# design 1

Design 1, routing congestion:
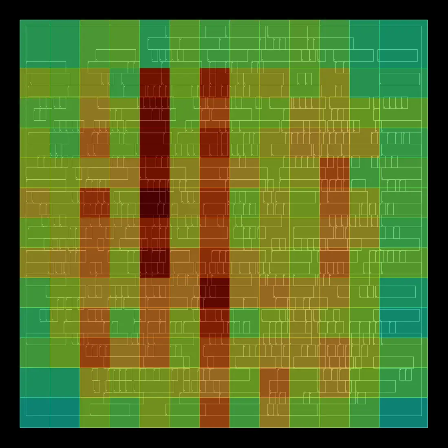

<file path="src/rtl/instr_loader_if.sv">
// Byte-stream input and instruction-memory write bus of the program loader.
// slave is the loader side, master the producer / memory side.
`timescale 1ns/1ps
interface instr_loader_if #(
  parameter int INSTR_BIT = 8
);
  logic                 in_valid;
  logic [7:0]           in_data;
  logic                 in_last;
  logic                 in_ready;
  logic                 mem_we;
  logic [INSTR_BIT-1:0] mem_addr;
  logic [31:0]          mem_wdata;

  modport slave (
    input  in_valid, in_data, in_last,
    output in_ready, mem_we, mem_addr, mem_wdata
  );

  modport master (
    output in_valid, in_data, in_last,
    input  in_ready, mem_we, mem_addr, mem_wdata
  );
endinterface

</file>
<file path="src/rtl/instr_loader.sv">
// Packs a byte stream into 32-bit instruction words and writes them to memory from
// address 0. After a clean load it pulses St and stays busy until the core reports done.
`timescale 1ns/1ps
module instr_loader #(
  parameter int INSTR_BIT = 8,
  parameter bit BYTE_LE   = 1'b1
) (
  input  logic               CLK,
  input  logic               RST,
  input  logic               load_en,
  input  logic               done,
  output logic               St,
  output logic               busy,
  output logic [INSTR_BIT:0] prog_len,
  output logic               err,
  instr_loader_if.slave      bus
);
  typedef enum logic [2:0] {IDLE, LOAD, START, RUN, ERR} state_t;

  localparam logic [INSTR_BIT-1:0] ADDR_MAX = '1;
  localparam logic [INSTR_BIT-1:0] ADDR_ONE = 1;
  localparam logic [INSTR_BIT:0]   LEN_ONE  = 1;

  state_t               state;
  logic [1:0]           byte_cnt;
  logic [1:0]           lane;
  logic [INSTR_BIT-1:0] addr;
  logic [31:0]          shreg;
  logic [31:0]          word_nxt;
  logic                 load_q;
  logic                 load_rise;
  logic                 accept;
  logic                 word_done;

  assign load_rise = load_en & ~load_q;
  assign accept    = bus.in_valid & bus.in_ready;
  assign word_done = (byte_cnt == 2'd3);
  // Big-endian order fills lanes 3..0, which is the bitwise inverse of the count.
  assign lane      = BYTE_LE ? byte_cnt : ~byte_cnt;

  always_comb begin
    word_nxt = shreg;
    word_nxt[8*lane +: 8] = bus.in_data;
  end

  always_ff @(posedge CLK or negedge RST) begin
    if (!RST) begin
      state         <= IDLE;
      byte_cnt      <= '0;
      addr          <= '0;
      shreg         <= '0;
      load_q        <= 1'b0;
      bus.in_ready  <= 1'b0;
      bus.mem_we    <= 1'b0;
      bus.mem_addr  <= '0;
      bus.mem_wdata <= '0;
      St            <= 1'b0;
      busy          <= 1'b0;
      prog_len      <= '0;
      err           <= 1'b0;
    end else begin
      load_q     <= load_en;
      bus.mem_we <= 1'b0;
      St         <= 1'b0;
      case (state)
        IDLE, ERR: begin
          if (load_rise) begin
            state        <= LOAD;
            byte_cnt     <= '0;
            addr         <= '0;
            shreg        <= '0;
            err          <= 1'b0;
            bus.in_ready <= 1'b1;
            busy         <= 1'b1;
          end
        end
        LOAD: begin
          // Abort has priority: a byte offered alongside the load_en drop is dropped.
          if (!load_en) begin
            state        <= IDLE;
            bus.in_ready <= 1'b0;
            busy         <= 1'b0;
          end else if (accept) begin
            shreg    <= word_nxt;
            byte_cnt <= byte_cnt + 2'd1;
            if (word_done) begin
              bus.mem_we    <= 1'b1;
              bus.mem_addr  <= addr;
              bus.mem_wdata <= word_nxt;
              addr          <= addr + ADDR_ONE;
              if (bus.in_last) begin
                state        <= START;
                prog_len     <= {1'b0, addr} + LEN_ONE;
                bus.in_ready <= 1'b0;
              end else if (addr == ADDR_MAX) begin
                state        <= ERR;
                err          <= 1'b1;
                bus.in_ready <= 1'b0;
                busy         <= 1'b0;
              end
            end else if (bus.in_last) begin
              state        <= ERR;
              err          <= 1'b1;
              bus.in_ready <= 1'b0;
              busy         <= 1'b0;
            end
          end
        end
        START: begin
          St    <= 1'b1;
          state <= RUN;
        end
        RUN: begin
          // St is still high in the first RUN cycle; a done seen alongside it is ignored.
          if (done && !St) begin
            state <= IDLE;
            busy  <= 1'b0;
          end
        end
        default: begin
          state        <= IDLE;
          bus.in_ready <= 1'b0;
          busy         <= 1'b0;
        end
      endcase
    end
  end
endmodule

</file>
<file path="src/flat_wrapper.sv">
// flat-port wrapper written by rule: the top's interface ports become plain ports
module instr_loader_flat 
#(
  parameter int INSTR_BIT = 8,
  parameter bit BYTE_LE   = 1'b1
)
  (CLK, RST, load_en, done, St, busy, prog_len, err, bus_in_valid, bus_in_data, bus_in_last, bus_in_ready, bus_mem_we, bus_mem_addr, bus_mem_wdata);
  instr_loader_if #(.INSTR_BIT(INSTR_BIT)) bus_i ();
  input  logic CLK;
  input  logic RST;
  input  logic load_en;
  input  logic done;
  output logic St;
  output logic busy;
  output logic [INSTR_BIT:0] prog_len;
  output logic err;
  input wire logic [$bits(bus_i.in_valid)-1:0] bus_in_valid;
  input wire logic [$bits(bus_i.in_data)-1:0] bus_in_data;
  input wire logic [$bits(bus_i.in_last)-1:0] bus_in_last;
  output wire logic [$bits(bus_i.in_ready)-1:0] bus_in_ready;
  output wire logic [$bits(bus_i.mem_we)-1:0] bus_mem_we;
  output wire logic [$bits(bus_i.mem_addr)-1:0] bus_mem_addr;
  output wire logic [$bits(bus_i.mem_wdata)-1:0] bus_mem_wdata;
  assign bus_i.in_valid = bus_in_valid;
  assign bus_i.in_data = bus_in_data;
  assign bus_i.in_last = bus_in_last;
  assign bus_in_ready = bus_i.in_ready;
  assign bus_mem_we = bus_i.mem_we;
  assign bus_mem_addr = bus_i.mem_addr;
  assign bus_mem_wdata = bus_i.mem_wdata;
  instr_loader #(.INSTR_BIT(INSTR_BIT), .BYTE_LE(BYTE_LE)) u_core (.CLK(CLK), .RST(RST), .load_en(load_en), .done(done), .St(St), .busy(busy), .prog_len(prog_len), .err(err), .bus(bus_i));
endmodule
</file>
<file path="config.mk">
export PLATFORM = sky130hd
export DESIGN_NAME = instr_loader_flat
export DESIGN_NICKNAME = d
export VERILOG_FILES = /design/src/rtl/instr_loader_if.sv /design/src/rtl/instr_loader.sv /design/src/flat_wrapper.sv
export SDC_FILE = /design/constraint.sdc
export NUM_CORES = 1
export LEC_CHECK = 0
export ABC_AREA = 1
export CAP_MARGIN = 25
export CORE_UTILIZATION = 55
export DETAILED_ROUTE_END_ITERATION = 8
export DONT_BUFFER_PORTS = 1
export PLACE_DENSITY = 0.7
export SLEW_MARGIN = 20
export SYNTH_ARGS = -nofsm -noshare
export SYNTH_HDL_FRONTEND = slang
export SYNTH_SLANG_ARGS = --single-unit
export TNS_END_PERCENT = 10
</file>
<file path="constraint.sdc">
create_clock -name CLK -period 2.35 [get_ports CLK]
set_input_delay 0.47 -clock CLK [delete_from_list [all_inputs] [get_ports CLK]]
set_output_delay 0.47 -clock CLK [all_outputs]
set_load 0.02 [all_outputs]
</file>
# design 2

**config.mk**
```make
export PLATFORM = sky130hd
export DESIGN_NAME = sec_to_hms
export DESIGN_NICKNAME = d
export VERILOG_FILES = /design/src/rtl/hms_pkg.sv /design/src/rtl/bin2bcd_2dig.sv /design/src/rtl/sec_to_hms.sv
export SDC_FILE = /design/constraint.sdc
export NUM_CORES = 1
export LEC_CHECK = 0
export CAP_MARGIN = 20
export CORE_ASPECT_RATIO = 0.7
export CORE_UTILIZATION = 60
export CTS_CLUSTER_SIZE = 24
export DETAILED_ROUTE_END_ITERATION = 12
export GPL_TIMING_DRIVEN = 1
export PLACE_DENSITY = 0.86
export SLEW_MARGIN = 40
export SYNTH_ARGS = -nofsm -noshare
export SYNTH_HDL_FRONTEND = slang
export SYNTH_HIERARCHICAL = 1
export SYNTH_SLANG_ARGS = --single-unit
export TNS_END_PERCENT = 30
```
**constraint.sdc**
```tcl
create_clock -name hms_clk -period 3.96 [get_ports hms_clk]
set_clock_uncertainty 0.2 [all_clocks]
set_input_delay 0.396 -clock hms_clk [delete_from_list [all_inputs] [get_ports hms_clk]]
set_output_delay 0.396 -clock hms_clk [all_outputs]
set_load 0.05 [all_outputs]
```
**src/rtl/hms_pkg.sv**
```systemverilog
// rtl/hms_pkg.sv - shared types and constants for the seconds-to-h:m:s converter
package hms_pkg;

    // Conversion sequence: wait, strip hours, strip minutes, publish
    typedef enum logic [1:0] {
        IDLE = 2'd0,
        HR   = 2'd1,
        MN   = 2'd2,
        DN   = 2'd3
    } hms_state_t;

    localparam int REM_W = 17;
    localparam int HR_W  = 5;
    localparam int MIN_W = 6;
    localparam int SEC_W = 6;

    localparam logic [REM_W-1:0] SEC_PER_HR  = 17'd3600;
    localparam logic [REM_W-1:0] SEC_PER_MIN = 17'd60;
    localparam logic [REM_W-1:0] DEF_MAX_SEC = 17'd86400;

endpackage

```
**src/rtl/bin2bcd_2dig.sv**
```systemverilog
// rtl/bin2bcd_2dig.sv - combinational 0..59 binary to two-digit BCD
module bin2bcd_2dig (
    input  logic [5:0] bin,
    output logic [7:0] bcd
);

    logic [3:0] tens;
    logic [3:0] tens_x10_lo;

    // Tens digit by range compare; the ones digit only needs the low nibble
    // of bin - 10*tens, since the true difference is always below 10.
    always_comb begin
        tens = 4'd0;
        if (bin >= 6'd50)      tens = 4'd5;
        else if (bin >= 6'd40) tens = 4'd4;
        else if (bin >= 6'd30) tens = 4'd3;
        else if (bin >= 6'd20) tens = 4'd2;
        else if (bin >= 6'd10) tens = 4'd1;

        case (tens)
            4'd1:    tens_x10_lo = 4'd10;
            4'd2:    tens_x10_lo = 4'd4;
            4'd3:    tens_x10_lo = 4'd14;
            4'd4:    tens_x10_lo = 4'd8;
            4'd5:    tens_x10_lo = 4'd2;
            default: tens_x10_lo = 4'd0;
        endcase

        bcd = {tens, bin[3:0] - tens_x10_lo};
    end

endmodule

```
**src/rtl/sec_to_hms.sv**
```systemverilog
// rtl/sec_to_hms.sv - iterative seconds to hours/minutes/seconds converter (HMS_BCD_EN adds bcd_out)
module sec_to_hms
    import hms_pkg::*;
#(
    parameter logic [REM_W-1:0] MAX_SEC = DEF_MAX_SEC
) (
    input  logic              hms_clk,
    input  logic              hms_rst,
    input  logic              start,
    input  logic [REM_W-1:0]  sec_in,
    output logic              busy,
    output logic              done,
    output logic              err,
    output logic [HR_W-1:0]   hours,
    output logic [MIN_W-1:0]  minutes,
    output logic [SEC_W-1:0]  seconds
`ifdef HMS_BCD_EN
    ,
    output logic [23:0]       bcd_out
`endif
);

    hms_state_t         state;
    hms_state_t         state_nxt;
    logic [REM_W-1:0]   rem;
    logic [HR_W-1:0]    h;
    logic [MIN_W-1:0]   m;
    logic               err_flag;

    logic accept;
    logic over_range;

    assign accept     = (state == IDLE) && start;
    assign over_range = (sec_in > MAX_SEC);

`ifdef HMS_BCD_EN
    logic [7:0] bcd_h;
    logic [7:0] bcd_m;
    logic [7:0] bcd_s;

    bin2bcd_2dig u_bcd_h (.bin({1'b0, h}), .bcd(bcd_h));
    bin2bcd_2dig u_bcd_m (.bin(m),         .bcd(bcd_m));
    bin2bcd_2dig u_bcd_s (.bin(rem[5:0]),  .bcd(bcd_s));
`endif

    // State register
    always_ff @(posedge hms_clk or posedge hms_rst) begin
        if (hms_rst) state <= IDLE;
        else         state <= state_nxt;
    end

    // Next state: each subtract is guarded by its compare, so rem never wraps
    always_comb begin
        state_nxt = state;
        case (state)
            IDLE: if (start) state_nxt = over_range ? DN : HR;
            HR:   if (rem < SEC_PER_HR)  state_nxt = MN;
            MN:   if (rem < SEC_PER_MIN) state_nxt = DN;
            DN:   state_nxt = IDLE;
            default: state_nxt = IDLE;
        endcase
    end

    // Status output decoded from state
    always_comb begin
        busy = 1'b0;
        if (state != IDLE) busy = 1'b1;
    end

    // Datapath: capture, repeated subtraction, and result publication in DN
    always_ff @(posedge hms_clk or posedge hms_rst) begin
        if (hms_rst) begin
            rem      <= '0;
            h        <= '0;
            m        <= '0;
            err_flag <= 1'b0;
            done     <= 1'b0;
            err      <= 1'b0;
            hours    <= '0;
            minutes  <= '0;
            seconds  <= '0;
`ifdef HMS_BCD_EN
            bcd_out  <= '0;
`endif
        end else begin
            done <= 1'b0;
            case (state)
                IDLE: begin
                    if (accept) begin
                        rem      <= sec_in;
                        h        <= '0;
                        m        <= '0;
                        err_flag <= over_range;
                        err      <= 1'b0;
                    end
                end
                HR: begin
                    if (rem >= SEC_PER_HR) begin
                        rem <= rem - SEC_PER_HR;
                        h   <= h + 5'd1;
                    end
                end
                MN: begin
                    if (rem >= SEC_PER_MIN) begin
                        rem <= rem - SEC_PER_MIN;
                        m   <= m + 6'd1;
                    end
                end
                DN: begin
                    done <= 1'b1;
                    if (err_flag) begin
                        err     <= 1'b1;
                        hours   <= '0;
                        minutes <= '0;
                        seconds <= '0;
`ifdef HMS_BCD_EN
                        bcd_out <= '0;
`endif
                    end else begin
                        hours   <= h;
                        minutes <= m;
                        seconds <= rem[5:0];
`ifdef HMS_BCD_EN
                        bcd_out <= {bcd_h, bcd_m, bcd_s};
`endif
                    end
                end
                default: ;
            endcase
        end
    end

endmodule
```
# design 3

$ cat config.mk
export PLATFORM = sky130hd
export DESIGN_NAME = mult_div_unit
export DESIGN_NICKNAME = d
export VERILOG_FILES = /design/src/rtl/mult_div_unit.sv
export SDC_FILE = /design/constraint.sdc
export NUM_CORES = 1
export LEC_CHECK = 0
export CORE_ASPECT_RATIO = 0.75
export CORE_MARGIN = 2
export CORE_UTILIZATION = 28
export DETAILED_ROUTE_END_ITERATION = 6
export PLACE_DENSITY = 0.48
export SYNTH_ARGS = -nofsm -noshare
export SYNTH_HDL_FRONTEND = slang
export SYNTH_SLANG_ARGS = --single-unit
$ cat constraint.sdc
create_clock -name clock -period 3.3 [get_ports clock]
set_input_delay 0.495 -clock clock [delete_from_list [all_inputs] [get_ports clock]]
set_output_delay 0.495 -clock clock [all_outputs]
set_load 0.05 [all_outputs]
$ cat src/rtl/mult_div_unit.sv
// Iterative 32-bit multiply/divide unit with HI/LO registers.
// One result bit per CALC cycle; start/busy/done handshake toward control.
// Optional: define MULT_DIV_EARLY_OUT_EN to let multiplies finish as soon as
// the remaining multiplier bits are all zero.
module mult_div_unit #(
  parameter int unsigned WIDTH = 32
) (
  input  logic             clock,
  input  logic             reset,
  input  logic             start,
  input  logic [1:0]       op,
  input  logic             mthi,
  input  logic             mtlo,
  input  logic [WIDTH-1:0] rs_data,
  input  logic [WIDTH-1:0] rt_data,
  output logic             busy,
  output logic             done,
  output logic             div_by_zero,
  output logic [WIDTH-1:0] hi,
  output logic [WIDTH-1:0] lo
);

  localparam int unsigned CNT_W = $clog2(WIDTH);
  localparam int unsigned DW    = 2 * WIDTH;

  typedef enum logic [1:0] {IDLE, CALC, FIX} state_t;

  state_t           state, state_d;
  logic             load, iter, finish, move_hi, move_lo;
  logic             early_out_c;

  logic [1:0]       op_q;
  logic [DW-1:0]    a_q;      // multiplicand (shifting left) / dividend-quotient
  logic [DW-1:0]    acc;      // product accumulator / remainder in low half
  logic [WIDTH-1:0] b_q;      // multiplier (shifting right) / divisor
  logic [CNT_W-1:0] cnt;
  logic             neg_res, neg_rem, dz_q;

  // Operand magnitudes and signs for the request on the inputs
  logic             rs_neg_c, rt_neg_c;
  logic [WIDTH-1:0] rs_mag_c, rt_mag_c;

  always_comb begin
    rs_neg_c = op[0] & rs_data[WIDTH-1];
    rt_neg_c = op[0] & rt_data[WIDTH-1];
    rs_mag_c = rs_neg_c ? (~rs_data + WIDTH'(1)) : rs_data;
    rt_mag_c = rt_neg_c ? (~rt_data + WIDTH'(1)) : rt_data;
  end

  // One restoring-division step and one shift-add multiply step
  logic [WIDTH:0]   shifted_c, diff_c;
  logic             q_bit_c;
  logic [DW-1:0]    prod_sum_c;

  always_comb begin
    shifted_c  = {acc[WIDTH-1:0], a_q[WIDTH-1]};
    diff_c     = shifted_c - {1'b0, b_q};
    q_bit_c    = (shifted_c >= {1'b0, b_q});
    prod_sum_c = acc + (b_q[0] ? a_q : '0);
  end

  // Sign-corrected results presented in FIX
  logic [DW-1:0]    prod_fix_c;
  logic [WIDTH-1:0] quot_fix_c, rem_fix_c;

  always_comb begin
    prod_fix_c = neg_res ? (~acc + DW'(1)) : acc;
    quot_fix_c = dz_q ? '1 :
                 (neg_res ? (~a_q[WIDTH-1:0] + WIDTH'(1)) : a_q[WIDTH-1:0]);
    rem_fix_c  = neg_rem ? (~acc[WIDTH-1:0] + WIDTH'(1)) : acc[WIDTH-1:0];
  end

`ifdef MULT_DIV_EARLY_OUT_EN
  // Multiply is complete once no multiplier bits remain
  assign early_out_c = ~op_q[1] & (b_q == '0);
`else
  assign early_out_c = 1'b0;
`endif

  // State register
  always_ff @(posedge clock) begin
    if (reset) state <= IDLE;
    else       state <= state_d;
  end

  // Next-state and control strobes
  always_comb begin
    state_d = state;
    load    = 1'b0;
    iter    = 1'b0;
    finish  = 1'b0;
    move_hi = 1'b0;
    move_lo = 1'b0;
    case (state)
      IDLE: begin
        if (start) begin
          load    = 1'b1;
          state_d = CALC;
        end else begin
          move_hi = mthi;
          move_lo = mtlo;
        end
      end
      CALC: begin
        if (early_out_c) begin
          state_d = FIX;
        end else begin
          iter = 1'b1;
          if (cnt == CNT_W'(WIDTH - 1)) state_d = FIX;
        end
      end
      FIX: begin
        finish  = 1'b1;
        state_d = IDLE;
      end
      default: state_d = IDLE;
    endcase
  end

  // Operand latch and iteration datapath
  always_ff @(posedge clock) begin
    if (reset) begin
      op_q    <= '0;
      a_q     <= '0;
      acc     <= '0;
      b_q     <= '0;
      cnt     <= '0;
      neg_res <= 1'b0;
      neg_rem <= 1'b0;
      dz_q    <= 1'b0;
    end else if (load) begin
      op_q    <= op;
      a_q     <= {WIDTH'(0), rs_mag_c};
      acc     <= '0;
      b_q     <= rt_mag_c;
      cnt     <= '0;
      neg_res <= rs_neg_c ^ rt_neg_c;
      neg_rem <= rs_neg_c;
      dz_q    <= op[1] & (rt_data == '0);
    end else if (iter) begin
      cnt <= cnt + CNT_W'(1);
      if (op_q[1]) begin
        acc <= {WIDTH'(0), q_bit_c ? diff_c[WIDTH-1:0] : shifted_c[WIDTH-1:0]};
        a_q <= {a_q[DW-2:0], q_bit_c};
      end else begin
        acc <= prod_sum_c;
        a_q <= {a_q[DW-2:0], 1'b0};
        b_q <= b_q >> 1;
      end
    end
  end

  // Registered handshake outputs and HI/LO
  always_ff @(posedge clock) begin
    if (reset) begin
      busy        <= 1'b0;
      done        <= 1'b0;
      div_by_zero <= 1'b0;
      hi          <= '0;
      lo          <= '0;
    end else begin
      busy        <= (state_d != IDLE);
      done        <= finish;
      div_by_zero <= finish & dz_q;
      if (finish) begin
        if (op_q[1]) begin
          hi <= rem_fix_c;
          lo <= quot_fix_c;
        end else begin
          hi <= prod_fix_c[DW-1:WIDTH];
          lo <= prod_fix_c[WIDTH-1:0];
        end
      end else begin
        if (move_hi) hi <= rs_data;
        if (move_lo) lo <= rs_data;
      end
    end
  end

endmodule
Design 2, routing congestion:
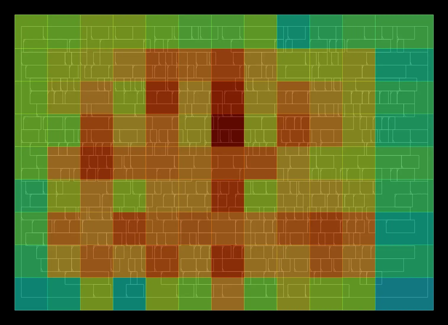
total track usage: 30.8%
Core Util, Final: 74.4%
busiest grt layer: met1
wire length per cell: 17.1 um
met2 usage: 42.8%

Design 2, register map, names as in the netlist:
(3 px per um) Other sequential cells in the stronger grey, the rest of the logic in the fainter grey.
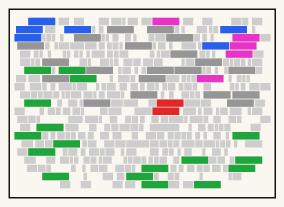
- magenta: hours (flops 5; where upper right)
- blue: minutes (flops 6)
- green: rem (flops 17)
- red: state (flops 2)
- not coloured: 20

==> impl_metrics.tcl, design 2 <==
# implementation run metrics
set metrics [dict create \
    status "finished, final reports clean" \
    p_leak_uw 0.00148 \
    whs_ns 0.304 \
    maxCapViolCount 0 \
    ys_sh_aoi_pct 24.7 \
    synth.most_common_cell "dfrtp_1" \
    initCoreUtil_pct 63.8 \
    vias 2801 \
    fmax_mhz 342 \
    routed-wl-met2_mm 3.29 \
    dpl_cell_area_um2 3540 \
    postSynthSeqShare_pct 40.1 \
    largest_class "combinational gates" \
    async_flop_share_pct 100 \
    post_cts_resized 0 \
    pwr-share-seq_pct 29.9 \
    clock_buffers 5 \
    dp_slack_ns 1.08 \
    topCellsByArea "dfrtp_1 40%, o21ai_0 5.9%, ha_1 4.4%" \
    period_minus_slack_ns 2.93 \
    warnings 32 \
    num_rows 21 \
    path_max_fanout 17 \
    slew_violations 0 \
    buffer_area_share_pct 12.2 \
    gp_congestion 0.905 \
    area_growth_pct 16.7 \
    netlist_area_um2 3120 \
    root_buffer "clkbuf_8" \
    hold_violations 0 \
    p_sw_uw 1640 \
    ys_cells 347 \
    cts_tree "built" \
    wl_met3_um 696 \
    final-clk-cell-share_pct 2.54 \
    fin_area_um2 3640 \
    p_seq_uw 961 \
    drt_first_pass_iters 5 \
    drt-initial-drc-count 282 \
    final_layout_size_suffix_gt1_share_pct 10.3 \
    xor_area_share_pct 1.12 \
    vdd_ir_drop_max_uv 466 \
]
design 2: worst max-delay path: stages, from the launching register on:
cell	delay (ns)
dfrtp_1	0.41
inv_1	0.11
ha_1	0.57
inv_1	0.41
o41ai_4	0.45
buf_4	0.27
nor2_2	0.10
mux2_2	0.27
design 2: cell usage in the layout, fill, tap and decap left out, types with 7 or more instances in the layout:
cell / n
inv_1: 32
ha_1: 10
clkdlybuf4s50_1: 39
o21ai_0: 37
o22ai_1: 11
o31ai_1: 7
a21oi_1: 13
nand3_1: 13
nand2_1: 29
dfrtp_1: 50
buf_4: 7
nor2_1: 16
Design 3, register map, names as in the netlist:
(1 px per um) Other sequential cells in the stronger grey, the rest of the logic in the fainter grey.
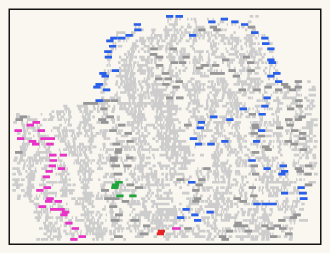
- red: state (flops 2)
- magenta: b_q (flops 32)
- green: cnt (flops 5)
- blue: a_q (flops 64)
- not coloured: 135
Seq. cell area: 4810 um2
P_seq: 3190 uW

Design 3, zoomed window:
Region (142, 58) to (167, 83) um. Cells in grey, sequential cells in the stronger grey; small squares are vias.
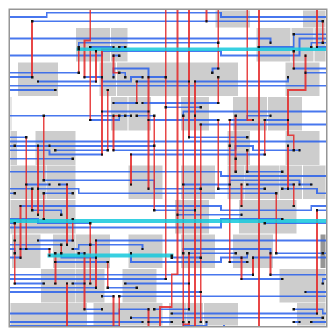
- cyan: M3
- blue: M1
- red: M2
- most frequent: buf_4 (16), nand2_1 (3), nor2_1 (3)
- cells with their middle in the window: 43
- sequential cells in the window: 0

==> impl_metrics.tcl, design 3 <==
# implementation run metrics
set metrics [dict create \
    status "finished with violations" \
    violations "setup timing" \
    fill_cells 7302 \
    io_buffers 137 \
    whs_ns 0.317 \
    crit_path_end_kind "register" \
    holdBufCountCts 0 \
    ff_type "dfxtp_1" \
    ys_sh_simple_pct 22.7 \
    worst_slack_ns -0.0549 \
    grt_pass1_wl_mm 132 \
    clock_buffers 40 \
    setup_violations 6 \
    layoutNonFillerInstCount 4121 \
    grt_max_degree 82 \
    setup-tns-final_ns -0.179 \
]
## design 3: how the worst max path moves through the flow
stage                    start  endpoint  slack [ns]  cells past startpoint
CTS                     b_q[0]   acc[56]       -0.09                     15
detailed placement  rs_data[4]   a_q[29]       -0.41                     11
floorplan               b_q[0]   acc[56]       0.006                     14
global route            b_q[0]   acc[56]       -0.23                     15
finish                  b_q[0]   acc[32]       -0.05                     18
global placement    rt_data[1]   b_q[30]       -0.38                     14
## design 3: tightest hold or removal path, stage by stage
cell and delay [ns]:
buf_4 0.14, nor2_4 0.11, o21ai_0 0.09, nor2_1 0.04
Design 1, pin map:
(4 px per um) Pins as bars across the die edge, other pins in grey.
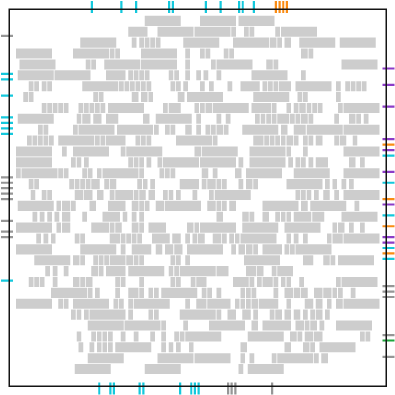
- orange: bus_mem_addr (pins 8; direction output; edge 4 right, 4 top)
- green: done (pins 1; direction input; edge right)
- purple: prog_len (pins 9; direction output; edge right)
- cyan: bus_mem_wdata (pins 32; direction output; edge 10 top, 9 bottom, 8 left, 5 right)
- all pins by edge: 24 right, 17 left, 14 top, 13 bottom

About 'routing congestion' of design 1:
met2 usage: 39.5%
met3 usage: 6.72%

==> impl_metrics.tcl, design 1 <==
# implementation run metrics
set metrics [dict create \
    p_sw_uw 1680 \
    setup-tns-final_ns 0 \
    period_minus_slack_ns 2.09 \
    comb-power_uw 1170 \
    top_area_cell "dfrtp_1" \
    whs_ns -0.217 \
    synthTopLogicFamily "simple AND/OR/NAND/NOR gates" \
    netlist_area_um2 4640 \
    die_w_um 93.8 \
    path_depth 8 \
    r2r_slack_ns 0.26 \
    die_h_um 93.8 \
    slowest_stage "dfrtp_1" \
    status "finished with violations" \
    arrival_ns 2.39 \
    route.detailed.drc 0 \
    initCoreUtil_pct 56.7 \
    r2r-start "u_core.byte_cnt[0]" \
    htree_levels 3 \
    vias_per_cell 5.22 \
    p_leak_uw 0.00254 \
    wl_met1_mm 4.41 \
    p_seq_uw 2040 \
    grt_max_degree 101 \
    rsz0062_at_grt "false" \
    syn_nets 597 \
    post-cts-setup-buffer-count 0 \
    ys_cells 576 \
    logic_gates 406 \
    ys_area_um2 4640 \
    edf_count 0 \
    pwr-share-clk_pct 24.6 \
    syn_inst 576 \
    vias 3566 \
    num_rows 33 \
    path_max_fanout 13 \
    crit_buf_inv 2 \
    fin_crit_sh_pct 88.9 \
    n_all_buffers 5 \
    drt-total-wl_mm 9.77 \
    mostFrequentLayoutCells "288 x nand2_1, 100 x dfrtp_1, 43 x inv_1" \
    worstSetupStartpoint "u_core.byte_cnt[0]" \
    swShare_pct 39.3 \
    cts_tree "built" \
    top_layer_used "met4" \
    hp-class "input port to asynchronous set/reset pin" \
    synth.cellmix.adderShare_pct 1.89 \
    topCellsByArea "dfrtp_1 54%, nand2_1 23%, inv_1 3.5%" \
    synth.most_common_cell "nand2_1" \
    comb_share_pct 37.1 \
    ys_sh_aoi_pct 7.01 \
    grt_pass1_wl_mm 16.4 \
    p_comb_share_pct 27.5 \
    core-area_um2 8180 \
    grt_util_met1_pct 30.3 \
    finClkSkew_ns 0.0130 \
    async_flop_share_pct 100 \
    yosysWarnings 0 \
    hold_violations 100 \
    violations "hold timing" \
    wl_met3_um 590 \
    globalRoute.totalOverflow 0 \
    crit_path_end_kind "register" \
    ff_type "dfrtp_1" \
    crit_chain "clkinv_1, ha_1, inv_1, nor2_1, nand2_1, o21ai_0, nand2_1, nand2_1" \
    final-clk-cell-share_pct 3.81 \
    ff_count 100 \
]
## design 1: per-stage QoR
step / total power [uW] / util (%) / cell area, um2 / std cells / setup slack (ns)
floorplan: 3010 / - / 4640 / 576 / 0.534
global placement: 3210 / 57.1 / 4670 / 667 / 0.352
detailed placement: 3240 / 57.1 / 4670 / 667 / 0.323
CTS: 4290 / 59.4 / 4860 / 683 / 0.291
global route: 4520 / 59.4 / 4860 / 683 / 0.110
finish: 4260 / 59.4 / 4860 / 683 / 0.260

# design 4

Design 4, logic cells by family:
(4 px per um)
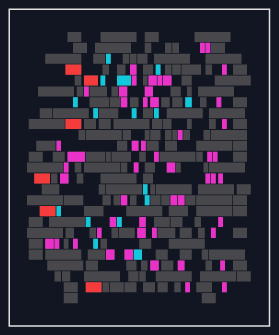

$ cat src/rtl/pattern_hit_window_counter_if.sv
// Report channel from the window counter to the next stage: a valid/ready handshake with two count fields.
interface pattern_hit_window_counter_if #(
    parameter int CNT_W = 8
);
    logic             rpt_valid;
    logic             rpt_ready;
    logic [CNT_W-1:0] rpt_cnt101;
    logic [CNT_W-1:0] rpt_cnt010;

    modport master (
        output rpt_valid,
        output rpt_cnt101,
        output rpt_cnt010,
        input  rpt_ready
    );

    modport slave (
        input  rpt_valid,
        input  rpt_cnt101,
        input  rpt_cnt010,
        output rpt_ready
    );
endinterface

$ cat src/rtl/pattern_hit_window_counter.sv
// Counts "101"/"010" detector hits over windows of WINDOW enabled cycles; the report appears on the edge ending the close cycle.
// Backpressure: one report slot; a window that closes while the slot is held and not accepted is dropped and flagged sticky.
module pattern_hit_window_counter #(
    parameter int CNT_W  = 8,
    parameter int WINDOW = 16
) (
    input  logic                         clock,
    input  logic                         reset_n,
    input  logic                         en,
    input  logic [1:0]                   hit,
    input  logic                         clr_drop,
    output logic                         dropped,
    pattern_hit_window_counter_if.master rpt
);
    localparam int                 WCNT_W    = $clog2(WINDOW);
    localparam logic [WCNT_W-1:0]  WCNT_LAST = WCNT_W'(WINDOW - 1);
    localparam logic [CNT_W-1:0]   CNT_MAX   = '1;

    typedef enum logic {
        IDLE,
        PENDING
    } state_t;

    state_t            state_q,   state_d;
    logic [WCNT_W-1:0] wcnt_q,    wcnt_d;
    logic [CNT_W-1:0]  c101_q,    c101_d;
    logic [CNT_W-1:0]  c010_q,    c010_d;
    logic [CNT_W-1:0]  rpt101_q,  rpt101_d;
    logic [CNT_W-1:0]  rpt010_q,  rpt010_d;
    logic              dropped_q, dropped_d;

    logic              close;
    logic              accept;
    logic              drop;
    logic [CNT_W-1:0]  fin101;
    logic [CNT_W-1:0]  fin010;

    function automatic logic [CNT_W-1:0] sat_inc(input logic [CNT_W-1:0] c, input logic inc);
        return (inc && (c != CNT_MAX)) ? c + CNT_W'(1) : c;
    endfunction

    // Final counts include this cycle's hits so the close cycle is never lost.
    always_comb begin
        close  = en && (wcnt_q == WCNT_LAST);
        accept = (state_q == PENDING) && rpt.rpt_ready;
        fin101 = sat_inc(c101_q, hit[1]);
        fin010 = sat_inc(c010_q, hit[0]);
    end

    always_comb begin
        wcnt_d = wcnt_q;
        c101_d = c101_q;
        c010_d = c010_q;
        if (en) begin
            if (close) begin
                wcnt_d = '0;
                c101_d = '0;
                c010_d = '0;
            end else begin
                wcnt_d = wcnt_q + WCNT_W'(1);
                c101_d = fin101;
                c010_d = fin010;
            end
        end
    end

    always_comb begin
        state_d  = state_q;
        rpt101_d = rpt101_q;
        rpt010_d = rpt010_q;
        drop     = 1'b0;
        case (state_q)
            IDLE: begin
                if (close) begin
                    state_d  = PENDING;
                    rpt101_d = fin101;
                    rpt010_d = fin010;
                end
            end
            PENDING: begin
                if (close) begin
                    if (accept) begin
                        rpt101_d = fin101;
                        rpt010_d = fin010;
                    end else begin
                        drop = 1'b1;
                    end
                end else if (accept) begin
                    state_d = IDLE;
                end
            end
            default: state_d = IDLE;
        endcase
    end

    // A drop in the same cycle as a clear must survive.
    always_comb begin
        dropped_d = dropped_q;
        if (clr_drop) begin
            dropped_d = 1'b0;
        end
        if (drop) begin
            dropped_d = 1'b1;
        end
    end

    always_ff @(posedge clock or negedge reset_n) begin
        if (!reset_n) begin
            state_q   <= IDLE;
            wcnt_q    <= '0;
            c101_q    <= '0;
            c010_q    <= '0;
            rpt101_q  <= '0;
            rpt010_q  <= '0;
            dropped_q <= 1'b0;
        end else begin
            state_q   <= state_d;
            wcnt_q    <= wcnt_d;
            c101_q    <= c101_d;
            c010_q    <= c010_d;
            rpt101_q  <= rpt101_d;
            rpt010_q  <= rpt010_d;
            dropped_q <= dropped_d;
        end
    end

    assign rpt.rpt_valid  = (state_q == PENDING);
    assign rpt.rpt_cnt101 = rpt101_q;
    assign rpt.rpt_cnt010 = rpt010_q;
    assign dropped        = dropped_q;
endmodule

$ cat src/flat_wrapper.sv
// flat-port wrapper written by rule: the top's interface ports become plain ports
module pattern_hit_window_counter_flat 
#(
    parameter int CNT_W  = 8,
    parameter int WINDOW = 16
)
  (clock, reset_n, en, hit, clr_drop, dropped, rpt_rpt_valid, rpt_rpt_cnt101, rpt_rpt_cnt010, rpt_rpt_ready);
  pattern_hit_window_counter_if #(.CNT_W(CNT_W)) rpt_i ();
  input  logic clock;
  input  logic reset_n;
  input  logic en;
  input  logic [1:0] hit;
  input  logic clr_drop;
  output logic dropped;
  output wire logic [$bits(rpt_i.rpt_valid)-1:0] rpt_rpt_valid;
  output wire logic [$bits(rpt_i.rpt_cnt101)-1:0] rpt_rpt_cnt101;
  output wire logic [$bits(rpt_i.rpt_cnt010)-1:0] rpt_rpt_cnt010;
  input wire logic [$bits(rpt_i.rpt_ready)-1:0] rpt_rpt_ready;
  assign rpt_rpt_valid = rpt_i.rpt_valid;
  assign rpt_rpt_cnt101 = rpt_i.rpt_cnt101;
  assign rpt_rpt_cnt010 = rpt_i.rpt_cnt010;
  assign rpt_i.rpt_ready = rpt_rpt_ready;
  pattern_hit_window_counter #(.CNT_W(CNT_W), .WINDOW(WINDOW)) u_core (.clock(clock), .reset_n(reset_n), .en(en), .hit(hit), .clr_drop(clr_drop), .dropped(dropped), .rpt(rpt_i));
endmodule
$ cat config.mk
export PLATFORM = sky130hd
export DESIGN_NAME = pattern_hit_window_counter_flat
export DESIGN_NICKNAME = d
export VERILOG_FILES = /design/src/rtl/pattern_hit_window_counter_if.sv /design/src/rtl/pattern_hit_window_counter.sv /design/src/flat_wrapper.sv
export SDC_FILE = /design/constraint.sdc
export NUM_CORES = 1
export LEC_CHECK = 0
export CORE_ASPECT_RATIO = 1.25
export CORE_MARGIN = 4
export CORE_UTILIZATION = 50
export CTS_CLUSTER_DIAMETER = 120
export CTS_CLUSTER_SIZE = 12
export DETAILED_ROUTE_END_ITERATION = 12
export GPL_TIMING_DRIVEN = 0
export PLACE_DENSITY = 0.73
export RECOVER_POWER = 25
export SYNTH_ARGS = -nofsm -noshare
export SYNTH_HDL_FRONTEND = slang
export SYNTH_SLANG_ARGS = --single-unit
$ cat constraint.sdc
create_clock -name clock -period 2.4 [get_ports clock]
set_input_delay 0.48 -clock clock [delete_from_list [all_inputs] [get_ports clock]]
set_output_delay 0.48 -clock clock [all_outputs]
set_load 0.05 [all_outputs]
# design 5

File: src/rtl/key_conditioner_if.sv
// Pushbutton conditioner signal bundle: raw keys and clear mask in,
// debounced levels, edge pulses and sticky press flags out.
interface key_conditioner_if #(
  parameter int N_KEYS = 3
);
  logic [N_KEYS-1:0] key_n;
  logic [N_KEYS-1:0] clr_pending;
  logic [N_KEYS-1:0] key_db_n;
  logic [N_KEYS-1:0] press_pulse;
  logic [N_KEYS-1:0] release_pulse;
  logic [N_KEYS-1:0] press_pending;

  modport master (
    output key_n,
    output clr_pending,
    input  key_db_n,
    input  press_pulse,
    input  release_pulse,
    input  press_pending
  );

  modport slave (
    input  key_n,
    input  clr_pending,
    output key_db_n,
    output press_pulse,
    output release_pulse,
    output press_pending
  );
endinterface

File: src/rtl/key_conditioner.sv
// Per-key synchronizer, stable-level debouncer and press/release edge logic
// for active-low pushbuttons; every output comes straight from a register.
module key_conditioner #(
  parameter int N_KEYS          = 3,
  parameter int DEBOUNCE_CYCLES = 1000000
) (
  input logic              CLOCK_50,
  input logic              reset,
  key_conditioner_if.slave bus
);

  localparam int CW = $clog2(DEBOUNCE_CYCLES);
  localparam logic [CW-1:0] CNT_MAX = CW'(DEBOUNCE_CYCLES - 1);

  logic [N_KEYS-1:0] sync1;
  logic [N_KEYS-1:0] sync2;
  logic [N_KEYS-1:0] accepted;
  logic [N_KEYS-1:0] accepted_d;
  logic [N_KEYS-1:0] press_q;
  logic [N_KEYS-1:0] release_q;
  logic [N_KEYS-1:0] pending_q;
  logic [CW-1:0]     count [N_KEYS];

  // A level is accepted only after sync2 has disagreed with it for
  // DEBOUNCE_CYCLES consecutive edges; any agreement restarts the count.
  always_ff @(posedge CLOCK_50 or posedge reset) begin
    if (reset) begin
      sync1    <= '1;
      sync2    <= '1;
      accepted <= '1;
      for (int i = 0; i < N_KEYS; i++) begin
        count[i] <= '0;
      end
    end else begin
      sync1 <= bus.key_n;
      sync2 <= sync1;
      for (int i = 0; i < N_KEYS; i++) begin
        if (sync2[i] == accepted[i]) begin
          count[i] <= '0;
        end else if (count[i] == CNT_MAX) begin
          accepted[i] <= sync2[i];
          count[i]    <= '0;
        end else begin
          count[i] <= count[i] + CW'(1);
        end
      end
    end
  end

  // Edge detection against a delayed copy of the accepted level; a press
  // landing on the same edge as a clear wins, so no press is ever lost.
  always_ff @(posedge CLOCK_50 or posedge reset) begin
    if (reset) begin
      accepted_d <= '1;
      press_q    <= '0;
      release_q  <= '0;
      pending_q  <= '0;
    end else begin
      accepted_d <= accepted;
      press_q    <= accepted_d & ~accepted;
      release_q  <= ~accepted_d & accepted;
      pending_q  <= (pending_q & ~bus.clr_pending) | (accepted_d & ~accepted);
    end
  end

  assign bus.key_db_n      = accepted;
  assign bus.press_pulse   = press_q;
  assign bus.release_pulse = release_q;
  assign bus.press_pending = pending_q;

endmodule

File: src/flat_wrapper.sv
// flat-port wrapper written by rule: the top's interface ports become plain ports
module key_conditioner_flat 
#(
  parameter int N_KEYS          = 3,
  parameter int DEBOUNCE_CYCLES = 1000000
)
  (CLOCK_50, reset, bus_key_n, bus_clr_pending, bus_key_db_n, bus_press_pulse, bus_release_pulse, bus_press_pending);
  key_conditioner_if #(.N_KEYS(N_KEYS)) bus_i ();
  input logic CLOCK_50;
  input logic reset;
  input wire logic [$bits(bus_i.key_n)-1:0] bus_key_n;
  input wire logic [$bits(bus_i.clr_pending)-1:0] bus_clr_pending;
  output wire logic [$bits(bus_i.key_db_n)-1:0] bus_key_db_n;
  output wire logic [$bits(bus_i.press_pulse)-1:0] bus_press_pulse;
  output wire logic [$bits(bus_i.release_pulse)-1:0] bus_release_pulse;
  output wire logic [$bits(bus_i.press_pending)-1:0] bus_press_pending;
  assign bus_i.key_n = bus_key_n;
  assign bus_i.clr_pending = bus_clr_pending;
  assign bus_key_db_n = bus_i.key_db_n;
  assign bus_press_pulse = bus_i.press_pulse;
  assign bus_release_pulse = bus_i.release_pulse;
  assign bus_press_pending = bus_i.press_pending;
  key_conditioner #(.N_KEYS(N_KEYS), .DEBOUNCE_CYCLES(DEBOUNCE_CYCLES)) u_core (.CLOCK_50(CLOCK_50), .reset(reset), .bus(bus_i));
endmodule
File: config.mk
export PLATFORM = sky130hd
export DESIGN_NAME = key_conditioner_flat
export DESIGN_NICKNAME = d
export VERILOG_FILES = /design/src/rtl/key_conditioner_if.sv /design/src/rtl/key_conditioner.sv /design/src/flat_wrapper.sv
export SDC_FILE = /design/constraint.sdc
export NUM_CORES = 1
export LEC_CHECK = 0
export CAP_MARGIN = 5
export CORE_AREA = 10 10 97 99
export CTS_CLUSTER_DIAMETER = 80
export DETAILED_ROUTE_END_ITERATION = 16
export DIE_AREA = 0 0 107 109
export PLACE_DENSITY_LB_ADDON = 0.05
export REMOVE_ABC_BUFFERS = 1
export SYNTH_ARGS = -nofsm -noshare
export SYNTH_HDL_FRONTEND = slang
export SYNTH_SLANG_ARGS = --single-unit
File: constraint.sdc
create_clock -name CLOCK_50 -period 4 [get_ports CLOCK_50]
set_clock_uncertainty 0.1 [all_clocks]
set_input_delay 1.2 -clock CLOCK_50 [delete_from_list [all_inputs] [get_ports CLOCK_50]]
set_output_delay 1.2 -clock CLOCK_50 [all_outputs]
set_load 0.1 [all_outputs]
# design 6

--- config.mk ---
export PLATFORM = sky130hd
export DESIGN_NAME = updown_counter_mod
export DESIGN_NICKNAME = d
export VERILOG_FILES = /design/src/rtl/updown_counter_mod.sv
export SDC_FILE = /design/constraint.sdc
export NUM_CORES = 1
export LEC_CHECK = 0
export CAP_MARGIN = 5
export CORE_UTILIZATION = 48
export CTS_BUF_LIST = sky130_fd_sc_hd__clkbuf_4
export DETAILED_ROUTE_END_ITERATION = 10
export HOLD_SLACK_MARGIN = 0.06
export PLACE_DENSITY = 0.81
export SYNTH_ARGS = -nofsm -noshare
export SYNTH_HDL_FRONTEND = slang
export SYNTH_SLANG_ARGS = --single-unit
--- constraint.sdc ---
create_clock -name clk -period 2.4 [get_ports clk]
set_clock_uncertainty 0.1 [all_clocks]
set_input_delay 0.48 -clock clk [delete_from_list [all_inputs] [get_ports clk]]
set_output_delay 0.48 -clock clk [all_outputs]
set_load 0.1 [all_outputs]
--- src/rtl/updown_counter_mod.sv ---
// Parametrised up/down counter over 0..MODULUS-1 with load, wrap/saturate,
// terminal count, Gray-coded output and a sticky out-of-range load flag.
module updown_counter_mod #(
   parameter int WIDTH   = 4,
   parameter int MODULUS = 10
) (
   input  logic             clk,
   input  logic             reset,
   input  logic             enable,
   input  logic             mode,
   input  logic             load,
   input  logic [WIDTH-1:0] load_value,
   input  logic             sat_en,
   output logic [WIDTH-1:0] count,
   output logic [WIDTH-1:0] count_gray,
   output logic             tc,
   output logic             wrap,
   output logic             load_err
);

   localparam logic [WIDTH-1:0] MAX_COUNT = WIDTH'(MODULUS - 1);
   localparam logic [WIDTH-1:0] ONE       = WIDTH'(1);
   // One extra bit so MODULUS == 2**WIDTH is representable for the range check.
   localparam logic [WIDTH:0]   MOD_EXT   = (WIDTH + 1)'(MODULUS);

   generate
      if (MODULUS < 2 || longint'(MODULUS) > (longint'(1) << WIDTH)) begin : g_bad_modulus
         $error("updown_counter_mod: MODULUS must lie in 2..2**WIDTH");
      end
   endgenerate

   logic             at_max;
   logic             at_zero;
   logic             load_oor;
   logic [WIDTH-1:0] count_next;
   logic             wrap_next;
   logic             err_next;

   assign at_max   = (count == MAX_COUNT);
   assign at_zero  = (count == '0);
   assign load_oor = ({1'b0, load_value} >= MOD_EXT);
   assign tc       = enable & ((mode & at_max) | (~mode & at_zero));

   always_comb begin
      // NOTE: every output of this block gets a default first, so no path leaves one unassigned and no latch is inferred.
      count_next = count;
      wrap_next  = 1'b0;
      err_next   = load_err;
      if (load) begin
         if (load_oor) begin
            count_next = MAX_COUNT;
            err_next   = 1'b1;
         end else begin
            count_next = load_value;
         end
      end else if (enable) begin
         if (mode) begin
            if (!at_max) begin
               count_next = count + ONE;
            end else if (!sat_en) begin
               count_next = '0;
               wrap_next  = 1'b1;
            end
         end else begin
            if (!at_zero) begin
               count_next = count - ONE;
            end else if (!sat_en) begin
               count_next = MAX_COUNT;
               wrap_next  = 1'b1;
            end
         end
      end
   end

   always_ff @(posedge clk or posedge reset) begin
      if (reset) begin
         count      <= '0;
         count_gray <= '0;
         wrap       <= 1'b0;
         load_err   <= 1'b0;
      end else begin
         // NOTE: non-blocking updates so every register samples pre-edge values regardless of statement order.
         count      <= count_next;
         count_gray <= count_next ^ (count_next >> 1);
         wrap       <= wrap_next;
         load_err   <= err_next;
      end
   end

endmodule

# design 7

<file path="config.mk">
export PLATFORM = sky130hd
export DESIGN_NAME = bp_update_scheduler
export DESIGN_NICKNAME = d
export VERILOG_FILES = /design/src/rtl/bp_update_scheduler.sv
export SDC_FILE = /design/constraint.sdc
export NUM_CORES = 1
export LEC_CHECK = 0
export CAP_MARGIN = 5
export CORE_MARGIN = 8
export CORE_UTILIZATION = 55
export DETAILED_ROUTE_END_ITERATION = 16
export PLACE_DENSITY_LB_ADDON = 0.3
export SLEW_MARGIN = 20
export SYNTH_ARGS = -nofsm -noshare
export SYNTH_HDL_FRONTEND = slang
export SYNTH_SLANG_ARGS = --single-unit
export TNS_END_PERCENT = 5
</file>
<file path="constraint.sdc">
create_clock -name clk -period 5.5 [get_ports clk]
set_clock_uncertainty 0.1 [all_clocks]
set_input_delay 0.825 -clock clk [delete_from_list [all_inputs] [get_ports clk]]
set_output_delay 0.825 -clock clk [all_outputs]
set_load 0.005 [all_outputs]
</file>
<file path="src/rtl/bp_update_scheduler.sv">
// bp_update_scheduler
//   Buffers resolved-branch records coming out of EX and feeds them, one per
//   non-stalled cycle, into the branch predictor's table-update port.
//   Mispredicts are detected when a record is accepted. The block then issues
//   a registered one-cycle flush/redirect and discards wrong-path results
//   for SQUASH_CYCLES cycles.
//
// Ports
//   clk, rst        clock, synchronous active-high reset
//   stall           pipeline stall, blocks popping
//   res_*           resolved-branch record from EX (valid/ready handshake)
//   upd_*           head record presented to the predictor (upd_valid = pop)
//   flush/flush_pc  one-cycle redirect pulse and target
//   count/full/empty queue occupancy
//
// state | meaning
// ------+----------------------------------------------------------------
// IDLE  | queue empty, accepting records
// DRAIN | queue holds records, popping one per non-stalled cycle
// FLUSH | redirect issued; incoming results dropped, queue keeps draining
module bp_update_scheduler #(
  parameter int DEPTH         = 4,
  parameter int SQUASH_CYCLES = 2
) (
  input  logic                       clk,
  input  logic                       rst,
  input  logic                       stall,
  input  logic                       res_valid,
  output logic                       res_ready,
  input  logic                       res_branch,
  input  logic [31:0]                res_pc,
  input  logic [31:0]                res_target,
  input  logic [31:0]                res_predict_pc,
  input  logic                       res_predict,
  input  logic                       res_actual,
  output logic                       upd_valid,
  output logic [31:0]                upd_branch_pc,
  output logic [31:0]                upd_pc,
  output logic [31:0]                upd_predict_pc,
  output logic                       upd_predict,
  output logic                       upd_actual,
  output logic                       flush,
  output logic [31:0]                flush_pc,
  output logic [$clog2(DEPTH):0]     count,
  output logic                       full,
  output logic                       empty
);

  localparam int AW = $clog2(DEPTH);
  localparam int CW = $clog2(DEPTH) + 1;
  localparam int SW = $clog2(SQUASH_CYCLES + 1);

  typedef enum logic [1:0] {
    IDLE  = 2'd0,
    DRAIN = 2'd1,
    FLUSH = 2'd2
  } state_t;

  state_t          state, state_nxt;
  logic [AW-1:0]   wr_ptr, rd_ptr;
  logic [CW-1:0]   count_nxt;
  logic [SW-1:0]   sq_cnt, sq_cnt_nxt;

  logic [31:0]     mem_pc         [DEPTH];
  logic [31:0]     mem_target     [DEPTH];
  logic [31:0]     mem_predict_pc [DEPTH];
  logic            mem_predict    [DEPTH];
  logic            mem_actual     [DEPTH];

  logic            accept;
  logic            push;
  logic            pop;
  logic            mp;

  assign full  = (count == CW'(DEPTH));
  assign empty = (count == '0);

  // Ready deliberately ignores a same-cycle pop so a full queue never
  // accepts, keeping the ready path independent of stall.
  assign res_ready = !full && (state != FLUSH);
  assign accept    = res_valid && res_ready;
  assign mp        = accept && (res_actual != res_predict) &&
                     (res_predict_pc != res_target);
  assign push      = accept && res_branch;

  assign upd_valid = !empty && !stall;
  assign pop       = upd_valid;

  assign count_nxt = count + CW'(push) - CW'(pop);

  always_comb begin
    upd_branch_pc  = '0;
    upd_pc         = '0;
    upd_predict_pc = '0;
    upd_predict    = 1'b0;
    upd_actual     = 1'b0;
    if (!empty) begin
      upd_branch_pc  = mem_pc[rd_ptr];
      upd_pc         = mem_target[rd_ptr];
      upd_predict_pc = mem_predict_pc[rd_ptr];
      upd_predict    = mem_predict[rd_ptr];
      upd_actual     = mem_actual[rd_ptr];
    end
  end

  // The squash counter is loaded with SQUASH_CYCLES-1 so that FLUSH,
  // including its exit cycle, lasts exactly SQUASH_CYCLES cycles.
  always_comb begin
    state_nxt  = state;
    sq_cnt_nxt = sq_cnt;
    case (state)
      IDLE: begin
        if (mp) begin
          state_nxt  = FLUSH;
          sq_cnt_nxt = SW'(SQUASH_CYCLES - 1);
        end else if (push) begin
          state_nxt = DRAIN;
        end
      end
      DRAIN: begin
        if (mp) begin
          state_nxt  = FLUSH;
          sq_cnt_nxt = SW'(SQUASH_CYCLES - 1);
        end else if (count_nxt == '0) begin
          state_nxt = IDLE;
        end
      end
      FLUSH: begin
        if (sq_cnt == '0) begin
          state_nxt = (count_nxt != '0) ? DRAIN : IDLE;
        end else begin
          sq_cnt_nxt = sq_cnt - SW'(1);
        end
      end
      default: begin
        state_nxt  = IDLE;
        sq_cnt_nxt = '0;
      end
    endcase
  end

  always_ff @(posedge clk) begin
    if (rst) begin
      state    <= IDLE;
      count    <= '0;
      wr_ptr   <= '0;
      rd_ptr   <= '0;
      sq_cnt   <= '0;
      flush    <= 1'b0;
      flush_pc <= '0;
    end else begin
      state  <= state_nxt;
      count  <= count_nxt;
      sq_cnt <= sq_cnt_nxt;
      flush  <= mp;
      if (mp) begin
        flush_pc <= res_target;
      end
      if (push) begin
        wr_ptr <= wr_ptr + AW'(1);
      end
      if (pop) begin
        rd_ptr <= rd_ptr + AW'(1);
      end
    end
  end

  // Storage needs no reset: entries are only visible while count covers them.
  always_ff @(posedge clk) begin
    if (push) begin
      mem_pc[wr_ptr]         <= res_pc;
      mem_target[wr_ptr]     <= res_target;
      mem_predict_pc[wr_ptr] <= res_predict_pc;
      mem_predict[wr_ptr]    <= res_predict;
      mem_actual[wr_ptr]     <= res_actual;
    end
  end

endmodule

</file>
# design 8

**src/rtl/datapath_seq_ctrl.sv**
```systemverilog
// Sequencer for the operand/ALU/result datapath: orders EA/EB, the ALU wait and EC,
// then holds done_o until the requester acknowledges.
module datapath_seq_ctrl #(
  parameter int ALU_LAT = 1,  // 1..15, fits the 4-bit wait counter
  parameter int CNT_W   = 8
) (
  input  logic             clk_sys,
  input  logic             rst_sys,
  input  logic             start_i,
  output logic             start_rdy_o,
  output logic             EA,
  output logic             EB,
  output logic             EC,
  output logic             busy_o,
  output logic             done_o,
  input  logic             done_ack_i,
  output logic [CNT_W-1:0] op_cnt_o,
  output logic             err_o
);

  typedef enum logic [2:0] {
    S_IDLE,
    S_LOAD,
    S_WAIT,
    S_CAPT,
    S_DONE
  } state_t;

  state_t           r_state;
  logic [3:0]       r_wait;
  logic             r_rdy;
  logic             r_ld;
  logic             r_ec;
  logic             r_busy;
  logic             r_done;
  logic [CNT_W-1:0] r_cnt;
  logic             r_err;

  // Every output is a flop updated together with the state, so none depends on an input.
  always_ff @(posedge clk_sys) begin
    if (rst_sys) begin
      r_state <= S_IDLE;
      r_wait  <= 4'd0;
      r_rdy   <= 1'b1;
      r_ld    <= 1'b0;
      r_ec    <= 1'b0;
      r_busy  <= 1'b0;
      r_done  <= 1'b0;
      r_cnt   <= '0;
      r_err   <= 1'b0;
    end else begin
      r_ld <= 1'b0;
      r_ec <= 1'b0;
      if (start_i && !r_rdy) begin
        r_err <= 1'b1;
      end
      case (r_state)
        S_IDLE: begin
          if (start_i) begin
            r_state <= S_LOAD;
            r_wait  <= 4'(ALU_LAT);
            r_rdy   <= 1'b0;
            r_busy  <= 1'b1;
            r_ld    <= 1'b1;
          end
        end
        S_LOAD: begin
          r_state <= S_WAIT;
        end
        S_WAIT: begin
          // Leaving on a count of one gives exactly ALU_LAT cycles in WAIT.
          if (r_wait == 4'd1) begin
            r_state <= S_CAPT;
            r_wait  <= 4'd0;
            r_ec    <= 1'b1;
          end else begin
            r_wait <= r_wait - 4'd1;
          end
        end
        S_CAPT: begin
          r_state <= S_DONE;
          r_done  <= 1'b1;
        end
        S_DONE: begin
          if (done_ack_i) begin
            r_state <= S_IDLE;
            r_done  <= 1'b0;
            r_rdy   <= 1'b1;
            r_busy  <= 1'b0;
            r_cnt   <= r_cnt + CNT_W'(1);
          end
        end
        default: begin
          r_state <= S_IDLE;
        end
      endcase
    end
  end

  assign start_rdy_o = r_rdy;
  assign EA          = r_ld;
  assign EB          = r_ld;
  assign EC          = r_ec;
  assign busy_o      = r_busy;
  assign done_o      = r_done;
  assign op_cnt_o    = r_cnt;
  assign err_o       = r_err;

endmodule

```
**config.mk**
```make
export PLATFORM = sky130hd
export DESIGN_NAME = datapath_seq_ctrl
export DESIGN_NICKNAME = d
export VERILOG_FILES = /design/src/rtl/datapath_seq_ctrl.sv
export SDC_FILE = /design/constraint.sdc
export NUM_CORES = 1
export LEC_CHECK = 0
export CORE_MARGIN = 4
export CORE_UTILIZATION = 45
export CTS_CLUSTER_SIZE = 10
export DETAILED_ROUTE_END_ITERATION = 8
export PLACE_DENSITY = 0.71
export SYNTH_ARGS = -nofsm -noshare
export SYNTH_HDL_FRONTEND = slang
export SYNTH_SLANG_ARGS = --single-unit
export TNS_END_PERCENT = 5
```
**constraint.sdc**
```tcl
create_clock -name clk_sys -period 4.1 [get_ports clk_sys]
set_input_delay 0.41 -clock clk_sys [delete_from_list [all_inputs] [get_ports clk_sys]]
set_output_delay 0.41 -clock clk_sys [all_outputs]
set_load 0.01 [all_outputs]
```
Design 4, pin map:
(6 px per um) Pins as bars across the die edge, other pins in grey.
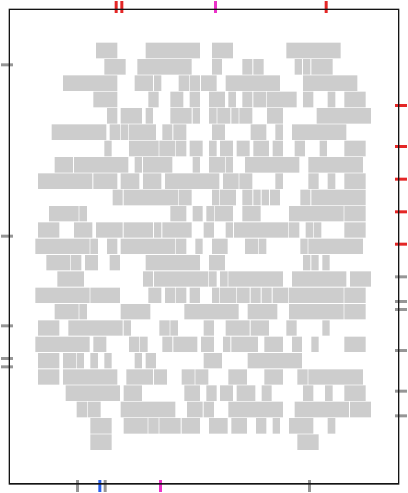
- blue: clr_drop (pins 1; direction input; edge bottom)
- magenta: hit (pins 2; direction input; edge 1 top, 1 bottom)
- red: rpt_rpt_cnt010 (pins 8; direction output; edge 5 right, 3 top)

Notes on 'logic cells by family' of design 4 above:
- magenta: nand cells (cells 51; most used nand2_1)
- red: mux cells (cells 6; most used mux2_2)
- cyan: nor cells (cells 16; most used nor2_1)
most frequent logic cell in the layout: dfrtp_1
Finished Layout Cells: 295
Comb area share: 39.9%

==> impl_metrics.tcl, design 4 <==
# implementation run metrics
set metrics [dict create \
    status "finished, final reports clean" \
    ff_count 38 \
    seq_share_pct 39.7 \
    slowest_stage "clkdlybuf4s50_1" \
    logic_gates 157 \
    ys_area_um2 2010 \
    cp.required_ns 1.92 \
    ios 25 \
    holdBufCountCts 0 \
    hold_violations 0 \
    topCellsByArea "dfrtp_1 47%, nand2_1 5.4%, a21oi_1 3.2%" \
    final-clk-cell-share_pct 3.45 \
    flop_area_um2 951 \
    clk_path_buf_depth 2 \
    grt_util_met1_pct 23.3 \
    post_cts_resized 0 \
    logic_area_um2 953 \
    n_all_buffers 33 \
    ys_sh_simple_pct 19.8 \
    worstSetupStartpoint "u_core.rpt.rpt_cnt101[1]" \
    cp-start-kind "register" \
    wl_met3_um 166 \
    vdd_ir_drop_max_uv 534 \
    synthTopLogicFamily "simple AND/OR/NAND/NOR gates" \
    internal_power_uw 1570 \
    initCoreUtil_pct 52.6 \
    place_hpwl_mm 3.08 \
    htree_levels 2 \
    clock_sinks 38 \
    ys_cells 211 \
    inverters 7 \
    mostFrequentLayoutCells "38 x dfrtp_1, 29 x nand2_1, 23 x clkdlybuf4s50_1" \
    setup-tns-final_ns 0 \
    slew_headroom_pct 37.4 \
    path_depth 1 \
    top_area_share_pct 47.4 \
    crit_path_end_kind "output port" \
    gr-usage-all-layers_pct 18.3 \
    fill_cells 358 \
    yosysWarnings 0 \
    slew_violations 0 \
    die_w_um 64.7 \
]
==> design 4: stage by stage <==
| stage | setup WS [ns] | utilization (%) | hold WS, ns | cells |
|---|---|---|---|---|
| floorplan | 0.715 | - | 0.184 | 211 |
| global placement | -0.0799 | 60.7 | 0.452 | 289 |
| detailed placement | 0.168 | 60.5 | 0.461 | 289 |
| CTS | 0.432 | 62.7 | 0.326 | 295 |
| global route | 0.259 | 62.7 | 0.401 | 295 |
| finish | 0.471 | 62.7 | 0.326 | 295 |
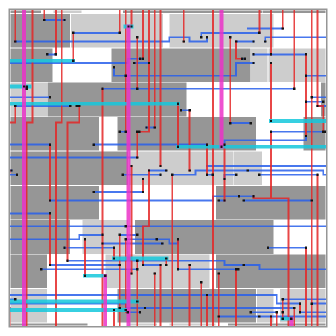
Design 7: zoomed window
Region (84, 46) to (109, 71) um. Cells in grey, sequential cells in the stronger grey; small squares are vias.
- magenta: M4
- blue: M1
- red: M2
- cyan: M3
- sequential cells in the window: 10
- netlist names of flops here include: mem_predict_pc (6), mem_target (4)
- most frequent: edfxtp_1 (10), mux4_2 (3), clkinv_1 (2)
- cells with their middle in the window: 18

==> impl_metrics.tcl, design 7 <==
# implementation run metrics
set metrics [dict create \
    status "finished, final reports clean" \
    routed-wl-met2_mm 18.8 \
    pwr-share-seq_pct 42.3 \
    avgSynthCellArea_um2 19.6 \
    grt_max_degree 79 \
    inverters 9 \
    topCellsByArea "edfxtp_1 68%, mux4_2 13%, dfxtp_1 5.3%" \
    drt-initial-drc-count 661 \
    edf_count 392 \
    cts_inserted_buffers 43 \
    core-area_um2 31200 \
    power_density_nw_per_um2 435 \
    nets 1246 \
    gp_congestion 0.733 \
    fin_crit_sh_pct 69.9 \
    synthTopLogicFamily "multiplexers" \
    r2r_slack_ns 2.13 \
    crit_type "register to output port" \
    use_met3_pct 4.79 \
    comb-power_uw 2650 \
    htree_levels 2 \
    seq_share_pct 59.2 \
    die_w_um 193 \
    initCoreUtil_pct 55.4 \
    fill_cells 2034 \
    warnings 29 \
    netlist-cell-type-count 37 \
    post_cts_resized 0 \
    dpl_cell_area_um2 20100 \
    final-clk-cell-share_pct 6.11 \
    largest_class "flip-flops and latches" \
    comb_share_pct 20.3 \
    cts_tree "built" \
    netlist_area_um2 17300 \
    ys_area_um2 17300 \
    logic_gates 390 \
    p_sw_uw 2440 \
]
[design 7: critical path: stages, from the launching register on]
cell	delay [ns]
dfxtp_4	0.94
buf_12	0.34
mux4_2	0.33
nor2b_1	0.15
clkdlybuf4s50_1	0.54
[design 7: cell usage in the layout, fill, tap and decap left out, drive strengths merged, types with 2 or more instances in the layout]
cell and n:
a21oi 4, and2b 10, and3 2, ha 7, or2b 3, buf 14, xor2 34, nor4 8
diode 2, nor2b 92, inv 10, mux4 98, and2 4, clkdlybuf4s50 239, nor2 11, nand2 4
mux2i 33, xnor2 4, nand4 2, nand2b 62, clkbuf 61, clkinv 17, edfxtp 392, dfxtp 46
Design 6, routing congestion:
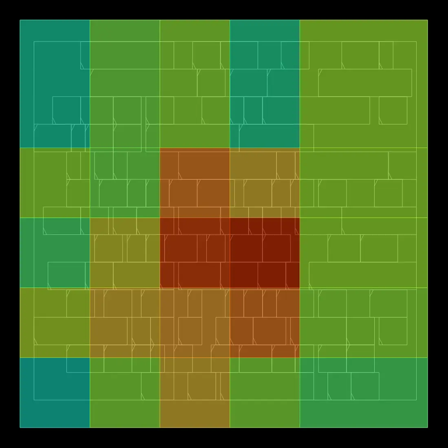
met3 usage: 8.33%
Core Util, Final: 76.3%
met2 usage: 45.2%

Design 6, pin map:
(12 px per um) Pins as bars across the die edge, other pins in grey.
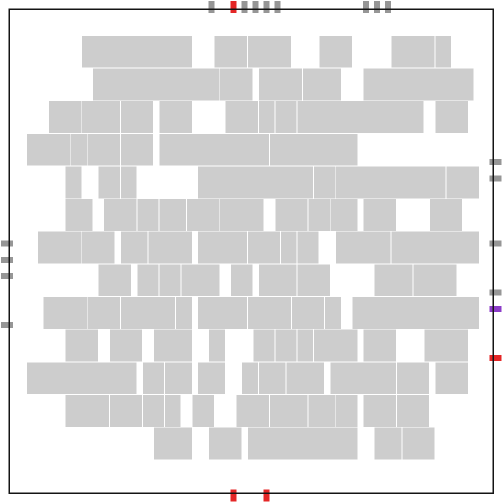
- purple: sat_en (pins 1; direction input; edge right)
- red: count (pins 4; direction output; edge 2 bottom, 1 top, 1 right)
- all pins by edge: 9 top, 6 right, 4 left, 2 bottom

==> impl_metrics.tcl, design 6 <==
# implementation run metrics
set metrics [dict create \
    n_all_buffers 31 \
    seq_share_pct 23.4 \
    comb-power_uw 567 \
    r2r_cells 8 \
    vdd_ir_drop_max_uv 566 \
    worst_slack_ns -0.0230 \
    clock_sinks 9 \
    p_comb_share_pct 61.6 \
    antenna_found_initial 0 \
    status "finished with violations" \
    final_antenna_net_count 0 \
    top_layer_used "met4" \
    p_seq_uw 219 \
    fmax_mhz 413 \
    drt_first_pass_iters 4 \
    holdBufCountCts 0 \
    ff_type "dfrtp_1" \
    final_layout_size_suffix_gt1_share_pct 41.7 \
    ys_cells 78 \
    crit_type "register to output port" \
    comb_share_pct 42.2 \
    die_h_um 40.2 \
    maxPowerGroup "combinational cells" \
    pwr-share-clk_pct 14.5 \
    grt_pass1_vias 647 \
    clock_buffers 4 \
    dieArea_um2 1620 \
    postSynthSeqShare_pct 32.1 \
    layoutNonFillerInstCount 123 \
    setup_violations 1 \
    gp_congestion 0.886 \
    route.detailed.drc 0 \
    netlist_area_um2 701 \
    crit_path_end_kind "output port" \
    warnings 31 \
    reg2reg_to "count_gray[2]" \
    violations "setup timing" \
    synth.cellmix.adderShare_pct 5.36 \
    buffer_area_share_pct 26.3 \
    cp.required_ns 1.82 \
    yosysWarnings 0 \
    die_w_um 40.2 \
    worstSetupEndpoint "tc" \
]
-- design 6: cells in the mapped netlist (2+ instances only) --
master    instances
dfrtp_1           9
a21oi_1           7
inv_1             6
nand2_1           5
buf_6             4
nand3_1           4
o21ai_0           4
ha_1              3
nor2_1            3
and2b_2           2
nor3b_1           2
o21bai_1          2
xor2_1            2
-- design 6: registers in the layout, indices dropped and copies added, names as in the netlist --
register    count
count           4
count_gray      3
load_err        1
wrap            1
-- design 6: critical path: stages (launching register included) --
cell and delay [ns]:
dfrtp_4 0.49, inv_4 0.08, ha_4 0.13, or3b_4 0.40, a211oi_4 0.27, buf_12 0.21
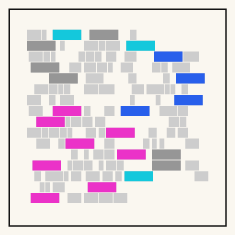
Design 8: register map, names as in the netlist
(4 px per um) Other sequential cells in the stronger grey, the rest of the logic in the fainter grey.
- blue: r_wait (flops 4)
- magenta: op_cnt_o (flops 8)
- cyan: r_state (flops 3)
- not coloured: 6

==> impl_metrics.tcl, design 8 <==
# implementation run metrics
set metrics [dict create \
    synthTopCellsByCount "21 x dfxtp_1, 14 x a21oi_1, 8 x nor2_1" \
    wl_met1_um 903 \
    vias 784 \
    routed-wl-met2_um 870 \
    final-clk-cell-share_pct 2.31 \
    crit_path_end_kind "register" \
    p_seq_uw 228 \
    clk_pin_slew_ns 0.11 \
    n_all_buffers 18 \
    avgSynthCellArea_um2 9.08 \
    internal_power_uw 285 \
    maxCapViolCount 0 \
    min_from "op_cnt_o[7]" \
    status "finished, final reports clean" \
    htree_levels 1 \
    dpl_cell_area_um2 1110 \
    core-area_um2 1980 \
    die_h_um 53.8 \
]
==> design 8: cell usage in the layout (no fill, tap or decap), drive strengths merged, types with 2 or more instances in the layout <==
cell,synthesis,layout
a21oi,14,14
clkbuf,3,4
clkdlybuf4s50,0,18
dfxtp,21,21
ha,3,3
inv,5,5
nand2,5,5
nand2b,2,2
nand3,2,2
nor2,8,8
nor3,2,2
nor4b,3,3
o21ai,3,3
o31ai,5,5
or3,2,2
or4,7,7
xnor2,2,2
Design 5, zoomed window:
Region (41, 20) to (66, 45) um. Cells in grey, sequential cells in the stronger grey; small squares are vias.
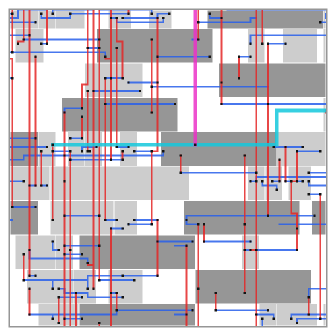
- blue: M1
- cyan: M3
- red: M2
- magenta: M4
- netlist names of flops here include: u_core.count (9)
- sequential cells in the window: 9
- cells with their middle in the window: 39
- most frequent: dfrtp_1 (9), nor2_1 (8), nand3_1 (5)

Design 5, logic cells by family:
(2 px per um)
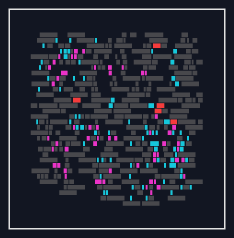
- red: mux cells (cells 5; most used mux2_2)
- cyan: nor cells (cells 74; most used nor2_1)
- magenta: nand cells (cells 54; most used nand3_1)

==> impl_metrics.tcl, design 5 <==
# implementation run metrics
set metrics [dict create \
    buffer_area_share_pct 5.06 \
    initCoreUtil_pct 49.1 \
    pwr-share-clk_pct 41.6 \
    logic_gates 253 \
    grt_pass1_vias 2581 \
    top_layer_used "met4" \
    worst_slack_ns 0.893 \
    power_density_nw_per_um2 365 \
    largest_register "u_core.count" \
    synth.cellmix.adderShare_pct 1.02 \
    min_from "u_core.sync1[1]" \
    crit_type "register to output port" \
    crit_path_end_kind "output port" \
    ys_sh_simple_pct 23.9 \
    status "finished, final reports clean" \
    slew_headroom_pct 34.9 \
    fill_cells 706 \
    root_buffer "clkbuf_8" \
    hold_path_end "u_core.sync2[1]" \
    synth.most_common_cell "dfrtp_1" \
    crit_buf_inv 1 \
    vdd_ir_drop_max_uv 221 \
    path_max_fanout 1 \
    clock_latency_ns 0.35 \
    n_tap_cell 102 \
    routed-wl-met2_mm 3.09 \
]
design 5: cells in the final DEF, fill, tap and decap left out, types with 3 or more instances in the layout:
cell type / count
a21o_1: 3
a21oi_1: 16
and2_1: 3
and3_1: 5
buf_4: 11
clkbuf_8: 9
clkdlybuf4s50_1: 11
dfrtp_1: 69
dfstp_2: 12
ha_1: 3
inv_1: 14
mux2_2: 3
nand2_1: 17
nand3_1: 24
nand4_1: 10
nor2_1: 49
nor2b_1: 6
nor3_1: 9
nor4_1: 6
o21ai_0: 11
o21ai_1: 3
o31ai_1: 6
or3_1: 9
or4_1: 13
xnor2_1: 22
xor2_1: 15

# design 9

## config.mk

```make
export PLATFORM = sky130hd
export DESIGN_NAME = demux_1_4_tdm
export DESIGN_NICKNAME = d
export VERILOG_FILES = /design/src/rtl/demux_1_4_tdm.sv
export SDC_FILE = /design/constraint.sdc
export NUM_CORES = 1
export LEC_CHECK = 0
export ABC_AREA = 1
export CAP_MARGIN = 20
export CORE_MARGIN = 10
export CORE_UTILIZATION = 45
export DETAILED_ROUTE_END_ITERATION = 6
export PLACE_DENSITY = 0.79
export SLEW_MARGIN = 10
export SYNTH_ARGS = -nofsm -noshare
export SYNTH_HDL_FRONTEND = slang
export SYNTH_SLANG_ARGS = --single-unit
```

## constraint.sdc

```tcl
create_clock -name clk -period 3.2 [get_ports clk]
set_clock_uncertainty 0.15 [all_clocks]
set_input_delay 0.64 -clock clk [delete_from_list [all_inputs] [get_ports clk]]
set_output_delay 0.64 -clock clk [all_outputs]
set_load 0.01 [all_outputs]
```

## src/rtl/demux_1_4_tdm.sv

```systemverilog
// Sequential 1:4 demultiplexer for the receive side of a 4-channel TDM link.
// Words are routed by an explicit select or by a frame-synchronised slot counter.
module demux_1_4_tdm #(
    parameter int W        = 1,
    parameter bit SYNC_CHK = 1'b1
) (
    input  logic           clk,
    input  logic           rst_n,
    input  logic [W-1:0]   I,
    input  logic           I_valid,
    input  logic [1:0]     S,
    input  logic           auto,
    input  logic           sync,
    output logic [4*W-1:0] Y,
    output logic [3:0]     Y_valid,
    output logic [1:0]     slot,
    output logic           frame_done,
    output logic           sync_err
);

    typedef enum logic {IDLE, RUN} state_t;

    state_t     state, state_nxt;
    logic [1:0] slot_nxt;
    logic [1:0] ch;
    logic       wr;
    logic       frame_done_nxt;
    logic       sync_err_nxt;

    // NOTE: every signal gets a default before any branch so no path leaves it unassigned (no latches).
    always_comb begin
        state_nxt      = state;
        slot_nxt       = slot;
        ch             = slot;
        wr             = 1'b0;
        frame_done_nxt = 1'b0;
        sync_err_nxt   = 1'b0;

        if (!auto) begin
            state_nxt = IDLE;
            slot_nxt  = 2'd0;
            ch        = S;
            wr        = I_valid;
        end else if (sync) begin
            // A sync always starts a new frame; a non-zero slot means the last frame was cut short.
            sync_err_nxt = SYNC_CHK && (state == RUN) && (slot != 2'd0);
            state_nxt    = RUN;
            ch           = 2'd0;
            wr           = I_valid;
            slot_nxt     = I_valid ? 2'd1 : 2'd0;
        end else if (state == RUN && I_valid) begin
            wr             = 1'b1;
            ch             = slot;
            slot_nxt       = slot + 2'd1;
            frame_done_nxt = (slot == 2'd3);
        end
    end

    // NOTE: sequential state uses non-blocking assignments so all registers update from pre-edge values.
    always_ff @(posedge clk or negedge rst_n) begin
        if (!rst_n) begin
            state      <= IDLE;
            slot       <= 2'd0;
            Y          <= '0;
            Y_valid    <= 4'b0000;
            frame_done <= 1'b0;
            sync_err   <= 1'b0;
        end else begin
            state      <= state_nxt;
            slot       <= slot_nxt;
            Y_valid    <= wr ? (4'b0001 << ch) : 4'b0000;
            frame_done <= frame_done_nxt;
            sync_err   <= sync_err_nxt;
            for (int k = 0; k < 4; k++) begin
                if (wr && ch == 2'(k))
                    Y[W*k +: W] <= I;
            end
        end
    end

endmodule
```

# design 10

===== src/rtl/cpu_pkg.sv =====
// Shared CPU constants: branch condition codes and flag bit positions.
// The instruction decoder and the assembler use the same values.
package cpu_pkg;

  // Branch condition codes (4-bit field of the branch instruction)
  localparam logic [3:0] COND_EQ   = 4'd0;
  localparam logic [3:0] COND_NE   = 4'd1;
  localparam logic [3:0] COND_PL   = 4'd2;
  localparam logic [3:0] COND_MI   = 4'd3;
  localparam logic [3:0] COND_CS   = 4'd4;
  localparam logic [3:0] COND_CC   = 4'd5;
  localparam logic [3:0] COND_VS   = 4'd6;
  localparam logic [3:0] COND_VC   = 4'd7;
  localparam logic [3:0] COND_HI   = 4'd8;
  localparam logic [3:0] COND_LS   = 4'd9;
  localparam logic [3:0] COND_GE   = 4'd10;
  localparam logic [3:0] COND_LT   = 4'd11;
  localparam logic [3:0] COND_GT   = 4'd12;
  localparam logic [3:0] COND_LE   = 4'd13;
  localparam logic [3:0] COND_AL   = 4'd14;
  localparam logic [3:0] COND_DBNZ = 4'd15;

  // Bit positions inside the packed {N,Z,C,V} flag vector
  localparam int FLAG_N = 3;
  localparam int FLAG_Z = 2;
  localparam int FLAG_C = 1;
  localparam int FLAG_V = 0;

endpackage : cpu_pkg


===== src/rtl/loop_counter.sv =====
// Hardware loop counter for decrement-and-branch-if-nonzero.
// A load wins over a decrement; the decrement saturates at zero.
module loop_counter #(
  parameter int LC_W = 8
) (
  input  logic            clk_i,
  input  logic            rst_i,
  input  logic            load_i,
  input  logic [LC_W-1:0] data_i,
  input  logic            dec_i,
  output logic [LC_W-1:0] cnt_o,
  output logic            zero_o,
  output logic            gt1_o
);

  localparam logic [LC_W-1:0] ONE = {{(LC_W-1){1'b0}}, 1'b1};

  logic [LC_W-1:0] cnt_q;
  logic [LC_W-1:0] cnt_d;
  logic            zero_s;

  assign zero_s = (cnt_q == {LC_W{1'b0}});

  // Next count: load has priority, decrement only while nonzero
  always_comb begin
    cnt_d = cnt_q;
    if (load_i) begin
      cnt_d = data_i;
    end else if (dec_i && !zero_s) begin
      cnt_d = cnt_q - ONE;
    end else begin
      cnt_d = cnt_q;
    end
  end

  // Counter register with synchronous reset
  always_ff @(posedge clk_i) begin
    if (rst_i) begin
      cnt_q <= {LC_W{1'b0}};
    end else begin
      cnt_q <= cnt_d;
    end
  end

  assign cnt_o  = cnt_q;
  assign zero_o = zero_s;
  assign gt1_o  = (cnt_q > ONE);

endmodule : loop_counter


===== src/rtl/branch_cond_unit.sv =====
// Branch-condition unit: registered NZCV flags with same-cycle bypass,
// 16-way condition evaluation, DBNZ loop counter and optional output stage.
module branch_cond_unit
  import cpu_pkg::*;
#(
  parameter int LC_W    = 8,
  parameter int BS_W    = 4,
  parameter int REG_OUT = 0
) (
  input  logic            CLK,
  input  logic            RST,
  input  logic            Z,
  input  logic            N,
  input  logic            C,
  input  logic            V,
  input  logic            FLAG_WE,
  input  logic            BR_EN,
  input  logic [BS_W-1:0] BS,
  input  logic            LC_LOAD,
  input  logic [LC_W-1:0] LC_DATA,
  output logic            MP,
  output logic [3:0]      FLAGS,
  output logic [LC_W-1:0] LC,
  output logic            LC_ZERO
);

  logic [3:0] flags_q;
  logic [3:0] flags_d;
  logic [3:0] live_flags_s;
  logic [3:0] eff_flags_s;
  logic [3:0] code_s;
  logic       bs_hi_s;
  logic       cond_s;
  logic       taken_s;
  logic       dbnz_dec_s;
  logic       lc_gt1_s;
  logic       z_s;
  logic       n_s;
  logic       c_s;
  logic       v_s;

  assign live_flags_s = {N, Z, C, V};
  assign code_s       = BS[3:0];

  // Any select bit above the 4-bit code field makes the branch not-taken
  generate
    if (BS_W > 4) begin : g_bs_wide
      assign bs_hi_s = |BS[BS_W-1:4];
    end else begin : g_bs_narrow
      assign bs_hi_s = 1'b0;
    end
  endgenerate

  // Flag register next state: load on FLAG_WE, otherwise hold
  always_comb begin
    flags_d = flags_q;
    if (FLAG_WE) begin
      flags_d = live_flags_s;
    end else begin
      flags_d = flags_q;
    end
  end

  // Flag register with synchronous reset
  always_ff @(posedge CLK) begin
    if (RST) begin
      flags_q <= 4'b0000;
    end else begin
      flags_q <= flags_d;
    end
  end

  // Bypass hides the flag-register latency from the branch decision
  assign eff_flags_s = FLAG_WE ? live_flags_s : flags_q;
  assign n_s = eff_flags_s[FLAG_N];
  assign z_s = eff_flags_s[FLAG_Z];
  assign c_s = eff_flags_s[FLAG_C];
  assign v_s = eff_flags_s[FLAG_V];

  // Condition evaluation on the effective flags and pre-load loop count
  always_comb begin
    cond_s = 1'b0;
    case (code_s)
      COND_EQ:   cond_s = z_s;
      COND_NE:   cond_s = !z_s;
      COND_PL:   cond_s = !n_s;
      COND_MI:   cond_s = n_s;
      COND_CS:   cond_s = c_s;
      COND_CC:   cond_s = !c_s;
      COND_VS:   cond_s = v_s;
      COND_VC:   cond_s = !v_s;
      COND_HI:   cond_s = c_s & !z_s;
      COND_LS:   cond_s = !c_s | z_s;
      COND_GE:   cond_s = (n_s == v_s);
      COND_LT:   cond_s = (n_s != v_s);
      COND_GT:   cond_s = !z_s & (n_s == v_s);
      COND_LE:   cond_s = z_s | (n_s != v_s);
      COND_AL:   cond_s = 1'b1;
      COND_DBNZ: cond_s = lc_gt1_s;
      default:   cond_s = 1'b0;
    endcase
  end

  assign taken_s = BR_EN & !bs_hi_s & cond_s;

  // A load in the same cycle suppresses the DBNZ decrement
  assign dbnz_dec_s = BR_EN & !bs_hi_s & (code_s == COND_DBNZ) & !LC_LOAD;

  loop_counter #(
    .LC_W (LC_W)
  ) u_loop_counter (
    .clk_i  (CLK),
    .rst_i  (RST),
    .load_i (LC_LOAD),
    .data_i (LC_DATA),
    .dec_i  (dbnz_dec_s),
    .cnt_o  (LC),
    .zero_o (LC_ZERO),
    .gt1_o  (lc_gt1_s)
  );

  generate
    if (REG_OUT != 0) begin : g_mp_reg
      logic mp_q;

      // One-cycle output stage for the taken decision
      always_ff @(posedge CLK) begin
        if (RST) begin
          mp_q <= 1'b0;
        end else begin
          mp_q <= taken_s;
        end
      end

      // Reset forces not-taken even while the stage still holds a decision
      assign MP = mp_q & !RST;
    end else begin : g_mp_comb
      assign MP = taken_s & !RST;
    end
  endgenerate

  assign FLAGS = flags_q;

endmodule : branch_cond_unit


===== config.mk =====
export PLATFORM = sky130hd
export DESIGN_NAME = branch_cond_unit
export DESIGN_NICKNAME = d
export VERILOG_FILES = /design/src/rtl/cpu_pkg.sv /design/src/rtl/loop_counter.sv /design/src/rtl/branch_cond_unit.sv
export SDC_FILE = /design/constraint.sdc
export NUM_CORES = 1
export LEC_CHECK = 0
export CAP_MARGIN = 20
export CORE_MARGIN = 4
export CORE_UTILIZATION = 25
export DETAILED_ROUTE_END_ITERATION = 7
export PLACE_DENSITY_LB_ADDON = 0.05
export SLEW_MARGIN = 20
export SYNTH_ARGS = -nofsm -noshare
export SYNTH_HDL_FRONTEND = slang
export SYNTH_SLANG_ARGS = --single-unit

===== constraint.sdc =====
create_clock -name CLK -period 2.7 [get_ports CLK]
set_clock_uncertainty 0.05 [all_clocks]
set_input_delay 0.54 -clock CLK [delete_from_list [all_inputs] [get_ports CLK]]
set_output_delay 0.54 -clock CLK [all_outputs]
set_load 0.005 [all_outputs]

Design 9, logic cells by family:
(4 px per um)
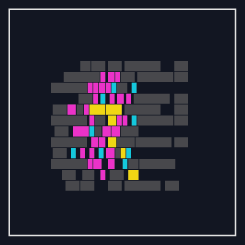
- cyan: inv cells (cells 9; most used inv_1; where centre)
- magenta: nand cells (cells 28; most used nand2_1; where centre)
- yellow: nor cells (cells 6; most used nor2_4; where centre)
most frequent logic cell in the layout: clkdlybuf4s50_1
Finished Layout Cells: 99
Comb area share: 28.0%

Design 9, zoomed window:
Region (16, 4) to (41, 29) um. Cells in grey, sequential cells in the stronger grey; small squares are vias.
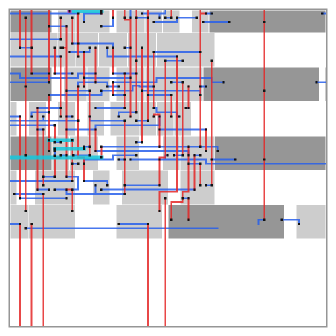
- blue: M1
- cyan: M3
- red: M2
- magenta: M4
- cells with their middle in the window: 39
- most frequent: nand2_1 (7)
- sequential cells in the window: 4

==> impl_metrics.tcl, design 9 <==
# implementation run metrics
set metrics [dict create \
    synth.most_common_cell "nand2_1" \
    path_depth 1 \
    path_max_fanout 6 \
    synthTopCellsByCount "16 x nand2_1, 13 x dfrtp_1, 7 x inv_1" \
    async_flop_share_pct 100 \
    p_leak_uw 0.000405 \
    dp_slack_ns 1.13 \
    arrival_ns 1.30 \
    antenna_found_initial 0 \
    mostFrequentLayoutCells "19 x clkdlybuf4s50_1, 16 x nand2_1, 13 x dfrtp_1" \
    holdBufCountCts 0 \
    gp_congestion 0.824 \
    r2r-start "slot[0]" \
    synthTopLogicFamily "simple AND/OR/NAND/NOR gates" \
    area_growth_pct 39.7 \
    top_area_cell "dfrtp_1" \
    r2r_cells 5 \
    dp.cells 95 \
    warnings 27 \
    crit_family "buffers and inverters" \
    clock_buffers 4 \
    avgSynthCellArea_um2 9.51 \
    largest_class "flip-flops and latches" \
    io_buffers 19 \
    clock_latency_ns 0.27 \
    vias_per_cell 4.91 \
    edf_count 0 \
    fin_total_pwr_uw 376 \
    post_cts_resized 0 \
    whs_ns 0.327 \
    htree_levels 1 \
    final_layout_size_suffix_gt1_share_pct 15.3 \
    vdd_ir_drop_max_uv 290 \
    root_buffer "clkbuf_4" \
    synth.cellmix.adderShare_pct 4.25 \
    fmax_mhz 478 \
    cts_inserted_buffers 3 \
    min_from "Y[1]" \
    final-clk-cell-share_pct 3.19 \
    fin_util_pct 70.3 \
    fill_cells 87 \
    grt_pass1_wl_mm 1.90 \
    ys_sh_aoi_pct 4.46 \
    hp-class "register to register" \
    initCoreUtil_pct 50.3 \
    crit_buf_inv 1 \
    reg2reg_to "Y[3]" \
    status "finished, final reports clean" \
    drt-total-wl_mm 1.21 \
    post-cts-setup-buffer-count 0 \
    worst_pin_slew_ns 0.549 \
]
-- design 9: kinds of logic (layout without fill, tap and decap cells) --
group	after synthesis	after routing
AND/OR/NAND/NOR	34	34
flip-flops	13	13
buffers and inverters	9	32
AND-OR/OR-AND	4	4
adder cells (fa/ha/maj)	2	2
-- design 9: report_power, final --
part           switching, uW  total, uW  internal (uW)
clock                   53.6        102           48.3
sequential              8.70        188            180
combinational           41.4       85.3           43.8
-- design 9: layer usage --
layer	GRT usage (%)	up-vias	part of all wire, %
met2	11.3	20	45
li1	-	246	-
met5	0	-	0
met1	7.34	216	42
met3	4.56	4	11
met4	3.07	0	1.2
Design 10, register map, names as in the netlist:
(4 px per um) Other cells in grey.
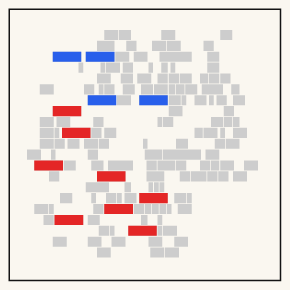
- red: u_loop_counter.cnt_o (flops 8)
- blue: FLAGS (flops 4)

==> impl_metrics.tcl, design 10 <==
# implementation run metrics
set metrics [dict create \
    gr-usage-all-layers_pct 11.8 \
    pwr-share-seq_pct 42.3 \
    cp-start-kind "input port" \
    netlist_area_um2 883 \
    logic_area_um2 622 \
    cp_slowest_stage_delay_ns 0.40 \
    pwr-share-clk_pct 22.6 \
    maxPowerGroup "registers" \
    reg2reg_to "u_loop_counter.cnt_o[7]" \
    power_density_nw_per_um2 343 \
    status "finished, final reports clean" \
    clock_latency_ns 0.27 \
    ys_area_um2 883 \
    swShare_pct 29.7 \
    gp_congestion 0.789 \
    dp_slack_ns -0.579 \
    grt_pass1_vias 885 \
    r2r-start "u_loop_counter.cnt_o[0]" \
    use_met2_pct 18.0 \
]
## design 10: cell type report
cell class / count / share of cell area, %
flip-flops and latches: 12 / 17.1
inverters: 4 / 1.07
multi-input cells: 79 / 44.1
repair buffers: 50 / 32.1
well taps: 46 / 4.09
clock buffers: 3 / 1.60
## design 10: stage by stage
stage	area, um2	hold WS (ns)
after floorplan	883	0.462
after global placement	1390	0.487
after detailed placement	1390	0.484
after CTS	1410	0.504
after global routing	1410	0.542
final	1410	0.509

# design 11

Design 11, logic cells by family:
(3 px per um)
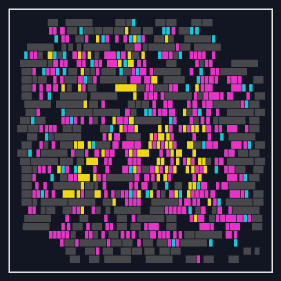

===== src/rtl/wdt_cnt_ctrl_pkg.sv =====
//------------------------------------------------------------------------------
// wdt_cnt_ctrl_pkg : shared WDT counter widths and sequencer state encoding
// Rev 1.0
//------------------------------------------------------------------------------
`default_nettype none

package wdt_cnt_ctrl_pkg;

  localparam int WDT_CNT_WIDTH_DEF = 32;
  localparam int RPL_WIDTH         = 8;

  typedef enum logic [1:0] {
    IDLE      = 2'd0,
    COUNT     = 2'd1,
    RST_PULSE = 2'd2
  } wdt_state_e;

endpackage

`default_nettype wire


===== src/rtl/wdt_rst_pulse_gen.sv =====
//------------------------------------------------------------------------------
// wdt_rst_pulse_gen : holds busy high for len+1 cycles after start, with done
//                     marking the final busy cycle.  Rev 1.0
//------------------------------------------------------------------------------
`default_nettype none

module wdt_rst_pulse_gen
  import wdt_cnt_ctrl_pkg::*;
(
  input  logic                 pclk,
  input  logic                 presetn,
  input  logic                 start,
  input  logic [RPL_WIDTH-1:0] len,
  output logic                 busy,
  output logic                 done
);

  localparam logic [RPL_WIDTH-1:0] c_len_one = 1;

  logic                 busy_q, busy_d;
  logic [RPL_WIDTH-1:0] len_cnt_q, len_cnt_d;

  assign busy = busy_q;
  assign done = busy_q && (len_cnt_q == '0);

  always_comb begin
    busy_d    = busy_q;
    len_cnt_d = len_cnt_q;
    if (start) begin
      busy_d    = 1'b1;
      len_cnt_d = len;
    end else if (busy_q) begin
      if (done) busy_d = 1'b0;
      else      len_cnt_d = len_cnt_q - c_len_one;
    end
  end

  always_ff @(posedge pclk or negedge presetn) begin
    if (!presetn) begin
      busy_q    <= 1'b0;
      len_cnt_q <= '0;
    end else begin
      busy_q    <= busy_d;
      len_cnt_q <= len_cnt_d;
    end
  end

endmodule

`default_nettype wire


===== src/rtl/wdt_cnt_ctrl.sv =====
//------------------------------------------------------------------------------
// wdt_cnt_ctrl : watchdog down-counter, interrupt and system-reset sequencer
// Rev 1.0
//------------------------------------------------------------------------------
`default_nettype none

module wdt_cnt_ctrl
  import wdt_cnt_ctrl_pkg::*;
#(
  parameter int WDT_CNT_WIDTH = WDT_CNT_WIDTH_DEF
)(
  input  logic                     pclk,
  input  logic                     presetn,
  input  logic                     clk_en,
  input  logic                     wdt_en,
  input  logic [WDT_CNT_WIDTH-1:0] top,
  input  logic                     restart,
  input  logic                     eoi_en,
  input  logic [RPL_WIDTH-1:0]     rpl,
  input  logic                     rmod,
  output logic [WDT_CNT_WIDTH-1:0] cnt,
  output logic                     wdt_int,
  output logic                     wdt_sys_rst
);

  localparam logic [WDT_CNT_WIDTH-1:0] c_cnt_one = 1;

  wdt_state_e               state_q, state_d;
  logic [WDT_CNT_WIDTH-1:0] cnt_q, cnt_d;
  logic                     wdt_int_q, wdt_int_d;
  logic                     pulse_start;
  logic                     pulse_busy;
  logic                     pulse_done;

  assign cnt         = cnt_q;
  assign wdt_int     = wdt_int_q;
  assign wdt_sys_rst = pulse_busy;

  wdt_rst_pulse_gen u_rst_pulse_gen (
    .pclk    (pclk),
    .presetn (presetn),
    .start   (pulse_start),
    .len     (rpl),
    .busy    (pulse_busy),
    .done    (pulse_done)
  );

  // Branch order inside COUNT encodes the priority: disable, restart, timeout, decrement.
  always_comb begin
    state_d     = state_q;
    cnt_d       = cnt_q;
    wdt_int_d   = wdt_int_q;
    pulse_start = 1'b0;
    if (eoi_en) wdt_int_d = 1'b0;

    unique case (state_q)
      IDLE: begin
        wdt_int_d = 1'b0;
        if (wdt_en && clk_en) begin
          state_d = COUNT;
          cnt_d   = top;
        end
      end
      COUNT: begin
        if (!wdt_en) begin
          state_d   = IDLE;
          wdt_int_d = 1'b0;
        end else if (restart) begin
          cnt_d = top;
        end else if (clk_en) begin
          if (cnt_q != '0) begin
            cnt_d = cnt_q - c_cnt_one;
          end else if (rmod && !wdt_int_q) begin
            // Interrupt set overrides a same-cycle eoi clear.
            wdt_int_d = 1'b1;
            cnt_d     = top;
          end else begin
            state_d     = RST_PULSE;
            pulse_start = 1'b1;
          end
        end
      end
      RST_PULSE: begin
        if (pulse_done) begin
          wdt_int_d = 1'b0;
          cnt_d     = top;
          state_d   = wdt_en ? COUNT : IDLE;
        end
      end
      default: state_d = IDLE;
    endcase
  end

  always_ff @(posedge pclk or negedge presetn) begin
    if (!presetn) begin
      state_q   <= IDLE;
      cnt_q     <= '0;
      wdt_int_q <= 1'b0;
    end else begin
      state_q   <= state_d;
      cnt_q     <= cnt_d;
      wdt_int_q <= wdt_int_d;
    end
  end

endmodule

`default_nettype wire

===== config.mk =====
export PLATFORM = sky130hd
export DESIGN_NAME = wdt_cnt_ctrl
export DESIGN_NICKNAME = d
export VERILOG_FILES = /design/src/rtl/wdt_cnt_ctrl_pkg.sv /design/src/rtl/wdt_rst_pulse_gen.sv /design/src/rtl/wdt_cnt_ctrl.sv
export SDC_FILE = /design/constraint.sdc
export NUM_CORES = 1
export LEC_CHECK = 0
export ABC_AREA = 1
export CAP_MARGIN = 20
export CORE_MARGIN = 2
export CORE_UTILIZATION = 51
export DETAILED_ROUTE_END_ITERATION = 10
export HOLD_SLACK_MARGIN = 0.15
export PLACE_DENSITY = 0.79
export SETUP_SLACK_MARGIN = 0.05
export SLEW_MARGIN = 20
export SYNTH_ARGS = -nofsm -noshare
export SYNTH_HDL_FRONTEND = slang
export SYNTH_SLANG_ARGS = --single-unit

===== constraint.sdc =====
create_clock -name pclk -period 2.4 [get_ports pclk]
set_input_delay 0.48 -clock pclk [delete_from_list [all_inputs] [get_ports pclk]]
set_output_delay 0.48 -clock pclk [all_outputs]
set_load 0.02 [all_outputs]

# design 12

File: src/rtl/eer_rl_pkg.sv
// Purpose : shared constants and types for the EER-RL neighbour table path
//           (neighbour memory bank and next-hop selector).
// Contents: WORD_WIDTH / MEM_DEPTH / IDX_WIDTH, Q-value type, scan FSM states.
package eer_rl_pkg;

   localparam int WORD_WIDTH = 16;   // Q-value / memory word width
   localparam int MEM_DEPTH  = 64;   // bank entries
   localparam int IDX_WIDTH  = 6;    // log2(MEM_DEPTH)

   typedef logic [WORD_WIDTH-1:0] q_value_t;

   typedef enum logic [1:0] {
      IDLE,
      ISSUE,
      DRAIN,
      DONE
   } state_t;

endpackage

File: src/rtl/q_max_compare.sv
// Purpose : registered running maximum over a stream of (index, Q-value) pairs.
// Latency : best_* / found update on the clock edge that samples valid=1.
// Backpres: none; every valid cycle is consumed.
// Ports   : clk, nrst (sync active-low), clear (restart the max), valid/index/data
//           (candidate), found/best_index/best_value (current winner).
module q_max_compare
   import eer_rl_pkg::*;
(
   input  logic                  clk,
   input  logic                  nrst,
   input  logic                  clear,
   input  logic                  valid,
   input  logic [IDX_WIDTH-1:0]  index,
   input  logic [WORD_WIDTH-1:0] data,
   output logic                  found,
   output logic [IDX_WIDTH-1:0]  best_index,
   output logic [WORD_WIDTH-1:0] best_value
);

   always_ff @(posedge clk) begin
      if (!nrst) begin
         found      <= 1'b0;
         best_index <= '0;
         best_value <= '0;
      end else if (clear) begin
         found      <= 1'b0;
         best_index <= '0;
         best_value <= '0;
      end else if (valid) begin
         found <= 1'b1;
         // Strictly greater: on ties the earlier (lower) index is kept.
         if (!found || (data > best_value)) begin
            best_index <= index;
            best_value <= data;
         end
      end
   end

endmodule

File: src/rtl/next_hop_selector.sv
// Purpose : scans the first neighbor_count words of the neighbour bank and reports
//           the index/value of the largest Q-value (the EER-RL next hop).
// Latency : start at edge E0 with N>0 -> done after E0+N+2; N=0 -> done after E0+1.
// Backpres: none; start is ignored while busy and during the done pulse.
// Ports   : clk, nrst (sync active-low); start + neighbor_count request a scan;
//           mem_index drives the bank read address, mem_data is its registered output;
//           busy/done/found/best_index/best_value report status and result.
// Option  : NEXT_HOP_EXCLUDE_EN adds exclude_valid/exclude_index (sampled with start)
//           to drop one entry from the comparison without changing the read timing.
module next_hop_selector
   import eer_rl_pkg::*;
(
   input  logic                  clk,
   input  logic                  nrst,
   input  logic                  start,
   input  logic [IDX_WIDTH:0]    neighbor_count,
`ifdef NEXT_HOP_EXCLUDE_EN
   input  logic                  exclude_valid,
   input  logic [IDX_WIDTH-1:0]  exclude_index,
`endif
   input  logic [WORD_WIDTH-1:0] mem_data,
   output logic [IDX_WIDTH-1:0]  mem_index,
   output logic                  busy,
   output logic                  done,
   output logic                  found,
   output logic [IDX_WIDTH-1:0]  best_index,
   output logic [WORD_WIDTH-1:0] best_value
);

   state_t               state;
   logic [IDX_WIDTH-1:0] last_index;   // final address of the sweep
   logic                 rd_vld;       // mem_data holds a scanned word this cycle
   logic [IDX_WIDTH-1:0] rd_idx;       // address that produced mem_data
   logic                 accept;
   logic                 cmp_vld;
   logic [IDX_WIDTH-1:0] count_last;

   // The done cycle is still treated as busy for start, so a new scan begins
   // no earlier than the cycle after the pulse.
   assign accept = (state == IDLE) && start && !done;

   // Any count with the top bit set is >= MEM_DEPTH, so clamp to the last entry.
   assign count_last = neighbor_count[IDX_WIDTH] ? {IDX_WIDTH{1'b1}}
                                                 : neighbor_count[IDX_WIDTH-1:0] - 1'b1;

`ifdef NEXT_HOP_EXCLUDE_EN
   logic                 excl_vld;
   logic [IDX_WIDTH-1:0] excl_idx;

   always_ff @(posedge clk) begin
      if (!nrst) begin
         excl_vld <= 1'b0;
         excl_idx <= '0;
      end else if (accept) begin
         excl_vld <= exclude_valid;
         excl_idx <= exclude_index;
      end
   end

   // The excluded word is still read; it is only withheld from the compare.
   assign cmp_vld = rd_vld && !(excl_vld && (rd_idx == excl_idx));
`else
   assign cmp_vld = rd_vld;
`endif

   always_ff @(posedge clk) begin
      if (!nrst) begin
         state      <= IDLE;
         mem_index  <= '0;
         busy       <= 1'b0;
         done       <= 1'b0;
         last_index <= '0;
         rd_vld     <= 1'b0;
         rd_idx     <= '0;
      end else begin
         done   <= 1'b0;
         rd_vld <= 1'b0;
         rd_idx <= mem_index;
         case (state)
            IDLE: begin
               if (accept) begin
                  busy <= 1'b1;
                  if (neighbor_count == '0) begin
                     // Nothing to read: mem_index keeps its previous value.
                     state <= DONE;
                  end else begin
                     last_index <= count_last;
                     mem_index  <= '0;
                     state      <= ISSUE;
                  end
               end
            end
            ISSUE: begin
               // The address presented this cycle returns on mem_data next cycle.
               rd_vld <= 1'b1;
               if (mem_index == last_index) begin
                  state <= DRAIN;
               end else begin
                  mem_index <= mem_index + 1'b1;
               end
            end
            DRAIN: begin
               // Last word is compared on this edge.
               state <= DONE;
            end
            DONE: begin
               done  <= 1'b1;
               busy  <= 1'b0;
               state <= IDLE;
            end
            default: state <= IDLE;
         endcase
      end
   end

   q_max_compare u_max (
      .clk        (clk),
      .nrst       (nrst),
      .clear      (accept),
      .valid      (cmp_vld),
      .index      (rd_idx),
      .data       (mem_data),
      .found      (found),
      .best_index (best_index),
      .best_value (best_value)
   );

endmodule
File: config.mk
export PLATFORM = sky130hd
export DESIGN_NAME = next_hop_selector
export DESIGN_NICKNAME = d
export VERILOG_FILES = /design/src/rtl/eer_rl_pkg.sv /design/src/rtl/q_max_compare.sv /design/src/rtl/next_hop_selector.sv
export SDC_FILE = /design/constraint.sdc
export NUM_CORES = 1
export LEC_CHECK = 0
export CORE_MARGIN = 2
export CORE_UTILIZATION = 37
export CTS_BUF_LIST = sky130_fd_sc_hd__clkbuf_4 sky130_fd_sc_hd__clkbuf_8
export DETAILED_ROUTE_END_ITERATION = 16
export MAX_ROUTING_LAYER = met4
export PLACE_DENSITY = 0.72
export SYNTH_ARGS = -nofsm -noshare
export SYNTH_HDL_FRONTEND = slang
export SYNTH_HIERARCHICAL = 1
export SYNTH_SLANG_ARGS = --single-unit
export TNS_END_PERCENT = 100
File: constraint.sdc
create_clock -name clk -period 3 [get_ports clk]
set_input_delay 0.6 -clock clk [delete_from_list [all_inputs] [get_ports clk]]
set_output_delay 0.6 -clock clk [all_outputs]
set_load 0.05 [all_outputs]
Design 12, register map, names as in the netlist:
(3 px per um) Other sequential cells in the stronger grey, the rest of the logic in the fainter grey.
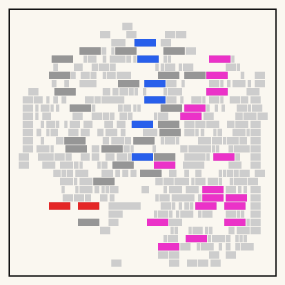
- blue: rd_idx (flops 6)
- red: state (flops 2)
- magenta: u_max/best_value (flops 16)
P_seq: 720 uW
Core Util, Final: 50.0%
Seq/total area: 27.0%
Seq. cell area: 921 um2

==> impl_metrics.tcl, design 12 <==
# implementation run metrics
set metrics [dict create \
    use_met3_pct 3.36 \
    clock_sinks 46 \
    area_growth_pct 29.4 \
    drt-total-wl_mm 5.33 \
    finClkSkew_ns 0.00683 \
    netlist_area_um2 2640 \
    dpl_cell_area_um2 3300 \
    min_from "rd_idx[2]" \
    hp-class "register to register" \
    p_sw_uw 651 \
    maxCapViolCount 0 \
    htree_levels 2 \
    n_all_buffers 62 \
    period_minus_slack_ns 2.65 \
    topCellsByArea "dfxtp_1 35%, ha_1 11%, mux2i_1 9.1%" \
    slew_violations 0 \
    whs_ns 0.444 \
    layoutNonFillerInstCount 447 \
    power_density_nw_per_um2 548 \
    cp-start-kind "input port" \
    largest_reg_flops 16 \
    ios 57 \
    r2r_slack_ns 0.69 \
    top_area_cell "dfxtp_1" \
    async_flop_share_pct 0 \
    core-area_um2 6830 \
    post_cts_resized 0 \
    cp.required_ns 3.22 \
    inverters 27 \
    warnings 31 \
    synth.cellmix.adderShare_pct 11.4 \
    drt_first_pass_iters 4 \
    synthTopCellsByCount "59 x nand2_1, 46 x dfxtp_1, 27 x inv_1" \
    swShare_pct 34.8 \
    p_leak_uw 0.00137 \
    drt-initial-drc-count 73 \
    post_drt_wl_per_cell_um 11.9 \
    ys_sh_mux_pct 9.10 \
    fmax_mhz 378 \
    pwr-share-clk_pct 24.7 \
    wl_met1_mm 2.42 \
    route.detailed.drc 0 \
    fin_total_pwr_uw 1870 \
    initCoreUtil_pct 38.6 \
    fill_cells 678 \
    hold_path_end "u_max/best_index[2]" \
    grt_max_degree 46 \
    ff_type "dfxtp_1" \
    slew_headroom_pct 64.8 \
    ff_count 46 \
    io_buffers 56 \
    status "finished, final reports clean" \
    netlist-cell-type-count 48 \
    r2r-start "u_max/best_value[15]" \
    antenna_cells_inserted 0 \
    logic_gates 209 \
    ys_sh_simple_pct 21.3 \
    syn_nets 345 \
]
design 12: power by group through the flow:
| stage | clock network, uW | registers (uW) | logic (uW) |
|---|---|---|---|
| after global routing | 508 | 729 | 759 |
| final | 463 | 720 | 689 |
| after detailed placement | 0 | 735 | 690 |
| after CTS | 481 | 721 | 693 |
| after floorplan | 0 | 813 | 444 |
| after global placement | 0 | 734 | 678 |
design 12: worst max-delay path, stage by stage:
cell and delay [ns]:
clkdlybuf4s50_1 0.44, ha_1 0.32, nand4_2 0.11, or4_4 0.58, a21o_1 0.20, a31oi_4 0.24, buf_12 0.19, mux2i_1 0.19
Design 11, zoomed window:
Region (31, 14) to (56, 39) um. Cells in grey, sequential cells in the stronger grey; small squares are vias.
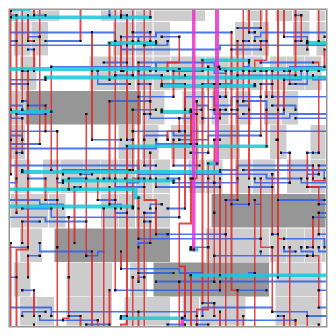
- blue: M1
- magenta: M4
- red: M2
- cyan: M3
- sequential cells in the window: 4
- most frequent: nand2_1 (33), nor2_1 (13)
- cells with their middle in the window: 74
- netlist names of flops here include: cnt (4)

About 'logic cells by family' of design 11:
- cyan: inv cells (cells 65; most used inv_1)
- magenta: nand cells (cells 294; most used nand2_1; where all over the die)
- yellow: nor cells (cells 83; most used nor2_1)

==> impl_metrics.tcl, design 11 <==
# implementation run metrics
set metrics [dict create \
    post_drt_wl_per_cell_um 12.9 \
    grt_max_degree 45 \
    edf_count 0 \
    synth.most_common_cell "nand2_1" \
    wl_met1_mm 4.06 \
    hold_violations 0 \
    logic_gates 437 \
    io_buffers 80 \
    ys_area_um2 3530 \
    fin_util_pct 66.4 \
    dp.cells 717 \
    worst_pin_slew_ns 0.583 \
    gr-max-usage-layer "met2" \
    routed-wl-met2_mm 4.63 \
    fin_crit_sh_pct 87.4 \
    clock_sinks 44 \
    wl_met3_um 482 \
    die_h_um 87.2 \
    final-clk-cell-share_pct 1.73 \
    post-cts-setup-buffer-count 0 \
    path_max_fanout 14 \
    swShare_pct 50.5 \
    synth_flops 44 \
    use_met2_pct 46.4 \
    pg_clk_uw 456 \
    status "finished, final reports clean" \
    r2r-start "cnt[0]" \
    worstSetupStartpoint "cnt[0]" \
    async_flop_share_pct 100 \
    drt-initial-drc-count 211 \
]
-- design 11: flip-flops by register name (all words and copies together), names as in the netlist --
name,flops
state_q,2
u_rst_pulse_gen.busy,1
wdt_int,1
u_rst_pulse_gen.len_cnt_q,8
cnt,32
-- design 11: logic make-up after synthesis --
kind of cell / Yosys count / share of synthesized area [%]
simple gates: 379 / 48.1
buf+inv: 78 / 9.93
flops: 44 / 31.2
compound gates: 40 / 5.92
xor+xnor: 15 / 3.72
fa+ha+maj: 3 / 1.06

# design 13

Design 13, pin map:
(3 px per um) Pins as bars across the die edge, other pins in grey.
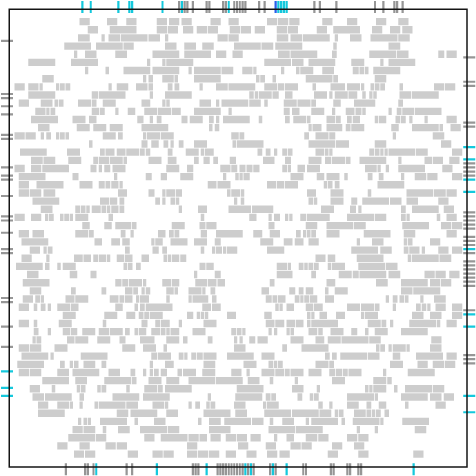

`src/rtl/hrange_pkg.sv`:
```
// Shared types and arithmetic helpers for the range stream generator.
package hrange_pkg;

    localparam int DEFAULT_WIDTH = 32;
    // Widest data path the overflow helper supports.
    localparam int MAX_WIDTH = 64;

    typedef enum logic [0:0] {
        IDLE,
        EMIT
    } state_t;

    typedef struct packed {
        logic                 ovf;
        logic [MAX_WIDTH-1:0] sum;
    } add_res_t;

    // Adds two sign-extended operands one bit wider than MAX_WIDTH, so the
    // sum is always exact, then flags results outside the signed range of
    // 'width' bits.
    function automatic add_res_t add_ovf(
        input logic signed [MAX_WIDTH-1:0] a,
        input logic signed [MAX_WIDTH-1:0] b,
        input int                          width
    );
        logic signed [MAX_WIDTH:0] full;
        logic signed [MAX_WIDTH:0] one;
        logic signed [MAX_WIDTH:0] hi;
        logic signed [MAX_WIDTH:0] lo;
        add_res_t                  res;
        one    = '0;
        one[0] = 1'b1;
        full   = {a[MAX_WIDTH-1], a} + {b[MAX_WIDTH-1], b};
        hi     = (one <<< (width - 1)) - one;
        lo     = -hi - one;
        res.ovf = (full > hi) || (full < lo);
        res.sum = full[MAX_WIDTH-1:0];
        return res;
    endfunction

endpackage

```
`src/rtl/hrange_if.sv`:
```
// Control and data stream between a range generator and its consumer.
interface hrange_if #(
    parameter int WIDTH = hrange_pkg::DEFAULT_WIDTH
);
    logic                    _start;
    logic signed [WIDTH-1:0] base;
    logic signed [WIDTH-1:0] limit;
    logic signed [WIDTH-1:0] step;
    logic                    inclusive;
    logic                    _wait;
    logic signed [WIDTH-1:0] _0;
    logic                    _valid;
    logic                    _ready;
    logic                    _busy;

    // Consumer / controller side.
    modport master (
        output _start, base, limit, step, inclusive, _wait,
        input  _0, _valid, _ready, _busy
    );

    // Generator side.
    modport slave (
        input  _start, base, limit, step, inclusive, _wait,
        output _0, _valid, _ready, _busy
    );
endinterface

```
`src/rtl/hrange_step_cmp.sv`:
```
// Next-value arithmetic and in-range tests. base_ok is the range test of
// cur itself; the top feeds the incoming base through cur on a start cycle.
module hrange_step_cmp
    import hrange_pkg::*;
#(
    parameter int WIDTH = DEFAULT_WIDTH
) (
    input  logic signed [WIDTH-1:0] cur,
    input  logic signed [WIDTH-1:0] step,
    input  logic signed [WIDTH-1:0] limit,
    input  logic                    inclusive,
    output logic signed [WIDTH-1:0] nxt,
    output logic                    nxt_ok,
    output logic                    base_ok
);

    // Zero step is never in range, so a zero-step sequence is always empty.
    function automatic logic in_range(
        input logic signed [MAX_WIDTH-1:0] v,
        input logic signed [MAX_WIDTH-1:0] s,
        input logic signed [MAX_WIDTH-1:0] lim,
        input logic                        incl
    );
        if (s > 0) begin
            return incl ? (v <= lim) : (v < lim);
        end else if (s < 0) begin
            return incl ? (v >= lim) : (v > lim);
        end
        return 1'b0;
    endfunction

    logic signed [MAX_WIDTH-1:0] cur_x;
    logic signed [MAX_WIDTH-1:0] step_x;
    logic signed [MAX_WIDTH-1:0] limit_x;
    logic signed [MAX_WIDTH-1:0] sum_x;
    add_res_t                    sum_res;

    // Widen operands, add exactly, and test the wide sum so overflow never wraps into range.
    always_comb begin
        cur_x   = MAX_WIDTH'(cur);
        step_x  = MAX_WIDTH'(step);
        limit_x = MAX_WIDTH'(limit);
        sum_res = add_ovf(cur_x, step_x, WIDTH);
        sum_x   = sum_res.sum;
        nxt     = sum_x[WIDTH-1:0];
        nxt_ok  = !sum_res.ovf && in_range(sum_x, step_x, limit_x, inclusive);
        base_ok = in_range(cur_x, step_x, limit_x, inclusive);
    end

endmodule

```
`src/rtl/hrange_stream.sv`:
```
// Range generator: streams base, base+step, ... while inside limit.
// One value per cycle when not stalled; all outputs are registered.
module hrange_stream
    import hrange_pkg::*;
#(
    parameter int WIDTH   = DEFAULT_WIDTH,
    parameter int INCL_EN = 1
) (
    input logic    _clock,
    input logic    _reset,
    hrange_if.slave bus
);

    state_t                  state, state_nx;
    logic signed [WIDTH-1:0] cur, cur_nx;
    logic signed [WIDTH-1:0] step_r, step_nx;
    logic signed [WIDTH-1:0] limit_r, limit_nx;
    logic                    incl_r, incl_nx;
    logic                    valid, valid_nx;
    logic                    ready, ready_nx;
    logic                    busy, busy_nx;

    logic                    incl_in;
    logic signed [WIDTH-1:0] cmp_cur;
    logic signed [WIDTH-1:0] cmp_step;
    logic signed [WIDTH-1:0] cmp_limit;
    logic                    cmp_incl;
    logic signed [WIDTH-1:0] nxt;
    logic                    nxt_ok;
    logic                    base_ok;

    assign incl_in = (INCL_EN != 0) ? bus.inclusive : 1'b0;

    // On a start cycle the comparator judges the incoming base; otherwise it steps the latched run.
    assign cmp_cur   = bus._start ? bus.base  : cur;
    assign cmp_step  = bus._start ? bus.step  : step_r;
    assign cmp_limit = bus._start ? bus.limit : limit_r;
    assign cmp_incl  = bus._start ? incl_in   : incl_r;

    hrange_step_cmp #(.WIDTH(WIDTH)) u_step_cmp (
        .cur       (cmp_cur),
        .step      (cmp_step),
        .limit     (cmp_limit),
        .inclusive (cmp_incl),
        .nxt       (nxt),
        .nxt_ok    (nxt_ok),
        .base_ok   (base_ok)
    );

    // Next-state and output decisions; a start always aborts and restarts.
    always_comb begin
        state_nx = state;
        cur_nx   = cur;
        step_nx  = step_r;
        limit_nx = limit_r;
        incl_nx  = incl_r;
        valid_nx = valid;
        busy_nx  = busy;
        ready_nx = 1'b0;
        if (bus._start) begin
            cur_nx   = bus.base;
            step_nx  = bus.step;
            limit_nx = bus.limit;
            incl_nx  = incl_in;
            if (base_ok) begin
                state_nx = EMIT;
                valid_nx = 1'b1;
                busy_nx  = 1'b1;
            end else begin
                state_nx = IDLE;
                valid_nx = 1'b0;
                busy_nx  = 1'b0;
                ready_nx = 1'b1;
            end
        end else begin
            case (state)
                IDLE: begin
                    valid_nx = 1'b0;
                    busy_nx  = 1'b0;
                end
                EMIT: begin
                    if (!bus._wait) begin
                        if (nxt_ok) begin
                            cur_nx = nxt;
                        end else begin
                            state_nx = IDLE;
                            valid_nx = 1'b0;
                            busy_nx  = 1'b0;
                            ready_nx = 1'b1;
                        end
                    end
                end
                default: state_nx = IDLE;
            endcase
        end
    end

    // State and output registers.
    always_ff @(posedge _clock or posedge _reset) begin
        if (_reset) begin
            state   <= IDLE;
            cur     <= '0;
            step_r  <= '0;
            limit_r <= '0;
            incl_r  <= 1'b0;
            valid   <= 1'b0;
            ready   <= 1'b0;
            busy    <= 1'b0;
        end else begin
            state   <= state_nx;
            cur     <= cur_nx;
            step_r  <= step_nx;
            limit_r <= limit_nx;
            incl_r  <= incl_nx;
            valid   <= valid_nx;
            ready   <= ready_nx;
            busy    <= busy_nx;
        end
    end

    assign bus._0     = cur;
    assign bus._valid = valid;
    assign bus._ready = ready;
    assign bus._busy  = busy;

endmodule

```
`src/flat_wrapper.sv`:
```
// flat-port wrapper written by rule: the top's interface ports become plain ports
module hrange_stream_flat import hrange_pkg::*;
#(
    parameter int WIDTH   = DEFAULT_WIDTH,
    parameter int INCL_EN = 1
)
  (_clock, _reset, bus__start, bus_base, bus_limit, bus_step, bus_inclusive, bus__wait, bus__0, bus__valid, bus__ready, bus__busy);
  hrange_if #(.WIDTH(WIDTH)) bus_i ();
  input logic _clock;
  input logic _reset;
  input wire logic [$bits(bus_i._start)-1:0] bus__start;
  input wire logic [$bits(bus_i.base)-1:0] bus_base;
  input wire logic [$bits(bus_i.limit)-1:0] bus_limit;
  input wire logic [$bits(bus_i.step)-1:0] bus_step;
  input wire logic [$bits(bus_i.inclusive)-1:0] bus_inclusive;
  input wire logic [$bits(bus_i._wait)-1:0] bus__wait;
  output wire logic [$bits(bus_i._0)-1:0] bus__0;
  output wire logic [$bits(bus_i._valid)-1:0] bus__valid;
  output wire logic [$bits(bus_i._ready)-1:0] bus__ready;
  output wire logic [$bits(bus_i._busy)-1:0] bus__busy;
  assign bus_i._start = bus__start;
  assign bus_i.base = bus_base;
  assign bus_i.limit = bus_limit;
  assign bus_i.step = bus_step;
  assign bus_i.inclusive = bus_inclusive;
  assign bus_i._wait = bus__wait;
  assign bus__0 = bus_i._0;
  assign bus__valid = bus_i._valid;
  assign bus__ready = bus_i._ready;
  assign bus__busy = bus_i._busy;
  hrange_stream #(.WIDTH(WIDTH), .INCL_EN(INCL_EN)) u_core (._clock(_clock), ._reset(_reset), .bus(bus_i));
endmodule
```
`config.mk`:
```
export PLATFORM = sky130hd
export DESIGN_NAME = hrange_stream_flat
export DESIGN_NICKNAME = d
export VERILOG_FILES = /design/src/rtl/hrange_pkg.sv /design/src/rtl/hrange_if.sv /design/src/rtl/hrange_step_cmp.sv /design/src/rtl/hrange_stream.sv /design/src/flat_wrapper.sv
export SDC_FILE = /design/constraint.sdc
export NUM_CORES = 1
export LEC_CHECK = 0
export CELL_PAD_IN_SITES_DETAIL_PLACEMENT = 0
export CELL_PAD_IN_SITES_GLOBAL_PLACEMENT = 2
export CORE_UTILIZATION = 36
export CTS_CLUSTER_SIZE = 16
export DETAILED_ROUTE_END_ITERATION = 7
export HOLD_SLACK_MARGIN = 0.1
export PLACE_DENSITY_LB_ADDON = 0.1
export SYNTH_ARGS = -nofsm -noshare
export SYNTH_HDL_FRONTEND = slang
export SYNTH_HIERARCHICAL = 1
export SYNTH_SLANG_ARGS = --single-unit
```
`constraint.sdc`:
```
create_clock -name _clock -period 7.8 [get_ports _clock]
set_input_delay 1.56 -clock _clock [delete_from_list [all_inputs] [get_ports _clock]]
set_output_delay 1.56 -clock _clock [all_outputs]
set_load 0.01 [all_outputs]
```
# design 14

[config.mk]
export PLATFORM = sky130hd
export DESIGN_NAME = regfile_dump
export DESIGN_NICKNAME = d
export VERILOG_FILES = /design/src/rtl/regfile_dump.sv
export SDC_FILE = /design/constraint.sdc
export NUM_CORES = 1
export LEC_CHECK = 0
export CELL_PAD_IN_SITES_DETAIL_PLACEMENT = 1
export CELL_PAD_IN_SITES_GLOBAL_PLACEMENT = 2
export CORE_AREA = 2 2 84 86
export CTS_BUF_LIST = sky130_fd_sc_hd__clkbuf_2
export DETAILED_ROUTE_END_ITERATION = 6
export DIE_AREA = 0 0 86 88
export PLACE_DENSITY_LB_ADDON = 0.1
export SLEW_MARGIN = 20
export SYNTH_ARGS = -nofsm -noshare
export SYNTH_HDL_FRONTEND = slang
export SYNTH_SLANG_ARGS = --single-unit
[constraint.sdc]
create_clock -name clk -period 4.3 [get_ports clk]
set_clock_uncertainty 0.05 [all_clocks]
set_input_delay 0.645 -clock clk [delete_from_list [all_inputs] [get_ports clk]]
set_output_delay 0.645 -clock clk [all_outputs]
set_load 0.05 [all_outputs]
[src/rtl/regfile_dump.sv]
// Debug read-out engine: walks the register file read port from address 0 to
// NUM_REGS-1 and streams each captured word with its address over valid/ready.
module regfile_dump #(
    parameter int NUM_REGS = 32,
    parameter int ADDR_W   = 5,
    parameter int DATA_W   = 32
) (
    input  logic              clk,
    input  logic              rst,
    input  logic              start,
    output logic              busy,
    output logic              done,
    output logic [ADDR_W-1:0] rd_addr,
    input  logic [DATA_W-1:0] rd_data,
    output logic              out_valid,
    input  logic              out_ready,
    output logic [ADDR_W-1:0] out_addr,
    output logic [DATA_W-1:0] out_data,
    output logic              out_last
);

    typedef enum logic [1:0] {
        IDLE,
        READ,
        SEND,
        DONE
    } state_t;

    localparam logic [ADDR_W-1:0] LAST_IDX = ADDR_W'(NUM_REGS - 1);

    state_t             state_q, state_d;
    logic [ADDR_W-1:0]  idx_q, idx_d;
    logic [ADDR_W-1:0]  rd_addr_q, rd_addr_d;
    logic               busy_q, busy_d;
    logic               done_q, done_d;
    logic               out_valid_q, out_valid_d;
    logic [ADDR_W-1:0]  out_addr_q, out_addr_d;
    logic [DATA_W-1:0]  out_data_q, out_data_d;
    logic               out_last_q, out_last_d;

    always_comb begin
        state_d     = state_q;
        idx_d       = idx_q;
        rd_addr_d   = rd_addr_q;
        busy_d      = busy_q;
        done_d      = 1'b0;
        out_valid_d = out_valid_q;
        out_addr_d  = out_addr_q;
        out_data_d  = out_data_q;
        out_last_d  = out_last_q;

        case (state_q)
            IDLE: begin
                idx_d     = '0;
                rd_addr_d = '0;
                busy_d    = 1'b0;
                if (start) begin
                    state_d = READ;
                    busy_d  = 1'b1;
                end
            end
            READ: begin
                // rd_data is combinational on rd_addr, which already equals idx here
                out_data_d  = rd_data;
                out_addr_d  = idx_q;
                out_last_d  = (idx_q == LAST_IDX);
                out_valid_d = 1'b1;
                state_d     = SEND;
            end
            SEND: begin
                if (out_valid_q && out_ready) begin
                    out_valid_d = 1'b0;
                    if (idx_q == LAST_IDX) begin
                        state_d   = DONE;
                        busy_d    = 1'b0;
                        done_d    = 1'b1;
                        idx_d     = '0;
                        rd_addr_d = '0;
                    end else begin
                        idx_d     = idx_q + 1'b1;
                        rd_addr_d = idx_q + 1'b1;
                        state_d   = READ;
                    end
                end
            end
            DONE: begin
                state_d = IDLE;
            end
            default: begin
                state_d = IDLE;
            end
        endcase
    end

    always_ff @(posedge clk or posedge rst) begin
        if (rst) begin
            state_q     <= IDLE;
            idx_q       <= '0;
            rd_addr_q   <= '0;
            busy_q      <= 1'b0;
            done_q      <= 1'b0;
            out_valid_q <= 1'b0;
            out_addr_q  <= '0;
            out_data_q  <= '0;
            out_last_q  <= 1'b0;
        end else begin
            state_q     <= state_d;
            idx_q       <= idx_d;
            rd_addr_q   <= rd_addr_d;
            busy_q      <= busy_d;
            done_q      <= done_d;
            out_valid_q <= out_valid_d;
            out_addr_q  <= out_addr_d;
            out_data_q  <= out_data_d;
            out_last_q  <= out_last_d;
        end
    end

    assign busy      = busy_q;
    assign done      = done_q;
    assign rd_addr   = rd_addr_q;
    assign out_valid = out_valid_q;
    assign out_addr  = out_addr_q;
    assign out_data  = out_data_q;
    assign out_last  = out_last_q;

endmodule


==> notes/layouts.md <==
Pictures saved along the way, in no particular order.

Logic cells by family.
picture 1
(3 px per um)
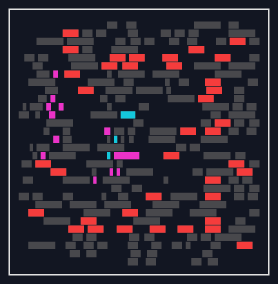
picture 2
(2 px per um)
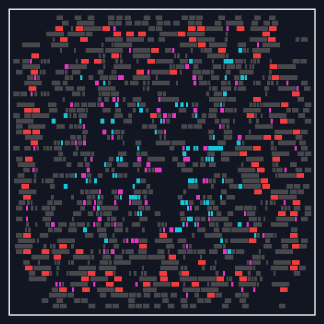
- design 14 = picture 1
- design 13 = picture 2
- largest die: picture 2
- most cells: picture 2

Design 14, routing congestion:
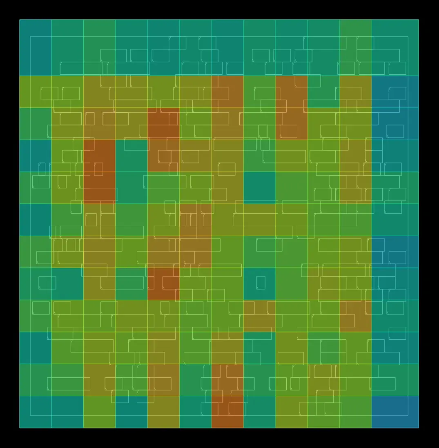
met2 usage: 21.3%
wire length per cell: 16.5 um
met1 GRT Util: 18.0%
busiest grt layer: met2

==> impl_metrics.tcl, design 14 <==
# implementation run metrics
set metrics [dict create \
    route.detailed.drc 0 \
    root_buffer "clkbuf_2" \
    antenna_cells_inserted 0 \
    r2r_cells 3 \
    maxCapViolCount 0 \
    htree_levels 2 \
    clock_buffers 6 \
    final_antenna_net_count 0 \
    vdd_ir_drop_max_uv 83.7 \
    cts_tree "built" \
    initCoreUtil_pct 31.2 \
    setup-tns-final_ns 0 \
    topCellsByArea "dfrtp_1 58%, mux2_4 28%, buf_6 2.2%" \
    final_layout_size_suffix_gt1_share_pct 24.9 \
    num_rows 30 \
    synth.most_common_cell "dfrtp_1" \
    n_all_buffers 82 \
    largest_reg_flops 32 \
    post-cts-setup-buffer-count 0 \
    die_w_um 86 \
    status "finished, final reports clean" \
    syn_nets 164 \
    pwr-share-clk_pct 26.1 \
    hold_path_end "out_data[3]" \
    r2r-start "state_q[1]" \
    ys_sh_mux_pct 27.5 \
    r2r_slack_ns 2.06 \
    yosysWarnings 0 \
    grt_max_degree 49 \
    core-area_um2 6640 \
    pwr-share-seq_pct 67.5 \
    setup_violations 0 \
    clk_path_buf_depth 2 \
    fill_cells 668 \
    routed-wl-met2_mm 2.32 \
    clock_sinks 48 \
    vias_per_cell 4.49 \
    p_comb_share_pct 6.4 \
    ys_area_um2 2070 \
    crit_chain "clkdlybuf4s50_1" \
    worstSetupEndpoint "rd_addr[2]" \
    comb_share_pct 26.7 \
    area_growth_pct 42.9 \
    use_met3_pct 3.49 \
    cp_slowest_stage_delay_ns 0.84 \
    ys_sh_aoi_pct 3.56 \
    fin_crit_sh_pct 57.2 \
    die_h_um 88 \
    lay_top_count "clkdlybuf4s50_1" \
    worstSetupStartpoint "rd_addr[2]" \
    p_leak_uw 0.00136 \
    comb-power_uw 42.9 \
    n_tap_cell 80 \
    drt-initial-drc-count 42 \
    fin_total_pwr_uw 670 \
    pg_clk_uw 175 \
    seq_share_pct 40.5 \
    ios 82 \
    min_from "out_data[3]" \
    synthTopLogicFamily "multiplexers" \
]
-- design 14: per-stage QoR --
| stage | setup WS, ns | area, um2 | std cells | hold WS (ns) | util [%] |
|---|---|---|---|---|---|
| finish | 1.84 | 2970 | 289 | 0.489 | 44.6 |
| global placement | 2.14 | 2930 | 282 | 0.444 | 44.1 |
| detailed placement | 2.05 | 2930 | 282 | 0.444 | 44.1 |
| CTS | 1.78 | 2960 | 289 | 0.495 | 44.6 |
| floorplan | 2.46 | 2070 | 126 | 0.522 | - |
| global route | 1.74 | 2970 | 289 | 0.513 | 44.6 |
Design 13, zoomed window:
Region (64, 33) to (89, 58) um. Cells in grey, sequential cells in the stronger grey; small squares are vias.
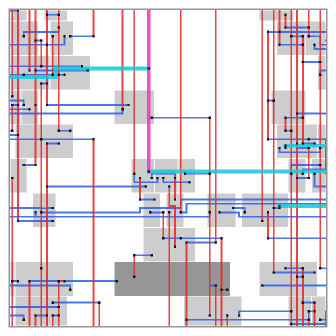
- cyan: M3
- red: M2
- magenta: M4
- blue: M1
- most frequent: ha_1 (4)
- sequential cells in the window: 1
- netlist names of flops here include: u_core/bus._0 (1)
- cells with their middle in the window: 29

Design 13, placement by cell class:
(2 px per um)
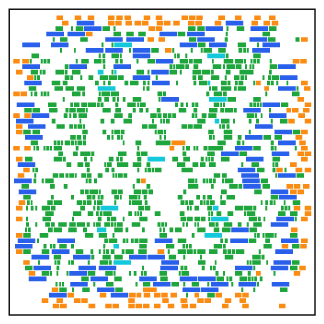
- orange: remaining buffers and delay cells (cells 144)
- green: remaining logic cells (cells 750)
- cyan: clock drivers and dummy loads (cells 16)
- blue: registers (cells 100)

## Picture notes: 'pin map' of design 13
- cyan: bus_limit (pins 32; direction input; edge 12 top, 9 right, 8 bottom, 3 left)
- blue: bus_inclusive (pins 1; direction input; edge top)
die width: 152 um
PortBufs: 135
die height: 152 um

==> impl_metrics.tcl, design 13 <==
# implementation run metrics
set metrics [dict create \
    setup_violations 0 \
    violations "DRC" \
    logic_area_um2 4970 \
    internal_power_uw 1530 \
    core-area_um2 22000 \
    dieArea_um2 23100 \
    gr-usage-all-layers_pct 19.7 \
    path_max_fanout 32 \
    crit_chain "buf_4, buf_4, mux2_2, ha_1, a21oi_1, o21ai_2, o2111ai_1, nand3_2, a31oi_1, o21ai_0, xor2_1, ha_1, nand4_1, nand2b_1, nor3_2, o41a_1, o21ai_1, a41oi_1, mux2i_1, a211oi_2, a31oi_4, buf_12, mux2_1" \
    top_area_share_pct 30.8 \
    avgSynthCellArea_um2 9.23 \
    htree_levels 3 \
    netlist_area_um2 8110 \
    logic_gates 633 \
    fmax_mhz 142 \
    status "finished with violations" \
    topCellsByArea "dfrtp_1 31%, ha_1 15%, mux2_2 13%" \
    n_tap_cell 280 \
    slew_headroom_pct 52.7 \
    clk_path_buf_depth 2 \
    wl_met1_mm 10.6 \
    slowest_stage "mux2_2" \
    area_growth_pct 23.1 \
    p_seq_uw 692 \
    routed-wl-met2_mm 10.3 \
    final_layout_size_suffix_gt1_share_pct 14.6 \
    layoutNonFillerInstCount 1290 \
    path_depth 23 \
    xor_area_share_pct 2.81 \
    synthTopCellsByCount "116 x inv_1, 100 x dfrtp_1, 97 x ha_1" \
    cp_slowest_stage_delay_ns 0.38 \
    swShare_pct 41.6 \
    largest_class "combinational gates" \
    crit_path_end_kind "register" \
    clock_sinks 100 \
    clock_buffers 12 \
    ys_sh_mux_pct 13.6 \
    fill_cells 2150 \
    vias 6540 \
    nets 1204 \
    grt_pass1_vias 6768 \
    async_flop_share_pct 100 \
    ys_sh_simple_pct 12.6 \
    hp-class "register to register" \
    r2r-start "u_core/bus._0[1]" \
    r2r_slack_ns 2.13 \
    crit_type "input port to register" \
    yosysWarnings 6 \
    gp_congestion 0.852 \
    vdd_ir_drop_max_uv 116 \
    num_rows 54 \
    antenna_found_initial 0 \
    route.detailed.drc 18 \
    finClkSkew_ns 0.0144 \
    worstSetupStartpoint "bus__start" \
    synth_flops 100 \
    power_density_nw_per_um2 263 \
    synth.most_common_cell "inv_1" \
    inverters 117 \
]
## design 13: layout by cell type, fill, tap and decap left out, drive strengths merged, types with 18 or more instances in the layout
cell and count:
nor2 42, dfrtp 100, a21oi 42, clkdlybuf4s50 134, xnor2 18, o21ai 97, inv 118, mux2 97
nand2 64, ha 97
## design 13: metrics by stage
step,total power [uW],util (%),setup WS (ns)
finish,2630,45.5,0.770
global route,2870,45.5,0.357
CTS,2670,45.5,0.768
detailed placement,2200,44.2,0.436
global placement,2210,44.2,0.527
floorplan,1700,-,1.30


==> gallery <==
Pin map.
Plate I
(2 px per um) Pins as bars across the die edge, other pins in grey.
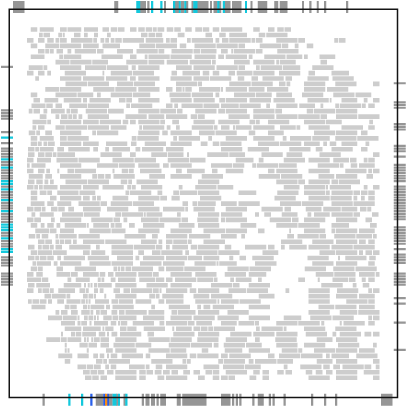
Plate II
(6 px per um) Pins as bars across the die edge, other pins in grey.
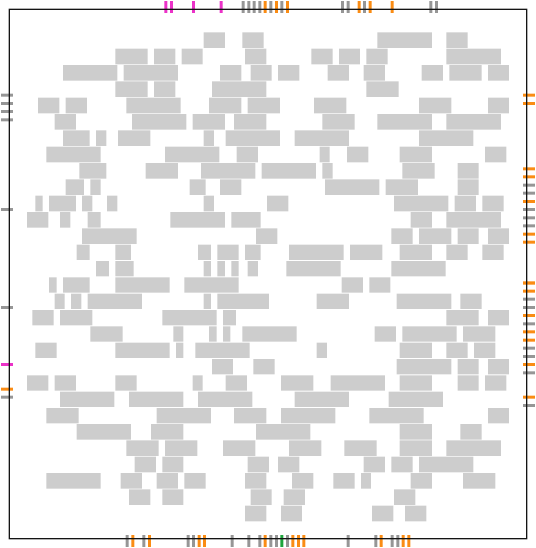
Plate III
(6 px per um) Pins as bars across the die edge, other pins in grey.
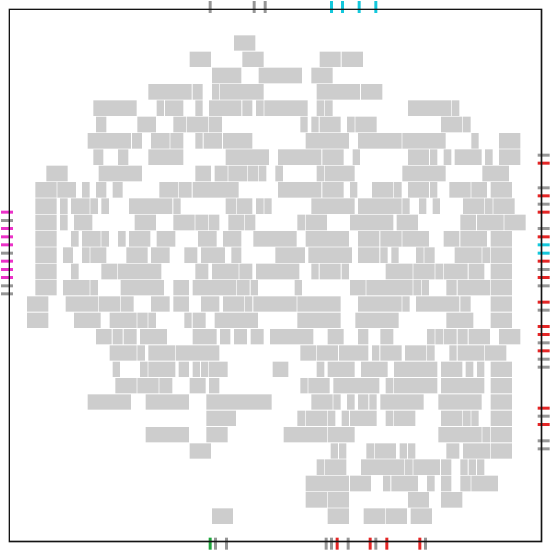
Plate IV
(10 px per um) Pins as bars across the die edge, other pins in grey.
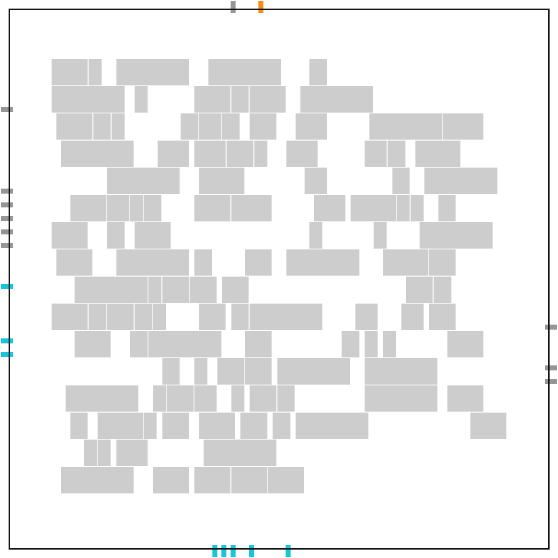
Plate V
(6 px per um) Pins as bars across the die edge, other pins in grey.
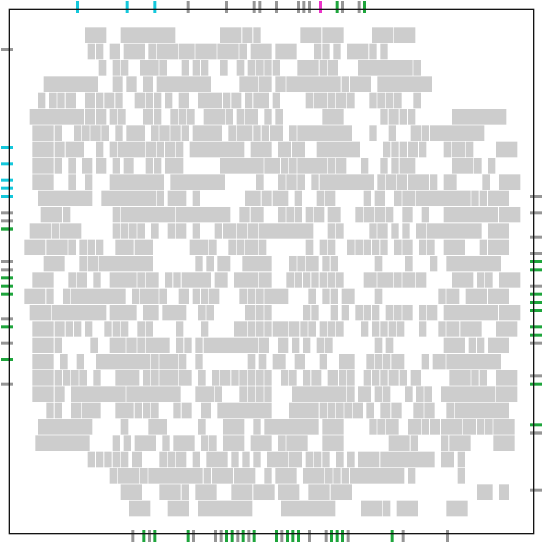
Plate VI
(1.5 px per um) Pins as bars across the die edge, other pins in grey.
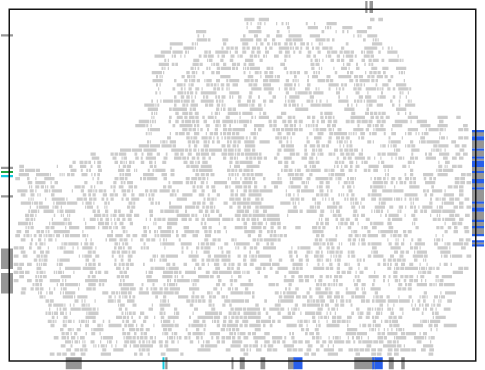
Plate II -> design 14
Plate I -> design 7
Plate III -> design 12
Plate V -> design 11
Plate VI -> design 3
Plate IV -> design 8

Key to Plate III:
- cyan: best_index (pins 6; direction output; edge 4 top, 2 right)
- red: mem_data (pins 16; direction input; edge 12 right, 4 bottom)
- magenta: neighbor_count (pins 7; direction input; edge left)
- green: done (pins 1; direction output; edge bottom)


==> screenshots <==
Register map, names as in the netlist.
(a)
(4 px per um) Other sequential cells in the stronger grey, the rest of the logic in the fainter grey.
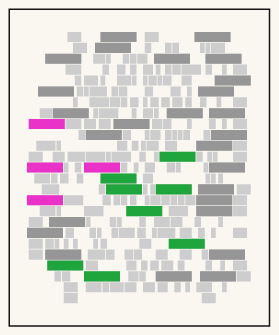
(b)
(4 px per um) Other sequential cells in the stronger grey, the rest of the logic in the fainter grey.
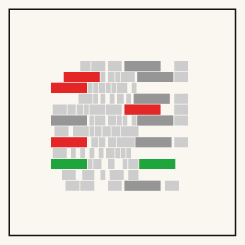
(c)
(3 px per um) Other sequential cells in the stronger grey, the rest of the logic in the fainter grey.
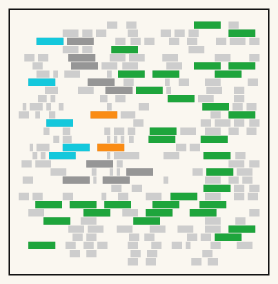
(d)
(1.5 px per um) Other sequential cells in the stronger grey, the rest of the logic in the fainter grey.
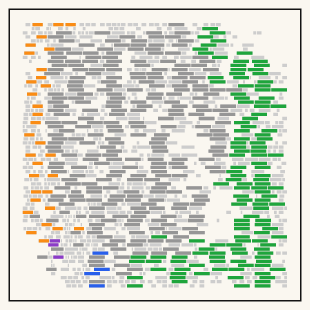
(e)
(3 px per um) Other sequential cells in the stronger grey, the rest of the logic in the fainter grey.
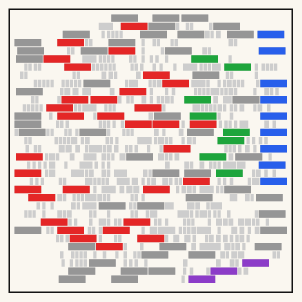
(f)
(2 px per um) Other sequential cells in the stronger grey, the rest of the logic in the fainter grey.
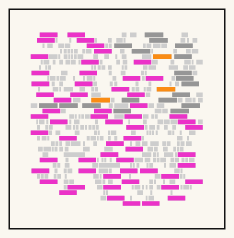
(d): design 7
(c): design 14
(e): design 1
(a): design 4
(f): design 5
(b): design 9
- largest die: (d)

Power is estimated from default activity; no workload was simulated.
